######## gcd_lcm_unit ########
**gcd_lcm_unit: signal wires by layer**

(1.5 px per um)
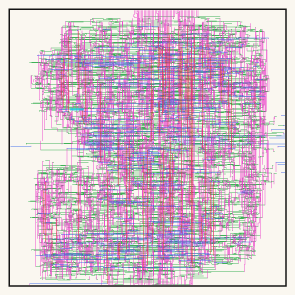

[config.mk]
export PLATFORM = sky130hd
export DESIGN_NAME = gcd_lcm_unit
export DESIGN_NICKNAME = d
export VERILOG_FILES = /design/src/rtl/gcd_lcm_unit.sv
export SDC_FILE = /design/constraint.sdc
export NUM_CORES = 1
export LEC_CHECK = 0
export CORE_MARGIN = 2
export CORE_UTILIZATION = 40
export CTS_CLUSTER_DIAMETER = 150
export DETAILED_ROUTE_END_ITERATION = 16
export HOLD_SLACK_MARGIN = 0.06
export PLACE_DENSITY = 0.63
export SETUP_SLACK_MARGIN = 0.1
export SLEW_MARGIN = 10
export SYNTH_ARGS = -nofsm -noshare
export SYNTH_HDL_FRONTEND = slang
export SYNTH_SLANG_ARGS = --single-unit
[constraint.sdc]
create_clock -name clk -period 3.1 [get_ports clk]
set_input_delay 0.62 -clock clk [delete_from_list [all_inputs] [get_ports clk]]
set_output_delay 0.62 -clock clk [all_outputs]
set_load 0.02 [all_outputs]
[src/rtl/gcd_lcm_unit.sv]
// Multi-cycle GCD/LCM coprocessor using Dijkstra subtraction with u/v accumulators for LCM.
// Latency k+2 cycles from Start (k subtraction steps); zero operands bypass to DONE in 1 cycle.
module gcd_lcm_unit #(
  parameter int WIDTH = 32
) (
  input  logic             clk,
  input  logic             reset,
  input  logic             Start,
  input  logic [WIDTH-1:0] SrcA,
  input  logic [WIDTH-1:0] SrcB,
  input  logic             LcmSel,
  output logic [WIDTH-1:0] Result,
  output logic             Busy,
  output logic             Done
);

  typedef enum logic [1:0] {IDLE, CALC, DONE} state_t;

  state_t             state_q;
  logic [WIDTH-1:0]   x_q, y_q, result_q;
  logic [2*WIDTH-1:0] u_q, v_q;
  logic               sel_q, busy_q, done_q;

  logic [2*WIDTH:0]   uv_sum;
  logic [WIDTH-1:0]   lcm_d, bypass_d;

  // Extra bit keeps the carry so the halving is exact before truncation.
  assign uv_sum   = {1'b0, u_q} + {1'b0, v_q};
  assign lcm_d    = WIDTH'(uv_sum >> 1);
  assign bypass_d = LcmSel ? '0 : (SrcA | SrcB);

  always_ff @(posedge clk) begin
    if (reset) begin
      state_q  <= IDLE;
      x_q      <= '0;
      y_q      <= '0;
      u_q      <= '0;
      v_q      <= '0;
      sel_q    <= 1'b0;
      result_q <= '0;
      busy_q   <= 1'b0;
      done_q   <= 1'b0;
    end else begin
      case (state_q)
        IDLE: begin
          if (Start) begin
            if (SrcA == '0 || SrcB == '0) begin
              result_q <= bypass_d;
              done_q   <= 1'b1;
              state_q  <= DONE;
            end else begin
              x_q     <= SrcA;
              y_q     <= SrcB;
              u_q     <= {{WIDTH{1'b0}}, SrcB};
              v_q     <= {{WIDTH{1'b0}}, SrcA};
              sel_q   <= LcmSel;
              busy_q  <= 1'b1;
              state_q <= CALC;
            end
          end
        end
        CALC: begin
          if (x_q > y_q) begin
            x_q <= x_q - y_q;
            v_q <= v_q + u_q;
          end else if (x_q < y_q) begin
            y_q <= y_q - x_q;
            u_q <= u_q + v_q;
          end else begin
            result_q <= sel_q ? lcm_d : x_q;
            busy_q   <= 1'b0;
            done_q   <= 1'b1;
            state_q  <= DONE;
          end
        end
        DONE: begin
          done_q  <= 1'b0;
          state_q <= IDLE;
        end
        default: begin
          busy_q  <= 1'b0;
          done_q  <= 1'b0;
          state_q <= IDLE;
        end
      endcase
    end
  end

  assign Result = result_q;
  assign Busy   = busy_q;
  assign Done   = done_q;

endmodule

######## alu_iter_divider ########
File: config.mk
export PLATFORM = sky130hd
export DESIGN_NAME = alu_iter_divider
export DESIGN_NICKNAME = d
export VERILOG_FILES = /design/src/rtl/alu_iter_divider.sv
export SDC_FILE = /design/constraint.sdc
export NUM_CORES = 1
export LEC_CHECK = 0
export CORE_MARGIN = 2
export CORE_UTILIZATION = 51
export DETAILED_ROUTE_END_ITERATION = 12
export PLACE_DENSITY = 0.77
export RECOVER_POWER = 100
export SYNTH_ARGS = -nofsm -noshare
export SYNTH_HDL_FRONTEND = slang
export SYNTH_SLANG_ARGS = --single-unit
File: constraint.sdc
create_clock -name clk -period 2.5 [get_ports clk]
set_clock_uncertainty 0.05 [all_clocks]
set_input_delay 0.25 -clock clk [delete_from_list [all_inputs] [get_ports clk]]
set_output_delay 0.25 -clock clk [all_outputs]
set_load 0.05 [all_outputs]
File: src/rtl/alu_iter_divider.sv
// ---------------------------------------------------------------------------
// alu_iter_divider
//
// Multi-cycle unsigned restoring divider for the ALU divide operation.
// Operands arrive over a valid/ready handshake. The quotient, remainder and a
// divide-by-zero flag are held under a second valid/ready handshake until the
// output mux takes them.
//
// Handshake semantics (both sides): a transfer happens on a rising clock edge
// where valid and ready are both high. A producer holds valid, and its data
// stable, until that edge. A consumer may raise or lower ready freely.
//
// Ports
//   clk          system clock, all state changes on the rising edge
//   rst          synchronous active-high reset
//   in_valid     dividend/divisor are valid this cycle
//   in_ready     divider can accept operands (IDLE only, low while rst high)
//   dividend     A operand, unsigned, W bits
//   divisor      B operand, unsigned, W bits
//   out_valid    quotient/remainder/div_by_zero are valid
//   out_ready    downstream accepts the result
//   quotient     unsigned A/B (all ones when B==0)
//   remainder    unsigned A%B (A when B==0)
//   div_by_zero  divisor of the presented result was zero
//   busy         high in CALC or DONE
//
// Timing, counted from the accept edge t0:
//   normal       : W CALC steps on edges t0+1..t0+W, out_valid high after t0+W
//   divide by 0  : DONE is entered at t0, out_valid rises after t0+1
// ---------------------------------------------------------------------------
module alu_iter_divider #(
  parameter int W = 3
) (
  input  logic         clk,
  input  logic         rst,
  input  logic         in_valid,
  output logic         in_ready,
  input  logic [W-1:0] dividend,
  input  logic [W-1:0] divisor,
  output logic         out_valid,
  input  logic         out_ready,
  output logic [W-1:0] quotient,
  output logic [W-1:0] remainder,
  output logic         div_by_zero,
  output logic         busy
);

  // Step counter must hold the value W.
  localparam int CW = $clog2(W + 1);

  typedef enum logic [1:0] {
    IDLE = 2'd0,
    CALC = 2'd1,
    DONE = 2'd2
  } state_t;

  state_t state;

  // Working registers for the restoring iteration.
  //   rem_acc : partial remainder. It is always < divisor after a step, so
  //             W bits are enough to store it; the shifted value needs W+1.
  //   quo_acc : starts as the dividend and is shifted out MSB first while the
  //             quotient bits are shifted in at the LSB end.
  logic [W-1:0]  rem_acc;
  logic [W-1:0]  quo_acc;
  logic [W-1:0]  div_reg;
  logic [CW-1:0] step_cnt;

  // One restoring step.
  logic [W:0]   rem_shift;
  logic         fits;
  logic [W-1:0] rem_sub;
  logic [W-1:0] rem_next;
  logic [W-1:0] quo_next;

  always_comb begin
    rem_shift = {rem_acc, quo_acc[W-1]};
    fits      = (rem_shift >= {1'b0, div_reg});
    // The difference is known to be < divisor whenever it is used, so a
    // modulo-2^W subtraction of the low bits gives the exact result.
    rem_sub   = rem_shift[W-1:0] - div_reg;
    rem_next  = fits ? rem_sub : rem_shift[W-1:0];
    quo_next  = {quo_acc[W-2:0], fits};
  end

  // Operands are only taken in IDLE and never while reset is asserted.
  assign in_ready = (state == IDLE) && !rst;
  assign busy     = (state != IDLE);

  always_ff @(posedge clk) begin
    if (rst) begin
      state       <= IDLE;
      out_valid   <= 1'b0;
      quotient    <= '0;
      remainder   <= '0;
      div_by_zero <= 1'b0;
      rem_acc     <= '0;
      quo_acc     <= '0;
      div_reg     <= '0;
      step_cnt    <= '0;
    end else begin
      case (state)
        IDLE: begin
          if (in_valid) begin
            div_reg     <= divisor;
            quo_acc     <= dividend;
            rem_acc     <= '0;
            div_by_zero <= (divisor == '0);
            if (divisor == '0) begin
              // No iteration needed: the result is defined directly.
              quotient  <= '1;
              remainder <= dividend;
              state     <= DONE;
            end else begin
              step_cnt <= CW'(W);
              state    <= CALC;
            end
          end
        end

        CALC: begin
          rem_acc  <= rem_next;
          quo_acc  <= quo_next;
          step_cnt <= step_cnt - CW'(1);
          if (step_cnt == CW'(1)) begin
            // Last step: publish the result on the same edge.
            quotient  <= quo_next;
            remainder <= rem_next;
            out_valid <= 1'b1;
            state     <= DONE;
          end
        end

        DONE: begin
          if (!out_valid) begin
            // Divide-by-zero path arrives here with out_valid still low.
            out_valid <= 1'b1;
          end else if (out_ready) begin
            out_valid <= 1'b0;
            state     <= IDLE;
          end
        end

        default: begin
          state     <= IDLE;
          out_valid <= 1'b0;
        end
      endcase
    end
  end

endmodule
**alu_iter_divider: cell area per tile**

(8 px per um) The die is cut into 10 by 10 equal tiles; black is low, pale yellow is high, 0 to 100% covered.
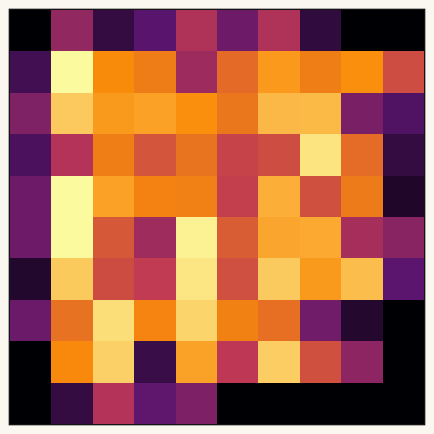
mean over tiles = 51%
emptiest ninth of the die = bottom right
nearly empty tiles = 12%
densest ninth of the die = middle
tiles over 75% full = 27%
placeable core region: 0.00219 mm^2
Floorplan Utilization: 53.1%
Final Core Density: 63.9%

==> impl_results.rst, alu_iter_divider <==
Implementation results
======================

.. list-table::
   :header-rows: 1

   * - Metric
     - Value
   * - Run status
     - complete, no violations
   * - Synthesis area per yosys
     - 0.00116 mm^2
   * - Post-synthesis sequential area ratio
     - 36.2%
   * - WS Path Type
     - flop to flop
   * - H-tree depth
     - 1
   * - Fraction of standard cell area in multi-input logic
     - 48.4%
   * - Flip-flop and latch share of the layout cell area
     - approximately 30%
   * - Max Fanout on Critical Path
     - 13
   * - Buffers outside the clock class
     - 23
   * - Final-stage net count
     - 182
   * - Post-synth cell types
     - 34
   * - Total Power
     - 1.39 mW
   * - Seq. pwr
     - 447 uW
   * - Synth Warn #
     - 0
   * - Number of stages on the worst hold path
     - 2
   * - Count of inserted tapcells
     - 28
==> alu_iter_divider: what timing repair did <==
item                                    CTS  global route
endpoints found under the setup margin    0             1
hold endpoints to repair                  0             0
gates resized                             0             1
==> alu_iter_divider: tightest hold or removal path: stages (launching register included) <==
cell,delay [ps]
sky130_fd_sc_hd__dfxtp_1,330
sky130_fd_sc_hd__nand2_1,50
sky130_fd_sc_hd__a21oi_1,50
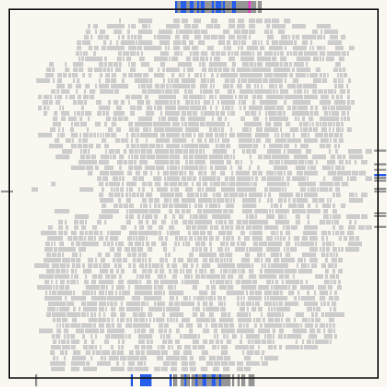
**Above:** gcd_lcm_unit (pin placement).
(2 px per um) Pins as bars across the die edge, other pins in gray.
magenta -> LcmSel  # pins 1, direction input, edge top
blue -> SrcB  # pins 32, direction input, edge 16 top, 15 bottom, 1 right
Port Buffer Count: 101
horizontal die size: 184 um
vertical die dimension: 184 um

Notes on 'signal wires by layer' of gcd_lcm_unit above:
blue -> metal 3  # wire length 5020 um
magenta -> metal 2  # wire length 24.4 mm
green -> metal 1  # wire length 24.4 mm
cyan -> metal 5  # wire length 7.40 um
red -> metal 4  # wire length 2760 um
final routed wire length divided by cell count: 22.7 um
Vias: 15400
overall routing resource usage: 31.7%

==> impl_results.rst, gcd_lcm_unit <==
Implementation results
======================

.. list-table::
   :header-rows: 1

   * - Metric
     - Value
   * - Setup Viol. Count Final
     - 7
   * - Share of flip-flops with an asynchronous set or reset after synthesis
     - 0%
   * - Run status
     - complete, but fails checks
   * - Final Core Density
     - between 50% and 60%
   * - Power density over cell area
     - 1330 mW/mm^2
   * - Depth of the critical timing path with buffers and inverters included
     - 15
   * - Violations in the final reports
     - negative setup slack
   * - Placed standard-cell area
     - 0.0162 mm^2
   * - Data-path buffer share of cell area in the final layout
     - 21.8%
   * - Setup Skew
     - between 15 and 20 ps
   * - Largest net degree at the start of global routing
     - 159
   * - Synthesis-to-finish area growth
     - 45.4%
   * - Fraction of final layout cells sized beyond drive strength 1
     - 26.8%
   * - Post-synth EDFFs
     - 0
   * - Vias per cell
     - 6.17
   * - Worst setup slack after layout
     - -56.3 ps
   * - Ant diodes
     - 0
gcd_lcm_unit: metal layers:
metal	wire length (um)	global-route usage (%)	up-vias
li1	-	-	7074
met1	24400	43.8	7322
met2	24400	47.7	811
met3	5020	6.34	158
met4	2760	13.6	2
met5	7	0	-
gcd_lcm_unit: where the power goes:
| group | switching (mW) | total (mW) | internal [mW] |
|---|---|---|---|
| logic | 10.6 | 19.2 | 8.61 |
| registers | 0.573 | 3.51 | 2.94 |
| clock network | 1.16 | 2.26 | 1.09 |

######## memory_bus_responder ########
**memory_bus_responder: clock nets**

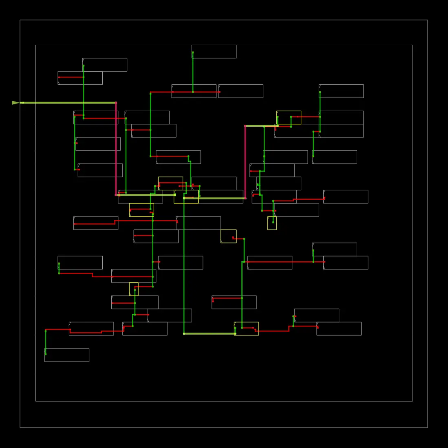

$ cat config.mk
export PLATFORM = sky130hd
export DESIGN_NAME = memory_bus_responder
export DESIGN_NICKNAME = d
export VERILOG_FILES = /design/src/rtl/memory_bus_responder.sv
export SDC_FILE = /design/constraint.sdc
export NUM_CORES = 1
export LEC_CHECK = 0
export ABC_AREA = 1
export CAP_MARGIN = 10
export CORE_MARGIN = 3
export CORE_UTILIZATION = 38
export DETAILED_ROUTE_END_ITERATION = 12
export GPL_TIMING_DRIVEN = 1
export PLACE_DENSITY_LB_ADDON = 0.2
export SYNTH_ARGS = -nofsm -noshare
export SYNTH_HDL_FRONTEND = slang
export SYNTH_SLANG_ARGS = --single-unit
$ cat constraint.sdc
create_clock -name BUS_CLK -period 1.41 [get_ports BUS_CLK]
set_input_delay 0.282 -clock BUS_CLK [delete_from_list [all_inputs] [get_ports BUS_CLK]]
set_output_delay 0.282 -clock BUS_CLK [all_outputs]
set_load 0.05 [all_outputs]
$ cat src/rtl/memory_bus_responder.sv
// Memory bus write responder: qualifies EN/WE writes and fans them out to region strobes.
// Optional committed-write counter enabled by defining MEMORY_BUS_WR_COUNTER_EN.
module memory_bus_responder #(
    parameter int unsigned WR_HOLD = 2
) (
    input  logic        BUS_CLK,
    input  logic        RST,
    input  logic        EN,
    input  logic        WE,
    input  logic [1:0]  BRAM_SELECT,
    input  logic [13:0] BRAM_ADDR,
    input  logic [15:0] DATA_IN,
    output logic        CTL_WE,
    output logic [7:0]  CTL_ADDR,
    output logic        MOD_WE,
    output logic [14:0] MOD_ADDR,
    output logic        PWE_WE,
    output logic [7:0]  PWE_ADDR,
    output logic        STM_WE,
    output logic [18:0] STM_ADDR,
    output logic [15:0] WDATA,
    output logic [31:0] WR_CNT
);

    localparam logic [1:0] BRAM_SELECT_CONTROLLER = 2'd0;
    localparam logic [1:0] BRAM_SELECT_MOD        = 2'd1;
    localparam logic [1:0] BRAM_SELECT_PWE_TABLE  = 2'd2;
    localparam logic [1:0] BRAM_SELECT_STM        = 2'd3;

    localparam logic [7:0] ADDR_MOD_MEM_WR_SEGMENT = 8'h10;
    localparam logic [7:0] ADDR_STM_MEM_WR_SEGMENT = 8'h11;
    localparam logic [7:0] ADDR_STM_MEM_WR_PAGE    = 8'h12;

    // A hold of zero cycles makes no sense; treat it as one.
    localparam int unsigned HOLD_MIN = (WR_HOLD < 1) ? 1 : WR_HOLD;
    localparam int CW = $clog2(HOLD_MIN + 1);

    typedef enum logic [1:0] {
        IDLE,
        HOLD,
        COMMIT,
        RELEASE
    } state_t;

    state_t        state;
    state_t        state_nx;
    logic [CW-1:0] cnt;
    logic [CW-1:0] cnt_nx;
    logic          capture;
    logic          commit;
    logic          bus_wr;

    logic [1:0]    cap_sel;
    logic [13:0]   cap_addr;
    logic [15:0]   cap_data;
    logic          mod_segment;
    logic          stm_segment;
    logic [3:0]    stm_page;
    logic          ctl_hit;

    assign bus_wr  = EN & WE;
    assign ctl_hit = commit && (cap_sel == BRAM_SELECT_CONTROLLER);

    // State and hold-counter register.
    always_ff @(posedge BUS_CLK or posedge RST) begin
        if (RST) begin
            state <= IDLE;
            cnt   <= '0;
        end else begin
            state <= state_nx;
            cnt   <= cnt_nx;
        end
    end

    // Next-state logic; cnt counts EN&WE-high samples including the entry one.
    always_comb begin
        state_nx = state;
        cnt_nx   = cnt;
        capture  = 1'b0;
        commit   = 1'b0;
        unique case (state)
            IDLE: begin
                if (bus_wr) begin
                    state_nx = HOLD;
                    cnt_nx   = CW'(1);
                    capture  = 1'b1;
                end
            end
            HOLD: begin
                if (cnt == CW'(HOLD_MIN)) begin
                    state_nx = COMMIT;
                end else if (!bus_wr) begin
                    state_nx = IDLE;
                end else begin
                    cnt_nx = cnt + CW'(1);
                end
            end
            COMMIT: begin
                commit   = 1'b1;
                state_nx = RELEASE;
            end
            RELEASE: begin
                if (!WE) begin
                    state_nx = IDLE;
                end
            end
            default: state_nx = IDLE;
        endcase
    end

    // Capture the bus transaction at HOLD entry; later DATA_IN changes are ignored.
    always_ff @(posedge BUS_CLK or posedge RST) begin
        if (RST) begin
            cap_sel  <= '0;
            cap_addr <= '0;
            cap_data <= '0;
        end else if (capture) begin
            cap_sel  <= BRAM_SELECT;
            cap_addr <= BRAM_ADDR;
            cap_data <= DATA_IN;
        end
    end

    // Segment/page registers update as the controller commit ends, so they
    // only steer later MOD/STM commits.
    always_ff @(posedge BUS_CLK or posedge RST) begin
        if (RST) begin
            mod_segment <= 1'b0;
            stm_segment <= 1'b0;
            stm_page    <= 4'd0;
        end else if (ctl_hit) begin
            if (cap_addr[7:0] == ADDR_MOD_MEM_WR_SEGMENT) begin
                mod_segment <= cap_data[0];
            end
            if (cap_addr[7:0] == ADDR_STM_MEM_WR_SEGMENT) begin
                stm_segment <= cap_data[0];
            end
            if (cap_addr[7:0] == ADDR_STM_MEM_WR_PAGE) begin
                stm_page <= cap_data[3:0];
            end
        end
    end

    assign CTL_WE   = ctl_hit;
    assign MOD_WE   = commit && (cap_sel == BRAM_SELECT_MOD);
    assign PWE_WE   = commit && (cap_sel == BRAM_SELECT_PWE_TABLE);
    assign STM_WE   = commit && (cap_sel == BRAM_SELECT_STM);

    assign CTL_ADDR = cap_addr[7:0];
    assign PWE_ADDR = cap_addr[7:0];
    assign MOD_ADDR = {mod_segment, cap_addr};
    assign STM_ADDR = {stm_segment, stm_page, cap_addr};
    assign WDATA    = cap_data;

`ifdef MEMORY_BUS_WR_COUNTER_EN
    logic [31:0] wr_cnt;

    // Committed-write counter, wraps naturally at 32 bits.
    always_ff @(posedge BUS_CLK or posedge RST) begin
        if (RST) begin
            wr_cnt <= '0;
        end else if (commit) begin
            wr_cnt <= wr_cnt + 32'd1;
        end
    end

    assign WR_CNT = wr_cnt;
`else
    assign WR_CNT = '0;
`endif

endmodule

######## exc_cp0 ########
===== src/rtl/exc_cp0.sv =====
// CP0 exception sink: SR/Cause/EPC/PRId, exception vs. interrupt arbitration, flush request.
// Optional EXC_COUNT_EN adds a taken-request counter readable at CP0 register 22.
module exc_cp0 #(
   parameter logic [31:0] HANDLER_PC = 32'h0000_4180,
   parameter logic [31:0] PRID_VAL   = 32'h2022_1217
) (
   input  logic        clk,
   input  logic        rst_n,
   input  logic        is_exc,
   input  logic [4:0]  exc_code,
   input  logic        is_bd,
   input  logic [31:0] vpc,
   input  logic [5:0]  hw_int,
   input  logic        we,
   input  logic [4:0]  addr,
   input  logic [31:0] wdata,
   input  logic        eret,
   output logic [31:0] rdata,
   output logic        req,
   output logic [31:0] handler_pc,
   output logic [31:0] epc_out
);

   localparam logic [4:0] CP0_SR    = 5'd12;
   localparam logic [4:0] CP0_CAUSE = 5'd13;
   localparam logic [4:0] CP0_EPC   = 5'd14;
   localparam logic [4:0] CP0_PRID  = 5'd15;
   localparam logic [4:0] CP0_CNT   = 5'd22;

   logic [5:0]  r_im;
   logic        r_exl;
   logic        r_ie;
   logic        r_bd;
   logic [5:0]  r_ip;
   logic [4:0]  r_exccode;
   logic [29:0] r_epc;

   logic        w_int_req;
   logic        w_exc_req;
   logic [29:0] w_victim_epc;
   logic [31:0] w_sr;
   logic [31:0] w_cause;
   logic [31:0] w_epc;
   logic        w_unused;

   // EXL masks both sources, so an exception handler is never re-entered.
   assign w_int_req = r_ie & ~r_exl & (|(hw_int & r_im));
   assign w_exc_req = is_exc & ~r_exl;
   assign req       = w_int_req | w_exc_req;

   // A delay-slot victim restarts at its branch, one word earlier.
   assign w_victim_epc = vpc[31:2] - {29'd0, is_bd};
   assign w_unused     = &{1'b0, vpc[1:0]};

   assign w_sr    = {16'h0000, r_im, 8'h00, r_exl, r_ie};
   assign w_cause = {r_bd, 15'h0000, r_ip, 3'b000, r_exccode, 2'b00};
   assign w_epc   = {r_epc, 2'b00};

   assign handler_pc = HANDLER_PC;
   assign epc_out    = w_epc;

   always_ff @(posedge clk or negedge rst_n) begin
      if (!rst_n) begin
         r_im      <= '0;
         r_exl     <= 1'b0;
         r_ie      <= 1'b0;
         r_bd      <= 1'b0;
         r_ip      <= '0;
         r_exccode <= '0;
         r_epc     <= '0;
      end else begin
         r_ip <= hw_int;
         if (req) begin
            r_exl     <= 1'b1;
            r_bd      <= is_bd;
            r_exccode <= w_int_req ? 5'd0 : exc_code;
            r_epc     <= w_victim_epc;
         end else begin
            if (we && (addr == CP0_SR)) begin
               r_im  <= wdata[15:10];
               r_exl <= wdata[1];
               r_ie  <= wdata[0];
            end
            if (we && (addr == CP0_EPC)) begin
               r_epc <= wdata[31:2];
            end
            // Placed after the mtc0 update so eret has the final say on EXL.
            if (eret) begin
               r_exl <= 1'b0;
            end
         end
      end
   end

`ifdef EXC_COUNT_EN
   logic [31:0] r_cnt;

   always_ff @(posedge clk or negedge rst_n) begin
      if (!rst_n) begin
         r_cnt <= '0;
      end else if (req) begin
         r_cnt <= r_cnt + 32'd1;
      end else if (we && (addr == CP0_CNT)) begin
         r_cnt <= wdata;
      end
   end
`endif

   always_comb begin
      rdata = '0;
      case (addr)
         CP0_SR:    rdata = w_sr;
         CP0_CAUSE: rdata = w_cause;
         CP0_EPC:   rdata = w_epc;
         CP0_PRID:  rdata = PRID_VAL;
`ifdef EXC_COUNT_EN
         CP0_CNT:   rdata = r_cnt;
`endif
         default:   rdata = '0;
      endcase
   end

endmodule


===== config.mk =====
export PLATFORM = sky130hd
export DESIGN_NAME = exc_cp0
export DESIGN_NICKNAME = d
export VERILOG_FILES = /design/src/rtl/exc_cp0.sv
export SDC_FILE = /design/constraint.sdc
export NUM_CORES = 1
export LEC_CHECK = 0
export CORE_ASPECT_RATIO = 1.2
export CORE_UTILIZATION = 30
export DETAILED_ROUTE_END_ITERATION = 6
export GPL_TIMING_DRIVEN = 0
export PLACE_DENSITY = 0.71
export SLEW_MARGIN = 20
export SYNTH_ARGS = -nofsm -noshare
export SYNTH_HDL_FRONTEND = slang
export SYNTH_SLANG_ARGS = --single-unit

===== constraint.sdc =====
create_clock -name clk -period 3.2 [get_ports clk]
set_input_delay 0.64 -clock clk [delete_from_list [all_inputs] [get_ports clk]]
set_output_delay 0.64 -clock clk [all_outputs]
set_load 0.05 [all_outputs]

######## shift_register_piso ########
==> src/rtl/shift_register_piso.sv <==
// rtl/shift_register_piso.sv - parallel-in serial-out shift register with valid/last framing
//
// Ports:
//   clk        system clock, rising edge
//   reset      synchronous active-high reset
//   load       request to accept D (honoured only while ready = 1)
//   D          n-bit parallel word
//   direction  bit order captured on accept: 0 = LSB-first, 1 = MSB-first
//   ready      word can be accepted this cycle (from state and last only)
//   O          serial data bit (registered)
//   valid      O carries a data bit (registered)
//   last       O carries the final bit of the word (registered)
//   done       one-cycle pulse after a frame ends with no follow-on word (registered)
module shift_register_piso #(
    parameter int n = 8
) (
    input  logic         clk,
    input  logic         reset,
    input  logic         load,
    input  logic [n-1:0] D,
    input  logic         direction,
    output logic         ready,
    output logic         O,
    output logic         valid,
    output logic         last,
    output logic         done
);

    localparam int CW = $clog2(n);
    // cnt value while the second-to-last bit is on O; the next step raises last.
    localparam logic [CW-1:0] CNT_PENULT = CW'(n - 2);

    typedef enum logic {
        IDLE,
        SHIFT
    } state_t;

    state_t        state, state_d;
    logic [n-1:0]  sr, sr_d;
    logic          dir_q, dir_d;
    logic [CW-1:0] cnt, cnt_d;
    logic          o_d, valid_d, last_d, done_d;
    logic          accept;

    // A new word may overlap the final bit of the current one, which is
    // what lets back-to-back words stream without an idle cycle.
    assign ready  = (state == IDLE) || (state == SHIFT && last);
    assign accept = load && ready;

    always_ff @(posedge clk) begin
        if (reset) begin
            state <= IDLE;
            sr    <= '0;
            dir_q <= 1'b0;
            cnt   <= '0;
            O     <= 1'b0;
            valid <= 1'b0;
            last  <= 1'b0;
            done  <= 1'b0;
        end else begin
            state <= state_d;
            sr    <= sr_d;
            dir_q <= dir_d;
            cnt   <= cnt_d;
            O     <= o_d;
            valid <= valid_d;
            last  <= last_d;
            done  <= done_d;
        end
    end

    always_comb begin
        state_d = state;
        sr_d    = sr;
        dir_d   = dir_q;
        cnt_d   = cnt;
        o_d     = O;
        valid_d = valid;
        last_d  = last;
        done_d  = 1'b0;

        if (accept) begin
            state_d = SHIFT;
            sr_d    = D;
            dir_d   = direction;
            cnt_d   = '0;
            o_d     = direction ? D[n-1] : D[0];
            valid_d = 1'b1;
            last_d  = 1'b0;
        end else if (state == SHIFT) begin
            if (last) begin
                state_d = IDLE;
                o_d     = 1'b0;
                valid_d = 1'b0;
                last_d  = 1'b0;
                done_d  = 1'b1;
            end else begin
                // sr keeps the bit currently on O at its output end, so the
                // next bit is its neighbour one position inward.
                if (dir_q) begin
                    sr_d = {sr[n-2:0], 1'b0};
                    o_d  = sr[n-2];
                end else begin
                    sr_d = {1'b0, sr[n-1:1]};
                    o_d  = sr[1];
                end
                cnt_d  = cnt + CW'(1);
                last_d = (cnt == CNT_PENULT);
            end
        end
    end

endmodule

==> config.mk <==
export PLATFORM = sky130hd
export DESIGN_NAME = shift_register_piso
export DESIGN_NICKNAME = d
export VERILOG_FILES = /design/src/rtl/shift_register_piso.sv
export SDC_FILE = /design/constraint.sdc
export NUM_CORES = 1
export LEC_CHECK = 0
export CAP_MARGIN = 25
export CORE_MARGIN = 4
export CORE_UTILIZATION = 35
export DETAILED_ROUTE_END_ITERATION = 8
export PLACE_DENSITY = 0.67
export SLEW_MARGIN = 20
export SYNTH_ARGS = -nofsm -noshare
export SYNTH_HDL_FRONTEND = slang
export SYNTH_SLANG_ARGS = --single-unit
==> constraint.sdc <==
create_clock -name clk -period 2.4 [get_ports clk]
set_clock_uncertainty 0.1 [all_clocks]
set_input_delay 0.48 -clock clk [delete_from_list [all_inputs] [get_ports clk]]
set_output_delay 0.48 -clock clk [all_outputs]
set_load 0.1 [all_outputs]
######## fpga_cfg_loader ########
[src/rtl/fpga_cfg_loader.sv]
// Serial-to-parallel configuration loader for the 4-input LUT array.
// Optional word parity checking is compiled in with `define FPGA_CFG_PARITY_EN.
module fpga_cfg_loader #(
    parameter int NUM_LUTS = 8,
    parameter int LUT_BITS = 16
) (
    input  logic                clk_i,
    input  logic                reset_ni,
    input  logic                start_i,
    input  logic                cfg_valid_i,
    input  logic                cfg_bit_i,
    output logic                cfg_ready_o,
    output logic [LUT_BITS-1:0] lut_data_o,
    output logic [NUM_LUTS-1:0] lut_we_o,
    output logic                busy_o,
    output logic                done_o,
    output logic                err_o,
    output logic [2:0]          dbg_state_o
);

    localparam int ADDR_W = $clog2(NUM_LUTS);
`ifdef FPGA_CFG_PARITY_EN
    localparam int WORD_BITS = LUT_BITS + 1;
`else
    localparam int WORD_BITS = LUT_BITS;
`endif
    localparam int CNT_W = $clog2(WORD_BITS + 1);
    localparam logic [CNT_W-1:0]    LAST_BIT = CNT_W'(WORD_BITS - 1);
    localparam logic [ADDR_W-1:0]   LAST_IDX = ADDR_W'(NUM_LUTS - 1);
    localparam logic [NUM_LUTS-1:0] WE_ONE   = {{(NUM_LUTS-1){1'b0}}, 1'b1};

    typedef enum logic [2:0] {
        S_IDLE  = 3'd0,
        S_SHIFT = 3'd1,
        S_WRITE = 3'd2,
        S_DONE  = 3'd3,
        S_ERR   = 3'd4
    } state_e;

    // Handshake: a bit transfers on a rising edge where cfg_valid_i && cfg_ready_o;
    // cfg_ready_o is a function of state only, so the source may stall freely.
    state_e              state_q, state_d;
    logic [LUT_BITS-1:0] shift_q, shift_d;
    logic [CNT_W-1:0]    bitcnt_q, bitcnt_d;
    logic [ADDR_W-1:0]   index_q, index_d;
    logic [LUT_BITS-1:0] lut_data_q, lut_data_d;
    logic [NUM_LUTS-1:0] lut_we_q, lut_we_d;
    logic [LUT_BITS-1:0] shift_in;
    logic                accept;

    assign cfg_ready_o = (state_q == S_SHIFT);
    assign accept      = cfg_valid_i && cfg_ready_o;
    assign shift_in    = {cfg_bit_i, shift_q[LUT_BITS-1:1]};
    assign busy_o      = (state_q == S_SHIFT) || (state_q == S_WRITE);
    assign done_o      = (state_q == S_DONE);
    assign lut_data_o  = lut_data_q;
    assign lut_we_o    = lut_we_q;
    assign dbg_state_o = state_q;

`ifdef FPGA_CFG_PARITY_EN
    logic par_q, par_d;
    assign err_o = (state_q == S_ERR);

    always_ff @(posedge clk_i or negedge reset_ni) begin
        if (!reset_ni) par_q <= 1'b0;
        else           par_q <= par_d;
    end
`else
    assign err_o = 1'b0;
`endif

    always_ff @(posedge clk_i or negedge reset_ni) begin
        if (!reset_ni) begin
            state_q    <= S_IDLE;
            shift_q    <= '0;
            bitcnt_q   <= '0;
            index_q    <= '0;
            lut_data_q <= '0;
            lut_we_q   <= '0;
        end else begin
            state_q    <= state_d;
            shift_q    <= shift_d;
            bitcnt_q   <= bitcnt_d;
            index_q    <= index_d;
            lut_data_q <= lut_data_d;
            lut_we_q   <= lut_we_d;
        end
    end

    always_comb begin
        state_d    = state_q;
        shift_d    = shift_q;
        bitcnt_d   = bitcnt_q;
        index_d    = index_q;
        lut_data_d = lut_data_q;
        lut_we_d   = '0;
`ifdef FPGA_CFG_PARITY_EN
        par_d      = par_q;
`endif
        case (state_q)
            S_IDLE, S_DONE, S_ERR: begin
                if (start_i) begin
                    state_d  = S_SHIFT;
                    index_d  = '0;
                    bitcnt_d = '0;
`ifdef FPGA_CFG_PARITY_EN
                    par_d    = 1'b0;
`endif
                end
            end
            S_SHIFT: begin
                if (accept) begin
                    bitcnt_d = bitcnt_q + CNT_W'(1);
`ifdef FPGA_CFG_PARITY_EN
                    // The trailing parity bit is checked but never enters the word.
                    par_d = par_q ^ cfg_bit_i;
                    if (bitcnt_q < CNT_W'(LUT_BITS)) shift_d = shift_in;
                    if (bitcnt_q == LAST_BIT) begin
                        if (par_q ^ cfg_bit_i) begin
                            state_d = S_ERR;
                        end else begin
                            state_d    = S_WRITE;
                            lut_data_d = shift_q;
                            lut_we_d   = WE_ONE << index_q;
                        end
                    end
`else
                    shift_d = shift_in;
                    if (bitcnt_q == LAST_BIT) begin
                        state_d    = S_WRITE;
                        lut_data_d = shift_in;
                        lut_we_d   = WE_ONE << index_q;
                    end
`endif
                end
            end
            S_WRITE: begin
                // Stop at the last LUT rather than letting the index wrap.
                if (index_q == LAST_IDX) begin
                    state_d = S_DONE;
                end else begin
                    state_d  = S_SHIFT;
                    index_d  = index_q + ADDR_W'(1);
                    bitcnt_d = '0;
`ifdef FPGA_CFG_PARITY_EN
                    par_d    = 1'b0;
`endif
                end
            end
            default: state_d = S_IDLE;
        endcase
    end

endmodule

[config.mk]
export PLATFORM = sky130hd
export DESIGN_NAME = fpga_cfg_loader
export DESIGN_NICKNAME = d
export VERILOG_FILES = /design/src/rtl/fpga_cfg_loader.sv
export SDC_FILE = /design/constraint.sdc
export NUM_CORES = 1
export LEC_CHECK = 0
export ABC_CLOCK_PERIOD_IN_PS = 2620
export CAP_MARGIN = 25
export CORE_MARGIN = 5
export CORE_UTILIZATION = 55
export DETAILED_ROUTE_END_ITERATION = 8
export PLACE_DENSITY = 0.93
export SLEW_MARGIN = 10
export SYNTH_ARGS = -nofsm -noshare
export SYNTH_HDL_FRONTEND = slang
export SYNTH_SLANG_ARGS = --single-unit
[constraint.sdc]
create_clock -name clk_i -period 2.62 [get_ports clk_i]
set_input_delay 0.524 -clock clk_i [delete_from_list [all_inputs] [get_ports clk_i]]
set_output_delay 0.524 -clock clk_i [all_outputs]
set_load 0.005 [all_outputs]
**exc_cp0: cell area per tile**

(3 px per um) The die is cut into 10 by 12 equal tiles; black is low, pale yellow is high, 0 to 100% covered.
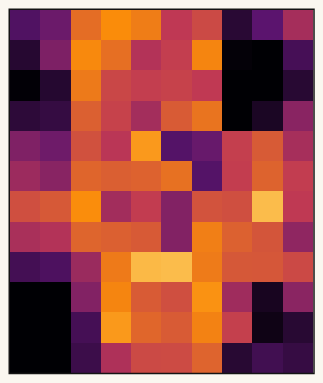
nearly empty tiles = 10%
densest ninth of the die = bottom middle
tiles over 75% full = 5.8%
mean over tiles = 43%
fullest tile = 86%
Floorplan Utilization: 30.7%
Final Core Density: 47.6%
placeable core region: 0.0115 mm^2

==> impl_results.rst, exc_cp0 <==
Implementation results
======================

.. list-table::
   :header-rows: 1

   * - Metric
     - Value
   * - Run status
     - complete, no violations
   * - Rel. slew slack
     - 34.4%
   * - Worst path cell trace
     - clkdlybuf4s50_1 > and3b_1 > clkbuf_2 > nand2_1 > nor2_1 > clkdlybuf4s15_2
   * - Setup slack of the most critical reg-to-reg path
     - 860 ps
   * - Kind of capture point of the worst setup path
     - primary output
   * - RD Place Congestion
     - 0.847
   * - Fraction of standard cell area in multi-input logic
     - a little under two fifths
   * - Chip footprint
     - 0.0122 mm^2
   * - Global-route congestion overflow total
     - 0
   * - Critical Path End
     - rdata[9]
   * - Filler Cell Count
     - 1141
   * - Largest net degree at the start of global routing
     - 51
   * - Final critical-path share of the clock period
     - 97.9%
   * - TritonCTS clock tree
     - yes
   * - Sequential cell area in the final layout
     - 0.00125 mm^2
==> exc_cp0: cells by family (layout without fill, tap and decap cells) <==
group | Yosys count | in the layout | share of synthesized area (%)
simple gates | 130 | 130 | 19.6
other cells | 2 | 34 | 0.212
fa+ha+maj | 2 | 2 | 0.708
xor+xnor | 13 | 13 | 3.22
mux | 48 | 48 | 13.8
compound gates | 75 | 75 | 16.0
buf+inv | 66 | 214 | 11.1
flops | 50 | 50 | 35.4
==> exc_cp0: registers in the layout (all words and copies together), names as in the netlist <==
signal,flops
r_im,6
r_bd,1
r_exl,1
r_ip,6
r_ie,1
r_epc,30
r_exccode,5
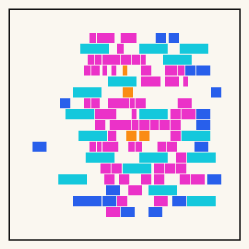
**Above:** shift_register_piso (cell classes on the final placement).
(4 px per um)
orange -> clock drivers and dummy loads  # cells 4, share of their area 2.6%
blue -> remaining buffers and delay cells  # cells 17, share of their area 17%
magenta -> combinational and other logic  # cells 62, share of their area 47%
cyan -> sequential cells  # cells 17, share of their area 34%
Final Core Density: 46.1%
area of all placed cells without fillers: 0.00104 mm^2
flip-flop and latch share of the layout cell area: 32.8%
placeable core region: 0.00225 mm^2
floorplan row count: 17

==> impl_results.rst, shift_register_piso <==
Implementation results
======================

.. list-table::
   :header-rows: 1

   * - Metric
     - Value
   * - Run status
     - complete, no violations
   * - Total number of sequential cells
     - 17
   * - Sequential cell area in the final layout
     - 340 um^2
   * - Post-cts sizing count
     - 0
   * - # clk buffers
     - 4
   * - Clock transition time at the flip-flop clock pins of the worst setup and hold paths
     - ~90 ps
   * - Simple-Gate Fraction of Synth Area
     - 16.2%
   * - RD Place Congestion
     - a little under 0.7
   * - Iteration count of the initial detailed-routing pass
     - 4
   * - Biggest combinational cell group after synthesis
     - AND-OR/OR-AND gates
   * - Synthesis area per yosys
     - about 850 um^2
   * - Aoi/oai-family share of the synthesized area
     - around 23%
   * - Post-synth top area cell
     - sky130_fd_sc_hd__dfxtp_1
   * - H-tree depth
     - 1
   * - Setup slack after placement
     - about 490 ps
   * - Synthesis-to-finish area growth
     - 22.1%
   * - WS Path Type
     - flop to primary output
   * - Timing startpoint of the critical path
     - state$_SDFF_PP0_
   * - Mean cell area of the mapped netlist
     - ~9.9 um^2
   * - Flops after synth
     - 17
   * - Share of flip-flops with an asynchronous set or reset after synthesis
     - 0%
   * - Synthesized cell area
     - 851 um^2
   * - Setup slack of the most critical reg-to-reg path
     - 830 ps
   * - Required time of the worst setup path
     - approximately 1800 ps
   * - Global-route congestion overflow total
     - 0
   * - Post-synthesis sequential area ratio
     - 40.0%
   * - Portion of the layout cell area used by clock cells
     - ~2.5%
   * - Time the final worst path needs with I/O delays and setup
     - approximately 2100 ps
   * - Port Buffer Count
     - 16
   * - Kind of capture point of the worst setup path
     - primary output
   * - Worst min-delay path endpoint
     - cnt[2]$_SDFFE_PP0P_
## shift_register_piso: flip-flops by register name, indices dropped and copies added, names as in the netlist
name and cells:
O 1, sr 8, valid 1, dir_q 1, state 1, done 1
cnt 3, last 1
## shift_register_piso: per-layer routing
| metal | vias to the layer above | routed length [um] |
|---|---|---|
| li1 | 347 | - |
| met1 | 309 | 829 |
| met2 | 12 | 806 |
| met3 | 2 | 73 |
| met4 | 0 | 19 |
| met5 | - | 0 |
## shift_register_piso: where the power goes
group	internal (mW)	switching, mW	total [mW]
logic	0.0595	0.0751	0.135
registers	0.301	0.0161	0.317
clock network	0.0643	0.0834	0.148
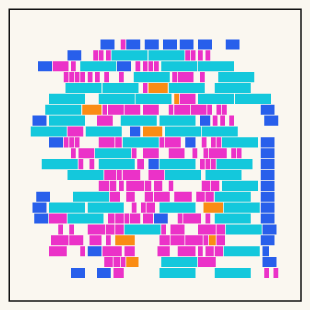
**Above:** fpga_cfg_loader (cell classes on the final placement).
(4 px per um)
magenta -> combinational and other logic  # cells 134, share of their area 34%
blue -> remaining buffers and delay cells  # cells 37, share of their area 14%
cyan -> sequential cells  # cells 49, share of their area 48%
orange -> clock drivers and dummy loads  # cells 8, share of their area 3.4%
area of all placed cells without fillers: 0.00259 mm^2
placeable core region: 0.00372 mm^2

==> impl_results.rst, fpga_cfg_loader <==
Implementation results
======================

.. list-table::
   :header-rows: 1

   * - Metric
     - Value
   * - Run status
     - complete, no violations
   * - Routing usage on met1
     - 21.2%
   * - Synth Warn #
     - 0
   * - Setup Buffers After CTS
     - 0
   * - Ant diodes
     - 0
   * - Clock transition time at the flip-flop clock pins of the worst setup and hold paths
     - approximately 90 ps
   * - Transition time of the tightest slew-check pin
     - 548 ps
   * - CTS hold repair buffers
     - 0
   * - Wire length of the first global-routing pass
     - about 6.5 mm
   * - Xor-xnor portion of the synthesized cell area
     - 0%
   * - VDD IR max
     - 0.552 mV
   * - Total Power
     - 2.11 mW
   * - Endpoint of the lowest-slack register-to-register path
     - bitcnt_q[0]$_DFFE_PN0P_
   * - Number of antenna violations at the first check in global routing
     - 0
   * - Worst path cell trace
     - inv_1 > ha_1 > clkdlybuf4s50_1
   * - Largest net degree at the start of global routing
     - 27
   * - Leakage Power
     - between 1 and 1.5 nW
   * - Startpoint kind of the worst setup timing path
     - flop
   * - Vias
     - 1429
   * - Total clock buffers created by CTS
     - 5
   * - Global routing usage on met3
     - 4.57%
   * - RD Place Congestion
     - 0.882
   * - Final Core Density
     - around 70%
   * - Share of flip-flops with an asynchronous set or reset after synthesis
     - 100%
   * - Port Buffer Count
     - 33
==> fpga_cfg_loader: area by class of cell <==
type	instances	area share, %
clock buffer	6	2.80
clock inverter	2	0.531
inverter	10	1.45
multi-input combinational	124	31.8
sequential	49	47.3
tap	48	2.32
timing repair buffer	37	13.7
==> fpga_cfg_loader: critical path: cells and delay by family (launching register included) <==
| family | cells | cell delay, ps |
|---|---|---|
| buf+inv | 2 | 680 |
| fa+ha+maj | 1 | 410 |
| flops | 1 | 430 |
==> fpga_cfg_loader: report_power, final <==
part	internal, mW	switching (mW)
Clock	0.190	0.246
Combinational	0.349	0.296
Sequential	0.905	0.123
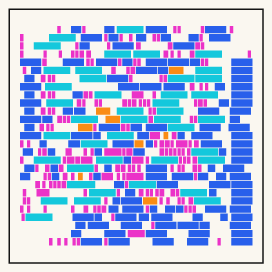
**Above:** memory_bus_responder (cell classes on the final placement).
(3 px per um)
orange -> clock drivers and dummy loads  # cells 8, share of their area 2.2%
blue -> remaining buffers and delay cells  # cells 131, share of their area 49%
magenta -> combinational and other logic  # cells 200, share of their area 22%
cyan -> sequential cells  # cells 42, share of their area 26%
placeable core region: 0.00571 mm^2
area of all placed cells without fillers: 0.00413 mm^2

About 'clock nets' of memory_bus_responder:
power attributed to the clock group: 775 uW
Setup Skew: 7.74 ps
CTS sink count: 42

==> impl_results.rst, memory_bus_responder <==
Implementation results
======================

.. list-table::
   :header-rows: 1

   * - Metric
     - Value
   * - Largest cell class
     - non-clock buffers
   * - Global-route congestion overflow total
     - 0
   * - CTS hold repair buffers
     - 0
   * - Worst setup slack after layout
     - -110 ps
   * - Final Core Density
     - between 70% and 80%
   * - Via count of the first global-routing pass
     - ~1900
   * - Number of antenna violations at the first check in global routing
     - 0
   * - Synthesis area per yosys
     - 0.00231 mm^2
   * - Run status
     - complete, but fails checks
   * - Final routed wire length divided by cell count
     - around 13 um
   * - Hold WC Path Type
     - input port to async pin
   * - Number of instances in the placed design
     - roughly 440
   * - Violations in the final reports
     - negative setup slack
   * - Xor-xnor portion of the synthesized cell area
     - 0%
   * - Busiest metal layer after global routing
     - met2
   * - Setup Viol. Count Final
     - 4
   * - Dominant delay contributor by cell family on the critical path
     - flip-flops
   * - Biggest combinational cell group after synthesis
     - simple AND/OR/NAND/NOR gates
memory_bus_responder: repair_timing:
action	in CTS	in global routing
resized	9	5
pin swaps	2	2
gates cloned	0	0
buffers inserted	8	2
endpoints found under the setup margin	4	4
memory_bus_responder: report_power, final:
group	internal, mW	total (mW)	switching (mW)	leakage (nW)
clock	0.348	0.775	0.427	0.0483
combinational	4.05	8.99	4.94	1.50
sequential	1.71	2.31	0.601	0.514
memory_bus_responder: state kept, by name (all words and copies together), names as in the netlist, named ones only:
name	flops
state	1
mod_segment	1
cap_addr	14
cap_sel	2
cnt	2
stm_page	4
stm_segment	1
WDATA	16

######## multi_operand_logic_unit ########
**multi_operand_logic_unit: signal wires by layer**

(2 px per um)
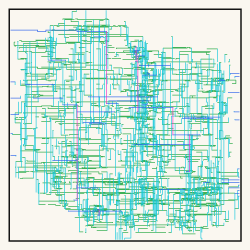

===== src/rtl/multi_operand_logic_unit.sv =====
// Register-mapped compute block: N_OPS operand FIFOs are combined with a selectable
// operator (OR/AND/XOR/SUM) into a result FIFO, which is drained through an addressed read port.
module multi_operand_logic_unit #(
  parameter int WIDTH = 8,
  parameter int DEPTH = 4,
  parameter int N_OPS = 2
) (
  input  logic             clk,
  input  logic             reset,
  input  logic [3:0]       write_addr,
  input  logic [WIDTH-1:0] write_data,
  input  logic             write_en,
  output logic             write_ready,
  input  logic [3:0]       read_addr,
  input  logic             read_en,
  output logic [WIDTH-1:0] read_data,
  output logic             read_ready
);
  localparam int PW = $clog2(DEPTH);
  localparam int CW = $clog2(DEPTH + 1);
  localparam logic [1:0] MODE_OR  = 2'd0;
  localparam logic [1:0] MODE_AND = 2'd1;
  localparam logic [1:0] MODE_XOR = 2'd2;

  logic [WIDTH-1:0] op_head [N_OPS];
  logic [N_OPS-1:0] op_full;
  logic [N_OPS-1:0] op_avail;
  logic [1:0]       mode_reg;
  logic [1:0]       mode_in;
  logic             write_fire;
  logic             read_fire;
  logic             fire;
  logic             res_pop;
  logic [WIDTH-1:0] result;
  logic [WIDTH-1:0] read_value;
  logic [WIDTH-1:0] res_mem [DEPTH];
  logic [PW-1:0]    res_wr_ptr_reg;
  logic [PW-1:0]    res_rd_ptr_reg;
  logic [CW-1:0]    res_count_reg;
  logic             res_full;
  logic             res_avail;

  // All handshake and fire decisions use pre-edge counts only.
  assign res_full   = res_count_reg == CW'(DEPTH);
  assign res_avail  = res_count_reg != '0;
  assign fire       = (&op_avail) && !res_full;
  assign write_fire = write_en && write_ready;
  assign read_ready = (read_addr == 4'd9) ? res_avail : 1'b1;
  assign read_fire  = read_en && read_ready;
  assign res_pop    = read_fire && (read_addr == 4'd9);

  always_comb begin
    write_ready = 1'b1;
    for (int k = 0; k < N_OPS; k++) begin
      if (write_addr == 4'(k)) write_ready = !op_full[k];
    end
  end

  generate
    if (WIDTH >= 2) begin : g_mode_wide
      assign mode_in = write_data[1:0];
    end else begin : g_mode_narrow
      assign mode_in = {1'b0, write_data[0]};
    end
  endgenerate

  generate
    for (genvar gi = 0; gi < N_OPS; gi++) begin : g_chan
      logic [WIDTH-1:0] mem [DEPTH];
      logic [PW-1:0]    wr_ptr_reg;
      logic [PW-1:0]    rd_ptr_reg;
      logic [CW-1:0]    count_reg;
      logic             push;

      assign push         = write_fire && (write_addr == 4'(gi));
      assign op_head[gi]  = mem[rd_ptr_reg];
      assign op_full[gi]  = count_reg == CW'(DEPTH);
      assign op_avail[gi] = count_reg != '0;

      always_ff @(posedge clk) begin
        if (push) mem[wr_ptr_reg] <= write_data;
      end

      always_ff @(posedge clk) begin
        if (reset) begin
          wr_ptr_reg <= '0;
          rd_ptr_reg <= '0;
          count_reg  <= '0;
        end else begin
          if (push) wr_ptr_reg <= wr_ptr_reg + 1'b1;
          if (fire) rd_ptr_reg <= rd_ptr_reg + 1'b1;
          case ({push, fire})
            2'b10:   count_reg <= count_reg + 1'b1;
            2'b01:   count_reg <= count_reg - 1'b1;
            default: count_reg <= count_reg;
          endcase
        end
      end
    end
  endgenerate

  // Fold operands in channel order; SUM wraps at WIDTH bits.
  always_comb begin
    result = op_head[0];
    for (int k = 1; k < N_OPS; k++) begin
      case (mode_reg)
        MODE_OR:  result = result | op_head[k];
        MODE_AND: result = result & op_head[k];
        MODE_XOR: result = result ^ op_head[k];
        default:  result = result + op_head[k];
      endcase
    end
  end

  always_comb begin
    read_value = '0;
    for (int k = 0; k < N_OPS; k++) begin
      if (read_addr == 4'(k)) read_value[0] = !op_full[k];
    end
    case (read_addr)
      4'd8:    read_value[0] = res_avail;
      4'd9:    read_value    = res_mem[res_rd_ptr_reg];
      4'd10:   read_value    = WIDTH'(res_count_reg);
      4'd11:   read_value    = WIDTH'(mode_reg);
      default: ;
    endcase
  end

  always_ff @(posedge clk) begin
    if (fire) res_mem[res_wr_ptr_reg] <= result;
  end

  always_ff @(posedge clk) begin
    if (reset) begin
      res_wr_ptr_reg <= '0;
      res_rd_ptr_reg <= '0;
      res_count_reg  <= '0;
      mode_reg       <= '0;
      read_data      <= '0;
    end else begin
      if (fire)    res_wr_ptr_reg <= res_wr_ptr_reg + 1'b1;
      if (res_pop) res_rd_ptr_reg <= res_rd_ptr_reg + 1'b1;
      case ({fire, res_pop})
        2'b10:   res_count_reg <= res_count_reg + 1'b1;
        2'b01:   res_count_reg <= res_count_reg - 1'b1;
        default: res_count_reg <= res_count_reg;
      endcase
      if (write_fire && (write_addr == 4'd8)) mode_reg <= mode_in;
      if (read_fire) read_data <= read_value;
    end
  end
endmodule


===== config.mk =====
export PLATFORM = sky130hd
export DESIGN_NAME = multi_operand_logic_unit
export DESIGN_NICKNAME = d
export VERILOG_FILES = /design/src/rtl/multi_operand_logic_unit.sv
export SDC_FILE = /design/constraint.sdc
export NUM_CORES = 1
export LEC_CHECK = 0
export CORE_MARGIN = 2
export CORE_UTILIZATION = 49
export CTS_BUF_LIST = sky130_fd_sc_hd__clkbuf_2
export CTS_CLUSTER_DIAMETER = 30
export DETAILED_ROUTE_END_ITERATION = 8
export GPL_TIMING_DRIVEN = 0
export PLACE_DENSITY = 0.67
export SETUP_SLACK_MARGIN = 0.02
export SLEW_MARGIN = 15
export SYNTH_ARGS = -nofsm -noshare
export SYNTH_HDL_FRONTEND = slang
export SYNTH_SLANG_ARGS = --single-unit

===== constraint.sdc =====
create_clock -name clk -period 2.9 [get_ports clk]
set_clock_uncertainty 0.2 [all_clocks]
set_input_delay 0.58 -clock clk [delete_from_list [all_inputs] [get_ports clk]]
set_output_delay 0.58 -clock clk [all_outputs]
set_load 0.005 [all_outputs]

######## ram_mp_bank ########
==> src/rtl/ram_mp_bank.sv <==
// Multi-read-port word RAM with byte-enabled write, pipelined reads, range checks
// and a post-reset clear sequencer that zeroes the array one word per cycle.
module ram_mp_bank #(
  parameter int D_WIDTH    = 32,
  parameter int A_WIDTH    = 5,
  parameter int DEPTH      = 32,
  parameter int RD_PORTS   = 2,
  parameter int RD_LATENCY = 1,
  parameter int RDW_MODE   = 0
) (
  input  logic                          clk,
  input  logic                          rst,
  output logic                          init_busy,
  output logic                          state_dbg,
  input  logic                          write_en,
  input  logic [A_WIDTH-1:0]            write_addr,
  input  logic [D_WIDTH-1:0]            write_data,
  input  logic [D_WIDTH/8-1:0]          write_be,
  output logic                          write_err,
  input  logic [RD_PORTS-1:0]           read_en,
  input  logic [RD_PORTS*A_WIDTH-1:0]   read_addr,
  output logic [RD_PORTS*D_WIDTH-1:0]   read_data,
  output logic [RD_PORTS-1:0]           read_valid,
  output logic [RD_PORTS-1:0]           read_err
);

  localparam int BE_WIDTH = D_WIDTH / 8;
  localparam int IDX_W    = (DEPTH > 1) ? $clog2(DEPTH) : 1;
  localparam logic [A_WIDTH:0]   DEPTH_C  = DEPTH[A_WIDTH:0];
  localparam logic [IDX_W-1:0]   LAST_IDX = IDX_W'(DEPTH - 1);

  typedef enum logic {
    ST_CLEAR = 1'b0,
    ST_READY = 1'b1
  } state_e;

  state_e             state_q, state_d;
  logic [IDX_W-1:0]   ptr_q, ptr_d;
  logic               init_busy_q, init_busy_d;
  logic               write_err_q, write_err_d;
  logic               clearing, ready;

  logic [D_WIDTH-1:0] mem_q [DEPTH];
  logic               mem_we;
  logic [IDX_W-1:0]   mem_widx;
  logic [D_WIDTH-1:0] mem_wdata;

  logic [D_WIDTH-1:0] wr_mask, wr_old, wr_merged;
  logic               wr_in_range, user_wr;
  logic [IDX_W-1:0]   wr_idx;

  logic [A_WIDTH-1:0] rd_addr [RD_PORTS];
  logic [RD_PORTS-1:0] rd_ok, rd_hit, issue_v, issue_e;
  logic [D_WIDTH-1:0] issue_dat [RD_PORTS];

  logic [RD_PORTS-1:0] stg_v [RD_LATENCY];
  logic [RD_PORTS-1:0] stg_e [RD_LATENCY];
  logic [D_WIDTH-1:0]  stg_dat [RD_LATENCY][RD_PORTS];
  logic [RD_PORTS-1:0] vld_q [RD_LATENCY];
  logic [RD_PORTS-1:0] vld_d [RD_LATENCY];
  logic [RD_PORTS-1:0] err_q [RD_LATENCY];
  logic [RD_PORTS-1:0] err_d [RD_LATENCY];
  logic [D_WIDTH-1:0]  dat_q [RD_LATENCY][RD_PORTS];
  logic [D_WIDTH-1:0]  dat_d [RD_LATENCY][RD_PORTS];

  assign clearing = (state_q == ST_CLEAR);
  assign ready    = (state_q == ST_READY);

  always_comb begin : clear_fsm
    state_d     = state_q;
    ptr_d       = ptr_q;
    init_busy_d = init_busy_q;
    if (state_q == ST_CLEAR) begin
      ptr_d = ptr_q + IDX_W'(1);
      if (ptr_q == LAST_IDX) begin
        state_d     = ST_READY;
        ptr_d       = '0;
        init_busy_d = 1'b0;
      end
    end
  end

  // The clear sequencer owns the write port until the last word is zeroed.
  always_comb begin : write_path
    wr_mask = '0;
    for (int i = 0; i < BE_WIDTH; i++) begin
      wr_mask[8*i +: 8] = {8{write_be[i]}};
    end
    wr_in_range = ({1'b0, write_addr} < DEPTH_C);
    wr_idx      = write_addr[IDX_W-1:0];
    wr_old      = mem_q[wr_idx];
    wr_merged   = (wr_old & ~wr_mask) | (write_data & wr_mask);
    user_wr     = ready && write_en && wr_in_range;
    write_err_d = ready && write_en && !wr_in_range;
    mem_we      = !rst && (clearing || user_wr);
    mem_widx    = clearing ? ptr_q : wr_idx;
    mem_wdata   = clearing ? '0 : wr_merged;
  end

  always_comb begin : read_issue
    for (int p = 0; p < RD_PORTS; p++) begin
      rd_addr[p]   = read_addr[p*A_WIDTH +: A_WIDTH];
      rd_ok[p]     = ({1'b0, rd_addr[p]} < DEPTH_C);
      rd_hit[p]    = (RDW_MODE != 0) && user_wr && (rd_addr[p] == write_addr);
      issue_v[p]   = ready && read_en[p];
      issue_e[p]   = issue_v[p] && !rd_ok[p];
      issue_dat[p] = '0;
      if (rd_ok[p]) begin
        issue_dat[p] = rd_hit[p] ? wr_merged : mem_q[rd_addr[p][IDX_W-1:0]];
      end
    end
  end

  // Each stage loads data only alongside a valid, so the last stage holds its value.
  always_comb begin : read_pipe
    stg_v[0]   = issue_v;
    stg_e[0]   = issue_e;
    stg_dat[0] = issue_dat;
    for (int s = 1; s < RD_LATENCY; s++) begin
      stg_v[s]   = vld_q[s-1];
      stg_e[s]   = err_q[s-1];
      stg_dat[s] = dat_q[s-1];
    end
    for (int s = 0; s < RD_LATENCY; s++) begin
      vld_d[s] = stg_v[s];
      err_d[s] = stg_e[s] & stg_v[s];
      for (int p = 0; p < RD_PORTS; p++) begin
        dat_d[s][p] = stg_v[s][p] ? stg_dat[s][p] : dat_q[s][p];
      end
    end
  end

  always_ff @(posedge clk) begin
    if (rst) begin
      state_q     <= ST_CLEAR;
      ptr_q       <= '0;
      init_busy_q <= 1'b1;
      write_err_q <= 1'b0;
      for (int s = 0; s < RD_LATENCY; s++) begin
        vld_q[s] <= '0;
        err_q[s] <= '0;
        for (int p = 0; p < RD_PORTS; p++) begin
          dat_q[s][p] <= '0;
        end
      end
    end else begin
      state_q     <= state_d;
      ptr_q       <= ptr_d;
      init_busy_q <= init_busy_d;
      write_err_q <= write_err_d;
      for (int s = 0; s < RD_LATENCY; s++) begin
        vld_q[s] <= vld_d[s];
        err_q[s] <= err_d[s];
        for (int p = 0; p < RD_PORTS; p++) begin
          dat_q[s][p] <= dat_d[s][p];
        end
      end
    end
  end

  always_ff @(posedge clk) begin
    if (mem_we) begin
      mem_q[mem_widx] <= mem_wdata;
    end
  end

  always_comb begin : out_pack
    for (int p = 0; p < RD_PORTS; p++) begin
      read_data[p*D_WIDTH +: D_WIDTH] = dat_q[RD_LATENCY-1][p];
    end
  end

  assign read_valid = vld_q[RD_LATENCY-1];
  assign read_err   = err_q[RD_LATENCY-1];
  assign write_err  = write_err_q;
  assign init_busy  = init_busy_q;
  assign state_dbg  = (state_q == ST_READY);

endmodule

==> config.mk <==
export PLATFORM = sky130hd
export DESIGN_NAME = ram_mp_bank
export DESIGN_NICKNAME = d
export VERILOG_FILES = /design/src/rtl/ram_mp_bank.sv
export SDC_FILE = /design/constraint.sdc
export NUM_CORES = 2
export LEC_CHECK = 0
export CELL_PAD_IN_SITES_DETAIL_PLACEMENT = 1
export CELL_PAD_IN_SITES_GLOBAL_PLACEMENT = 2
export CORE_UTILIZATION = 44
export DETAILED_ROUTE_END_ITERATION = 7
export HOLD_SLACK_MARGIN = 0.12
export PLACE_DENSITY = 0.83
export SYNTH_ARGS = -nofsm -noshare
export SYNTH_HDL_FRONTEND = slang
export SYNTH_SLANG_ARGS = --single-unit
export TNS_END_PERCENT = 100
==> constraint.sdc <==
create_clock -name clk -period 3.3 [get_ports clk]
set_input_delay 0.33 -clock clk [delete_from_list [all_inputs] [get_ports clk]]
set_output_delay 0.33 -clock clk [all_outputs]
set_load 0.03 [all_outputs]
######## bus_arb ########
--- config.mk ---
export PLATFORM = sky130hd
export DESIGN_NAME = bus_arb
export DESIGN_NICKNAME = d
export VERILOG_FILES = /design/src/rtl/bus_arb_pkg.sv /design/src/rtl/bus_arb_lat_cnt.sv /design/src/rtl/bus_arb.sv
export SDC_FILE = /design/constraint.sdc
export NUM_CORES = 1
export LEC_CHECK = 0
export CAP_MARGIN = 20
export CORE_MARGIN = 2
export CORE_UTILIZATION = 46
export DETAILED_ROUTE_END_ITERATION = 7
export MAX_ROUTING_LAYER = met4
export PLACE_DENSITY = 0.87
export SLEW_MARGIN = 40
export SYNTH_ARGS = -nofsm -noshare
export SYNTH_HDL_FRONTEND = slang
export SYNTH_SLANG_ARGS = --single-unit
--- constraint.sdc ---
create_clock -name clk -period 6.75 [get_ports clk]
set_clock_uncertainty 0.2 [all_clocks]
set_input_delay 1.0125 -clock clk [delete_from_list [all_inputs] [get_ports clk]]
set_output_delay 1.0125 -clock clk [all_outputs]
set_load 0.005 [all_outputs]
--- src/rtl/bus_arb_pkg.sv ---
// Shared types for the fetch/data memory arbiter: FSM state and grant encodings.
package bus_arb_pkg;

  localparam int ArbStateBus = 2;
  localparam int LatCntW     = 3;

  typedef enum logic [ArbStateBus-1:0] {
    ArbIdle  = 2'd0,
    ArbIssue = 2'd1,
    ArbWait  = 2'd2,
    ArbDone  = 2'd3
  } arb_state_e;

  typedef enum logic {
    GntIf   = 1'b0,
    GntData = 1'b1
  } arb_gnt_e;

endpackage

--- src/rtl/bus_arb_lat_cnt.sv ---
// Loadable down-counter with zero flag, used to time out memory read latency.
module arb_lat_cnt
  import bus_arb_pkg::*;
(
  input  logic               clk,
  input  logic               rst,
  input  logic               load,
  input  logic [LatCntW-1:0] load_val,
  input  logic               dec,
  output logic               zero
);

  logic [LatCntW-1:0] cnt;

  always_ff @(posedge clk or negedge rst) begin
    if (!rst) begin
      cnt <= '0;
    end else if (load) begin
      cnt <= load_val;
    end else if (dec && (cnt != '0)) begin
      cnt <= cnt - LatCntW'(1);
    end
  end

  assign zero = (cnt == '0);

endmodule

--- src/rtl/bus_arb.sv ---
// Arbiter sharing one single-port synchronous memory between instruction fetch and data accesses.
module bus_arb
  import bus_arb_pkg::*;
#(
  parameter int ADDR_W     = 32,
  parameter int DATA_W     = 32,
  parameter int MEM_LAT    = 1,
  parameter int STARVE_MAX = 4
) (
  input  logic              clk,
  input  logic              rst,
  input  logic              if_re,
  input  logic [ADDR_W-1:0] if_addr,
  output logic [DATA_W-1:0] if_rdata,
  output logic              if_ready,
  input  logic              d_re,
  input  logic              d_we,
  input  logic [ADDR_W-1:0] d_addr,
  input  logic [DATA_W-1:0] d_wdata,
  output logic [DATA_W-1:0] d_rdata,
  output logic              d_ready,
  output logic              m_en,
  output logic              m_we,
  output logic [ADDR_W-1:0] m_addr,
  output logic [DATA_W-1:0] m_wdata,
  input  logic [DATA_W-1:0] m_rdata,
  output logic              stallreq_o
);

  localparam int StW = (STARVE_MAX < 1) ? 1 : $clog2(STARVE_MAX + 1);
  localparam logic [StW-1:0]     StarveTop = StW'(STARVE_MAX);
  localparam logic [LatCntW-1:0] LatLoad   = LatCntW'(MEM_LAT - 1);

  function automatic logic [StW-1:0] sat_inc(input logic [StW-1:0] v);
    return (v == StarveTop) ? v : v + StW'(1);
  endfunction

  arb_state_e              state, state_nxt;
  arb_gnt_e                gnt_p0;
  logic                    we_p0;
  logic [ADDR_W-1:0]       addr_p0;
  logic [DATA_W-1:0]       wdata_p0;
  logic [DATA_W-1:0]       if_rdata_p1, d_rdata_p1;
  logic [StW-1:0]          starve_cnt;
  logic                    d_req, fetch_win, grant;
  logic                    lat_load, lat_dec, lat_zero, capture;

  assign d_req     = d_re | d_we;
  assign fetch_win = if_re & (~d_req | (starve_cnt == StarveTop));
  assign grant     = (state == ArbIdle) & (if_re | d_req);

  always_comb begin
    state_nxt = state;
    lat_load  = 1'b0;
    lat_dec   = 1'b0;
    capture   = 1'b0;
    case (state)
      ArbIdle:  if (if_re | d_req) state_nxt = ArbIssue;
      ArbIssue: begin
        if (we_p0) begin
          state_nxt = ArbDone;
        end else begin
          state_nxt = ArbWait;
          lat_load  = 1'b1;
        end
      end
      ArbWait: begin
        lat_dec = 1'b1;
        if (lat_zero) begin
          state_nxt = ArbDone;
          capture   = 1'b1;
        end
      end
      ArbDone:  state_nxt = ArbIdle;
      default:  state_nxt = ArbIdle;
    endcase
  end

  always_ff @(posedge clk or negedge rst) begin
    if (!rst) begin
      state      <= ArbIdle;
      gnt_p0     <= GntIf;
      we_p0      <= 1'b0;
      starve_cnt <= '0;
    end else begin
      state <= state_nxt;
      if (grant) begin
        gnt_p0 <= fetch_win ? GntIf : GntData;
        we_p0  <= ~fetch_win & d_we;
        // Fairness: only data grants that overtake a waiting fetch count toward starvation.
        if (fetch_win || !if_re) starve_cnt <= '0;
        else                     starve_cnt <= sat_inc(starve_cnt);
      end
    end
  end

  // Stage p0: address and store data latched at grant.
  always_ff @(posedge clk) begin
    if (grant) begin
      addr_p0  <= fetch_win ? if_addr : d_addr;
      wdata_p0 <= fetch_win ? '0 : d_wdata;
    end
  end

  // Stage p1: read data captured on the last latency cycle; held between accesses.
  always_ff @(posedge clk or negedge rst) begin
    if (!rst) begin
      if_rdata_p1 <= '0;
      d_rdata_p1  <= '0;
    end else if (capture) begin
      if (gnt_p0 == GntIf) if_rdata_p1 <= m_rdata;
      else                 d_rdata_p1  <= m_rdata;
    end
  end

  arb_lat_cnt u_lat_cnt (
    .clk      (clk),
    .rst      (rst),
    .load     (lat_load),
    .load_val (LatLoad),
    .dec      (lat_dec),
    .zero     (lat_zero)
  );

  assign m_en     = (state == ArbIssue);
  assign m_we     = m_en & we_p0;
  assign m_addr   = m_en ? addr_p0 : '0;
  assign m_wdata  = m_we ? wdata_p0 : '0;
  assign if_ready = (state == ArbDone) & (gnt_p0 == GntIf);
  assign d_ready  = (state == ArbDone) & (gnt_p0 == GntData);
  assign if_rdata = if_rdata_p1;
  assign d_rdata  = d_rdata_p1;

  assign stallreq_o = rst & ((if_re & ~if_ready) | (d_req & ~d_ready));

endmodule

######## mac_result_requant ########
**src/rtl/mac_result_requant.sv**
```systemverilog
// mac_result_requant: reassembles the MAC's 32-bit accumulator from an
// MSB-first byte stream, applies ReLU, right-shift requantisation and unsigned
// saturation, then buffers the OUT_W-bit activations in a first-word-fall-through
// FIFO with a valid/ready output handshake.
// Optional build macro ROUND_EN: round-half-up before the shift instead of
// truncation.
module mac_result_requant #(
    parameter int SHIFT      = 8,
    parameter int OUT_W      = 7,
    parameter int FIFO_DEPTH = 2
) (
    input  logic                            clk,
    input  logic                            rst_n,
    input  logic                            in_valid,
    input  logic                            in_first,
    input  logic [7:0]                      in_byte,
    output logic                            in_ready,
    output logic                            out_valid,
    input  logic                            out_ready,
    output logic [OUT_W-1:0]                out_data,
    output logic                            out_sat,
    output logic                            frame_err,
    output logic [$clog2(FIFO_DEPTH):0]     fifo_level
);

    localparam int PTR_W = $clog2(FIFO_DEPTH);
    localparam int LVL_W = PTR_W + 1;

    localparam logic [32:0]      MAX_Q      = (33'd1 << OUT_W) - 33'd1;
    localparam logic [32:0]      ROUND_BIAS = (33'd1 << SHIFT) >> 1;
    localparam logic [LVL_W-1:0] DEPTH_LVL  = LVL_W'(FIFO_DEPTH);
    localparam logic [LVL_W:0]   DEPTH_OCC  = (LVL_W + 1)'(FIFO_DEPTH);

    // Byte assembly state: only bytes 0..2 need storing, byte 3 goes straight to stage 2.
    logic [1:0]  cnt;
    logic [23:0] acc;
    logic [31:0] s2_word;
    logic        s2_valid;

    logic        accept;
    logic [1:0]  byte_idx;
    logic        word_done;
    logic        framing_bad;

    // FIFO state; each entry carries {sat, data}.
    logic [OUT_W:0]     mem [FIFO_DEPTH];
    logic [PTR_W-1:0]   wr_ptr;
    logic [PTR_W-1:0]   rd_ptr;
    logic [LVL_W-1:0]   level;
    logic               push;
    logic               pop;

    logic [32:0]        biased;
    logic [32:0]        q;
    logic [OUT_W-1:0]   s2_data;
    logic               s2_sat;

    assign accept = in_valid & in_ready;

    // Decode which byte of the word the current input represents.
    always_comb begin
        // NOTE: every always_comb output gets a default first so no latch is inferred.
        byte_idx    = cnt;
        framing_bad = 1'b0;
        if (in_first) begin
            byte_idx    = 2'd0;
            framing_bad = (cnt != 2'd0);
        end else begin
            framing_bad = (cnt == 2'd0);
        end
        word_done = (byte_idx == 2'd3);
    end

    // Shift accepted bytes into the assembly register and track the byte count.
    always_ff @(posedge clk) begin
        // NOTE: sequential state uses non-blocking assignments so every register samples pre-edge values.
        if (!rst_n) begin
            cnt       <= 2'd0;
            acc       <= '0;
            frame_err <= 1'b0;
        end else if (accept) begin
            acc <= {acc[15:0], in_byte};
            cnt <= byte_idx + 2'd1;
            if (framing_bad) begin
                frame_err <= 1'b1;
            end
        end
    end

    // Stage 2 holds a complete word until it is pushed into the FIFO.
    always_ff @(posedge clk) begin
        if (!rst_n) begin
            s2_word  <= '0;
            s2_valid <= 1'b0;
        end else if (accept && word_done) begin
            s2_word  <= {acc, in_byte};
            s2_valid <= 1'b1;
        end else if (push) begin
            s2_valid <= 1'b0;
        end
    end

    // ReLU, optional rounding, shift and saturation on the stage-2 word.
    always_comb begin
        biased  = {1'b0, s2_word};
`ifdef ROUND_EN
        biased  = biased + ROUND_BIAS;
`endif
        q       = biased >> SHIFT;
        s2_data = '0;
        s2_sat  = 1'b0;
        if (s2_word[31]) begin
            s2_data = '0;
            s2_sat  = 1'b0;
        end else if (q > MAX_Q) begin
            s2_data = MAX_Q[OUT_W-1:0];
            s2_sat  = 1'b1;
        end else begin
            s2_data = q[OUT_W-1:0];
        end
    end

    assign push      = s2_valid && (level != DEPTH_LVL);
    assign out_valid = (level != '0);
    assign pop       = out_valid && out_ready;

    // FIFO storage write port.
    always_ff @(posedge clk) begin
        // NOTE: the storage array is not reset; level and pointers alone decide what is valid.
        if (push) begin
            mem[wr_ptr] <= {s2_sat, s2_data};
        end
    end

    // FIFO pointers and occupancy.
    always_ff @(posedge clk) begin
        if (!rst_n) begin
            wr_ptr <= '0;
            rd_ptr <= '0;
            level  <= '0;
        end else begin
            if (push) begin
                wr_ptr <= wr_ptr + PTR_W'(1);
            end
            if (pop) begin
                rd_ptr <= rd_ptr + PTR_W'(1);
            end
            case ({push, pop})
                2'b10:   level <= level + LVL_W'(1);
                2'b01:   level <= level - LVL_W'(1);
                default: level <= level;
            endcase
        end
    end

    assign out_data   = out_valid ? mem[rd_ptr][OUT_W-1:0] : '0;
    assign out_sat    = out_valid ? mem[rd_ptr][OUT_W] : 1'b0;
    assign fifo_level = level;

    // Accept input only while FIFO plus stage 2 still has room for one more word.
    assign in_ready = ({1'b0, level} + {{LVL_W{1'b0}}, s2_valid}) < DEPTH_OCC;

endmodule

```
**config.mk**
```make
export PLATFORM = sky130hd
export DESIGN_NAME = mac_result_requant
export DESIGN_NICKNAME = d
export VERILOG_FILES = /design/src/rtl/mac_result_requant.sv
export SDC_FILE = /design/constraint.sdc
export NUM_CORES = 1
export LEC_CHECK = 0
export CORE_MARGIN = 8
export CORE_UTILIZATION = 30
export CTS_BUF_LIST = sky130_fd_sc_hd__clkbuf_4 sky130_fd_sc_hd__clkbuf_8 sky130_fd_sc_hd__clkbuf_16
export DETAILED_ROUTE_END_ITERATION = 16
export DONT_BUFFER_PORTS = 1
export PLACE_DENSITY = 0.42
export SKIP_LAST_GASP = 1
export SYNTH_ARGS = -nofsm -noshare
export SYNTH_HDL_FRONTEND = slang
export SYNTH_SLANG_ARGS = --single-unit
```
**constraint.sdc**
```tcl
create_clock -name clk -period 2 [get_ports clk]
set_clock_uncertainty 0.15 [all_clocks]
set_input_delay 0.5 -clock clk [delete_from_list [all_inputs] [get_ports clk]]
set_output_delay 0.5 -clock clk [all_outputs]
set_load 0.05 [all_outputs]
```
**ram_mp_bank: pin placement**

(1 px per um) Pins as bars across the die edge, other pins in gray.
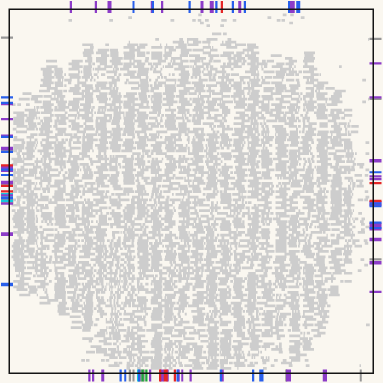
cyan -> write_be  # pins 4, direction input, edge 3 left, 1 bottom
purple -> read_data  # pins 64, direction output, edge 17 bottom, 17 right, 16 top, 14 left
green -> read_en  # pins 2, direction input, edge bottom
blue -> write_data  # pins 32, direction input, edge 9 left, 9 top, 9 bottom, 5 right
red -> read_addr  # pins 10, direction input, edge 4 bottom, 3 left, 2 right, 1 top
vertical die dimension: 363 um
horizontal die size: 363 um
Port Buffer Count: 123

==> impl_results.rst, ram_mp_bank <==
Implementation results
======================

.. list-table::
   :header-rows: 1

   * - Metric
     - Value
   * - Sum of met2 wire segment lengths after detailed routing
     - 101 mm
   * - Grt met2 use
     - 51.4%
   * - Total Power
     - 31.5 mW
   * - Endpoint of the lowest-slack register-to-register path
     - mem_q[28][7]$_DFFE_PP_
   * - WS Path Type
     - flop to flop
   * - Most common library cell in the layout ignoring fill and taps
     - sky130_fd_sc_hd__edfxtp_1
   * - Post-synth top area cell
     - sky130_fd_sc_hd__edfxtp_1
   * - Run status
     - complete, no violations
   * - Xor-xnor portion of the synthesized cell area
     - 0%
   * - Worst setup slack after layout
     - 546 ps
   * - H-tree depth
     - 3
   * - Synth Warn #
     - 0
   * - Final critical-path share of the clock period
     - 83.5%
   * - Final-stage net count
     - between 3000 and 4000
   * - Worst path cell trace
     - mux2i_1 > nor2b_1 > nand2_1 > nor2_4 > buf_4
   * - Number of DRC violations after detailed routing
     - 0
   * - Data-path buffer share of cell area in the final layout
     - ~6.5%
   * - Worst hold slack
     - 316 ps
   * - Ant diodes
     - 6
   * - Time the final worst path needs with I/O delays and setup
     - 2750 ps
   * - Largest net degree at the start of global routing
     - 55
   * - Rel. slew slack
     - roughly 29%
   * - Biggest combinational cell group after synthesis
     - multiplexers
   * - Hold WC Path Type
     - input port to flop
   * - Kind of capture point of the worst setup path
     - flop
   * - Post-cts sizing count
     - 0
   * - Critical Path End
     - mem_q[28][7]$_DFFE_PP_
   * - Startpoint kind of the worst setup timing path
     - flop
   * - Largest buffer count on any clock path
     - 3
## ram_mp_bank: state kept, by name, indices dropped and copies added (netlist names)
name	flops
state_dbg	1
ptr_q	5
dat_q	64
mem_q	1024
vld_q	2
init_busy	1
## ram_mp_bank: worst reg2reg max path, delay by kind of cell (launching register included)
| kind | cells | cell delay, ps |
|---|---|---|
| buf+inv | 1 | 340 |
| simple gates | 3 | 1150 |
| flops | 1 | 660 |
| mux | 1 | 280 |
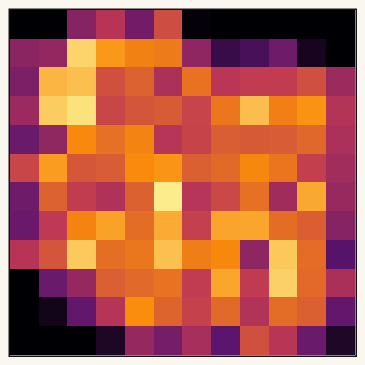
**Above:** multi_operand_logic_unit (cell area per tile).
(3 px per um) The die is cut into 12 by 12 equal tiles; black is low, pale yellow is high, 0 to 100% covered.
mean over tiles = 51%
nearly empty tiles = 9.7%
densest ninth of the die = middle
emptiest ninth of the die = bottom left
tiles over 75% full = 15%
fullest tile = 96%
Floorplan Utilization: 50.4%
placeable core region: 0.0120 mm^2
Final Core Density: 57.4%

## Picture notes: 'signal wires by layer' of multi_operand_logic_unit
magenta -> metal 4  # wire length 154 um
green -> metal 1  # wire length 4850 um
cyan -> metal 2  # wire length 5600 um
blue -> metal 3  # wire length 465 um
Vias: 3546
total wire length: 11.1 mm

==> impl_results.rst, multi_operand_logic_unit <==
Implementation results
======================

.. list-table::
   :header-rows: 1

   * - Metric
     - Value
   * - Multiplexer fraction of the synthesized cell area
     - 10.9%
   * - Power attributed to the clock group
     - 1.02 mW
   * - Wire length of the first global-routing pass
     - around 18 mm
   * - RD Place Congestion
     - a little over 0.8
   * - Power density over cell area
     - 461 mW/mm^2
   * - Slowest cell on crit path
     - sky130_fd_sc_hd__a2111o_1
   * - Combinational-cell power consumption
     - approximately 120 uW
   * - Mean cell area of the mapped netlist
     - 13.9 um^2
   * - Flip-flop cell with the highest count after synthesis
     - sky130_fd_sc_hd__edfxtp_1
   * - Fraction of final layout cells sized beyond drive strength 1
     - 19.7%
   * - Synthesis area per yosys
     - 0.00605 mm^2
   * - Flops after synth
     - 133
   * - Post-synth cell types
     - ~53
   * - Biggest combinational cell group after synthesis
     - multiplexers
   * - Final critical-path share of the clock period
     - 95.5%
   * - Fraction of standard cell area in multi-input logic
     - 32.9%
   * - Synthesized cell area
     - 0.00605 mm^2
   * - Inverters
     - approximately 45
   * - Total clock buffers created by CTS
     - 17
   * - Post-route ant nets
     - 0
   * - Vias per cell
     - between 5 and 6
   * - Run status
     - complete, no violations
   * - Switching part of the total
     - 24.5%
   * - Max Fanout on Critical Path
     - 8
   * - Cells after synthesis
     - 436
   * - Area of all placed cells without fillers
     - roughly 0.0069 mm^2
   * - Setup Buffers After CTS
     - 3
   * - Filler Cell Count
     - 978
   * - Fraction of power consumed by sequential logic
     - 64.2%
   * - VDD IR max
     - 0.372 mV
   * - Number of DRC violations after detailed routing
     - 0
   * - Via count of the first global-routing pass
     - 3639
   * - Count of inserted tapcells
     - 147
-- multi_operand_logic_unit: path summary, 6_finish.rpt --
path                                                   to  slack [ps]  cells after the start
worst min-delay path            read_data[0]$_SDFFE_PP0N_         200                      3
worst max register to register    res_mem[2][6]$_DFFE_PP_         130                      9
worst max-delay path              res_mem[2][6]$_DFFE_PP_         130                      9
worst min register to register  read_data[1]$_SDFFE_PP0N_         280                      1
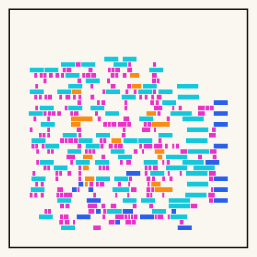
**Above:** mac_result_requant (cell classes on the final placement).
(2 px per um)
cyan -> sequential cells  # cells 73, share of their area 46%
blue -> remaining buffers and delay cells  # cells 20, share of their area 9.1%
magenta -> combinational and other logic  # cells 224, share of their area 38%
orange -> clock drivers and dummy loads  # cells 16, share of their area 6.8%
floorplan row count: 37
area of all placed cells without fillers: 0.00371 mm^2
placeable core region: 0.0102 mm^2
Final Core Density: 36.2%

==> impl_results.rst, mac_result_requant <==
Implementation results
======================

.. list-table::
   :header-rows: 1

   * - Metric
     - Value
   * - CTS sink count
     - between 70 and 80
   * - Post-cts sizing count
     - 4
   * - Net switching power figure
     - 649 uW
   * - Number of antenna violations at the first check in global routing
     - 0
   * - Largest buffer count on any clock path
     - 2
   * - Fraction of final layout cells sized beyond drive strength 1
     - between 10% and 20%
   * - TritonCTS clock tree
     - yes
   * - Kind of capture point of the worst setup path
     - primary output
   * - Post-route met1 wirelength
     - ~3.7 mm
   * - Vias
     - 2460
   * - Total Power
     - 2.98 mW
   * - Final critical-path share of the clock period
     - around 100%
   * - Most used cells in the layout excluding fill and tap cells
     - sky130_fd_sc_hd__a21oi_1 (59), sky130_fd_sc_hd__dfxtp_1 (54), sky130_fd_sc_hd__o21ai_0 (25), sky130_fd_sc_hd__nand3_1 (25), sky130_fd_sc_hd__nand4_1 (24)
   * - Transition time of the tightest slew-check pin
     - 554 ps
   * - Run status
     - complete, no violations
   * - Top layer used by detailed routing
     - met4
   * - Area fraction in full adders, half adders and majority gates
     - less than 1%
   * - Fin Setup TNS
     - 0 ps
   * - Setup slack of the most critical reg-to-reg path
     - between 150 and 200 ps
   * - Startpoint kind of the worst setup timing path
     - flop
   * - Via count of the first global-routing pass
     - 2410
   * - Flops after synth
     - 73
   * - Routing usage on met1
     - ~14%
   * - VDD IR max
     - slightly below 0.3 mV
   * - Switching part of the total
     - 21.8%
   * - Post-synthesis sequential area ratio
     - 51.6%
   * - Synthesized cell area
     - between 0.003 and 0.004 mm^2
   * - Aoi/oai-family share of the synthesized area
     - 21.7%
   * - Seq. pwr
     - 1.54 mW
   * - Post-synth EDFFs
     - 16
   * - Final Max Slew Viols
     - 0
   * - Setup Buffers After CTS
     - 0
   * - Largest net degree at the start of global routing
     - 57
   * - H-tree depth
     - 3
   * - Fraction of power consumed by sequential logic
     - 51.7%
   * - Chip footprint
     - about 0.014 mm^2
   * - RD Place Congestion
     - 0.712
   * - Ant diodes
     - 0
   * - Post-route ant nets
     - 0
   * - Power attributed to the clock group
     - 1.33 mW
   * - Cells after synthesis
     - 335
   * - Number of nets in the synthesized netlist
     - 350
   * - Post-synth cell types
     - 31
   * - Synthesis area per yosys
     - 0.00314 mm^2
   * - Global routing usage on met3
     - about 2.7%
mac_result_requant: worst register-to-register path, stage by stage, from the launching register on:
cell                      delay, ps
sky130_fd_sc_hd__dfxtp_4        370
sky130_fd_sc_hd__o21ai_0        290
sky130_fd_sc_hd__inv_1           90
sky130_fd_sc_hd__ha_1           320
sky130_fd_sc_hd__or3_1          380
sky130_fd_sc_hd__a21oi_1        140
mac_result_requant: final cells by class:
type | count | area, um^2
timing repair buffer | 20 | 320
multi-input combinational | 211 | 1300
tap | 136 | 170
fill | 1084 | 6520
sequential | 73 | 1630
inverter | 13 | 48.8
clock inverter | 3 | 43.8
clock buffer | 13 | 195
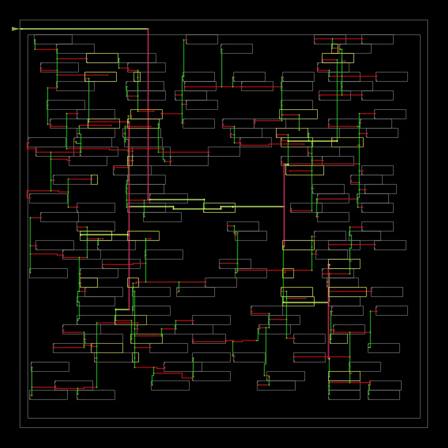
**Above:** bus_arb (clock nets).
power attributed to the clock group: 1.01 mW
# clk buffers: 23
total number of sequential cells: 138
clock network latency to the later pin of the worst-skew pair: 410 ps

==> impl_results.rst, bus_arb <==
Implementation results
======================

.. list-table::
   :header-rows: 1

   * - Metric
     - Value
   * - Area share of the largest cell type after synthesis
     - 31.9%
   * - CP peak stage delay
     - 550 ps
   * - Violation tally from detailed-route iteration zero
     - 237
   * - Seq. pwr
     - 1.43 mW
   * - Comb gates
     - 238
   * - Port Buffer Count
     - 265
   * - Number of warnings in the stage logs
     - 31
   * - Most common library cell in the layout ignoring fill and taps
     - sky130_fd_sc_hd__clkdlybuf4s50_1
   * - Unrepaired setup endpoints after global routing
     - false
   * - Cell seen most often among critical-path stages
     - sky130_fd_sc_hd__clkdlybuf4s50_1
   * - Clock share of power
     - about 26%
   * - Mean cell area of the mapped netlist
     - roughly 15 um^2
   * - Rel. slew slack
     - 51.7%
   * - Most instantiated library cell after synthesis
     - sky130_fd_sc_hd__mux2_2
   * - Group drawing the most power
     - combinational logic
   * - Final Core Density
     - 74.6%
   * - Run status
     - complete, no violations
   * - Total clock buffers created by CTS
     - 17
   * - HPWL reported at the end of detailed placement
     - 11.5 mm
   * - Number of instances in the placed design
     - 827
   * - Area fraction in full adders, half adders and majority gates
     - 1.66%
   * - TritonCTS clock tree
     - yes
   * - Number of DRC violations after detailed routing
     - 0
   * - Most used cells in the layout excluding fill and tap cells
     - sky130_fd_sc_hd__clkdlybuf4s50_1 (264), sky130_fd_sc_hd__mux2_2 (93), sky130_fd_sc_hd__dfrtp_1 (73)
   * - Post-route met1 wirelength
     - 6.10 mm
   * - CTS Root Buffer Type
     - sky130_fd_sc_hd__clkbuf_16
   * - Worst setup slack after layout
     - 3000 ps
   * - # Cells Yosys
     - 410
==> bus_arb: final timing paths <==
path	start	endpoint	cells after the start
setup / recovery	d_we	stallreq_o	5
hold / removal	d_rdata[13]$_DFFE_PN0P_	d_rdata[13]$_DFFE_PN0P_	1
setup reg to reg	starve_cnt[1]$_DFFE_PN0P_	addr_p0[2]$_DFFE_PP_	6
hold reg to reg	d_rdata[13]$_DFFE_PN0P_	d_rdata[13]$_DFFE_PN0P_	1
max in group asynchronous	rst	we_p0$_DFFE_PN0P_	2
min in group asynchronous	rst	d_rdata[27]$_DFFE_PN0P_	2


==> notes/layouts.md <==
Pictures saved along the way, in no particular order.

Pin placement.
Plate I
(8 px per um) Pins as bars across the die edge, other pins in gray.
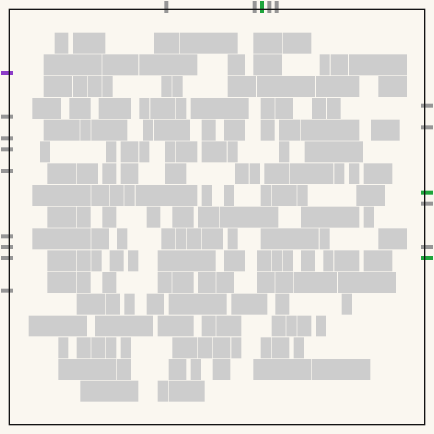
Plate II
(3 px per um) Pins as bars across the die edge, other pins in gray.
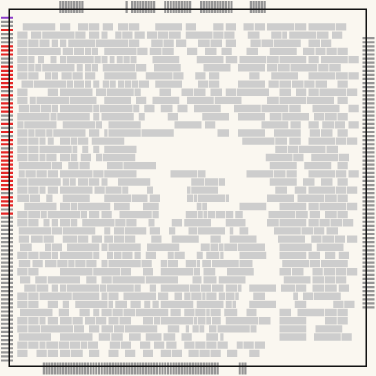
Plate III
(3 px per um) Pins as bars across the die edge, other pins in gray.
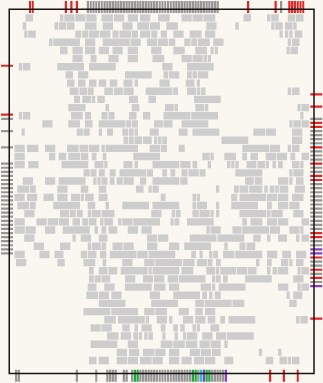
Plate IV
(4 px per um) Pins as bars across the die edge, other pins in gray.
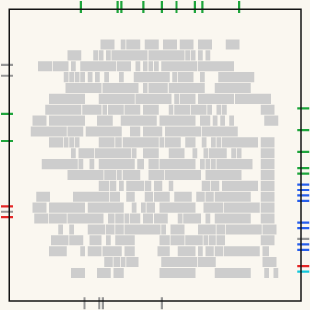
Plate V
(4 px per um) Pins as bars across the die edge, other pins in gray.
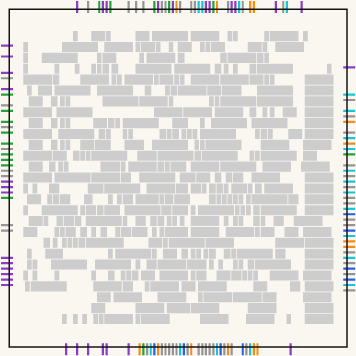
Plate VI
(6 px per um) Pins as bars across the die edge, other pins in gray.
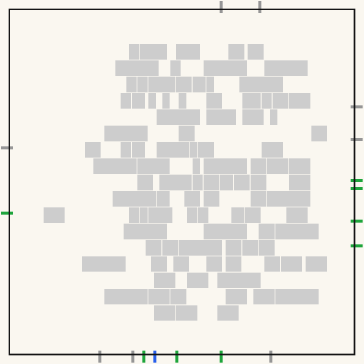
shift_register_piso -> Plate VI
fpga_cfg_loader -> Plate IV
bus_arb -> Plate II
alu_iter_divider -> Plate I
exc_cp0 -> Plate III
memory_bus_responder -> Plate V


==> notes/layouts.md <==
Pictures saved along the way, in no particular order.

Signal wires by layer.
image #1
(4 px per um)
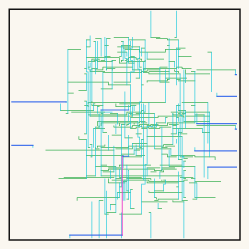
image #2
(4 px per um)
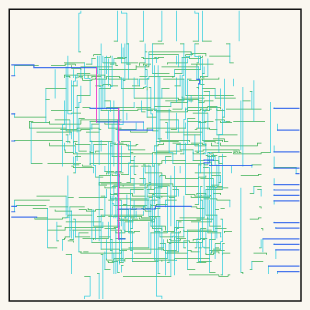
image #3
(6 px per um)
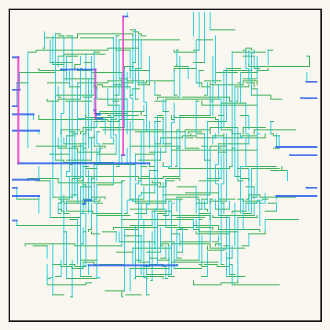
image #4
(2 px per um)
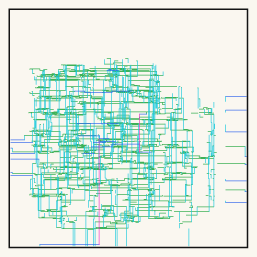
image #5
(2 px per um)
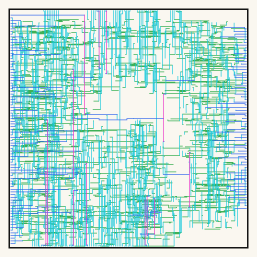
image #6
(1 px per um)
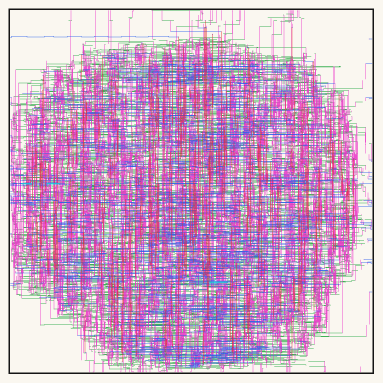
Image #3 comes from alu_iter_divider.
Image #6 comes from ram_mp_bank.
Image #2 comes from fpga_cfg_loader.
Image #5 comes from bus_arb.
Image #4 comes from mac_result_requant.
Image #1 comes from shift_register_piso.

Key to image #4:
magenta -> metal 4  # wire length 72.1 um
green -> metal 1  # wire length 3660 um
cyan -> metal 2  # wire length 3410 um
blue -> metal 3  # wire length 266 um

Power figures rest on the tool's default switching activity, not on a simulated workload.
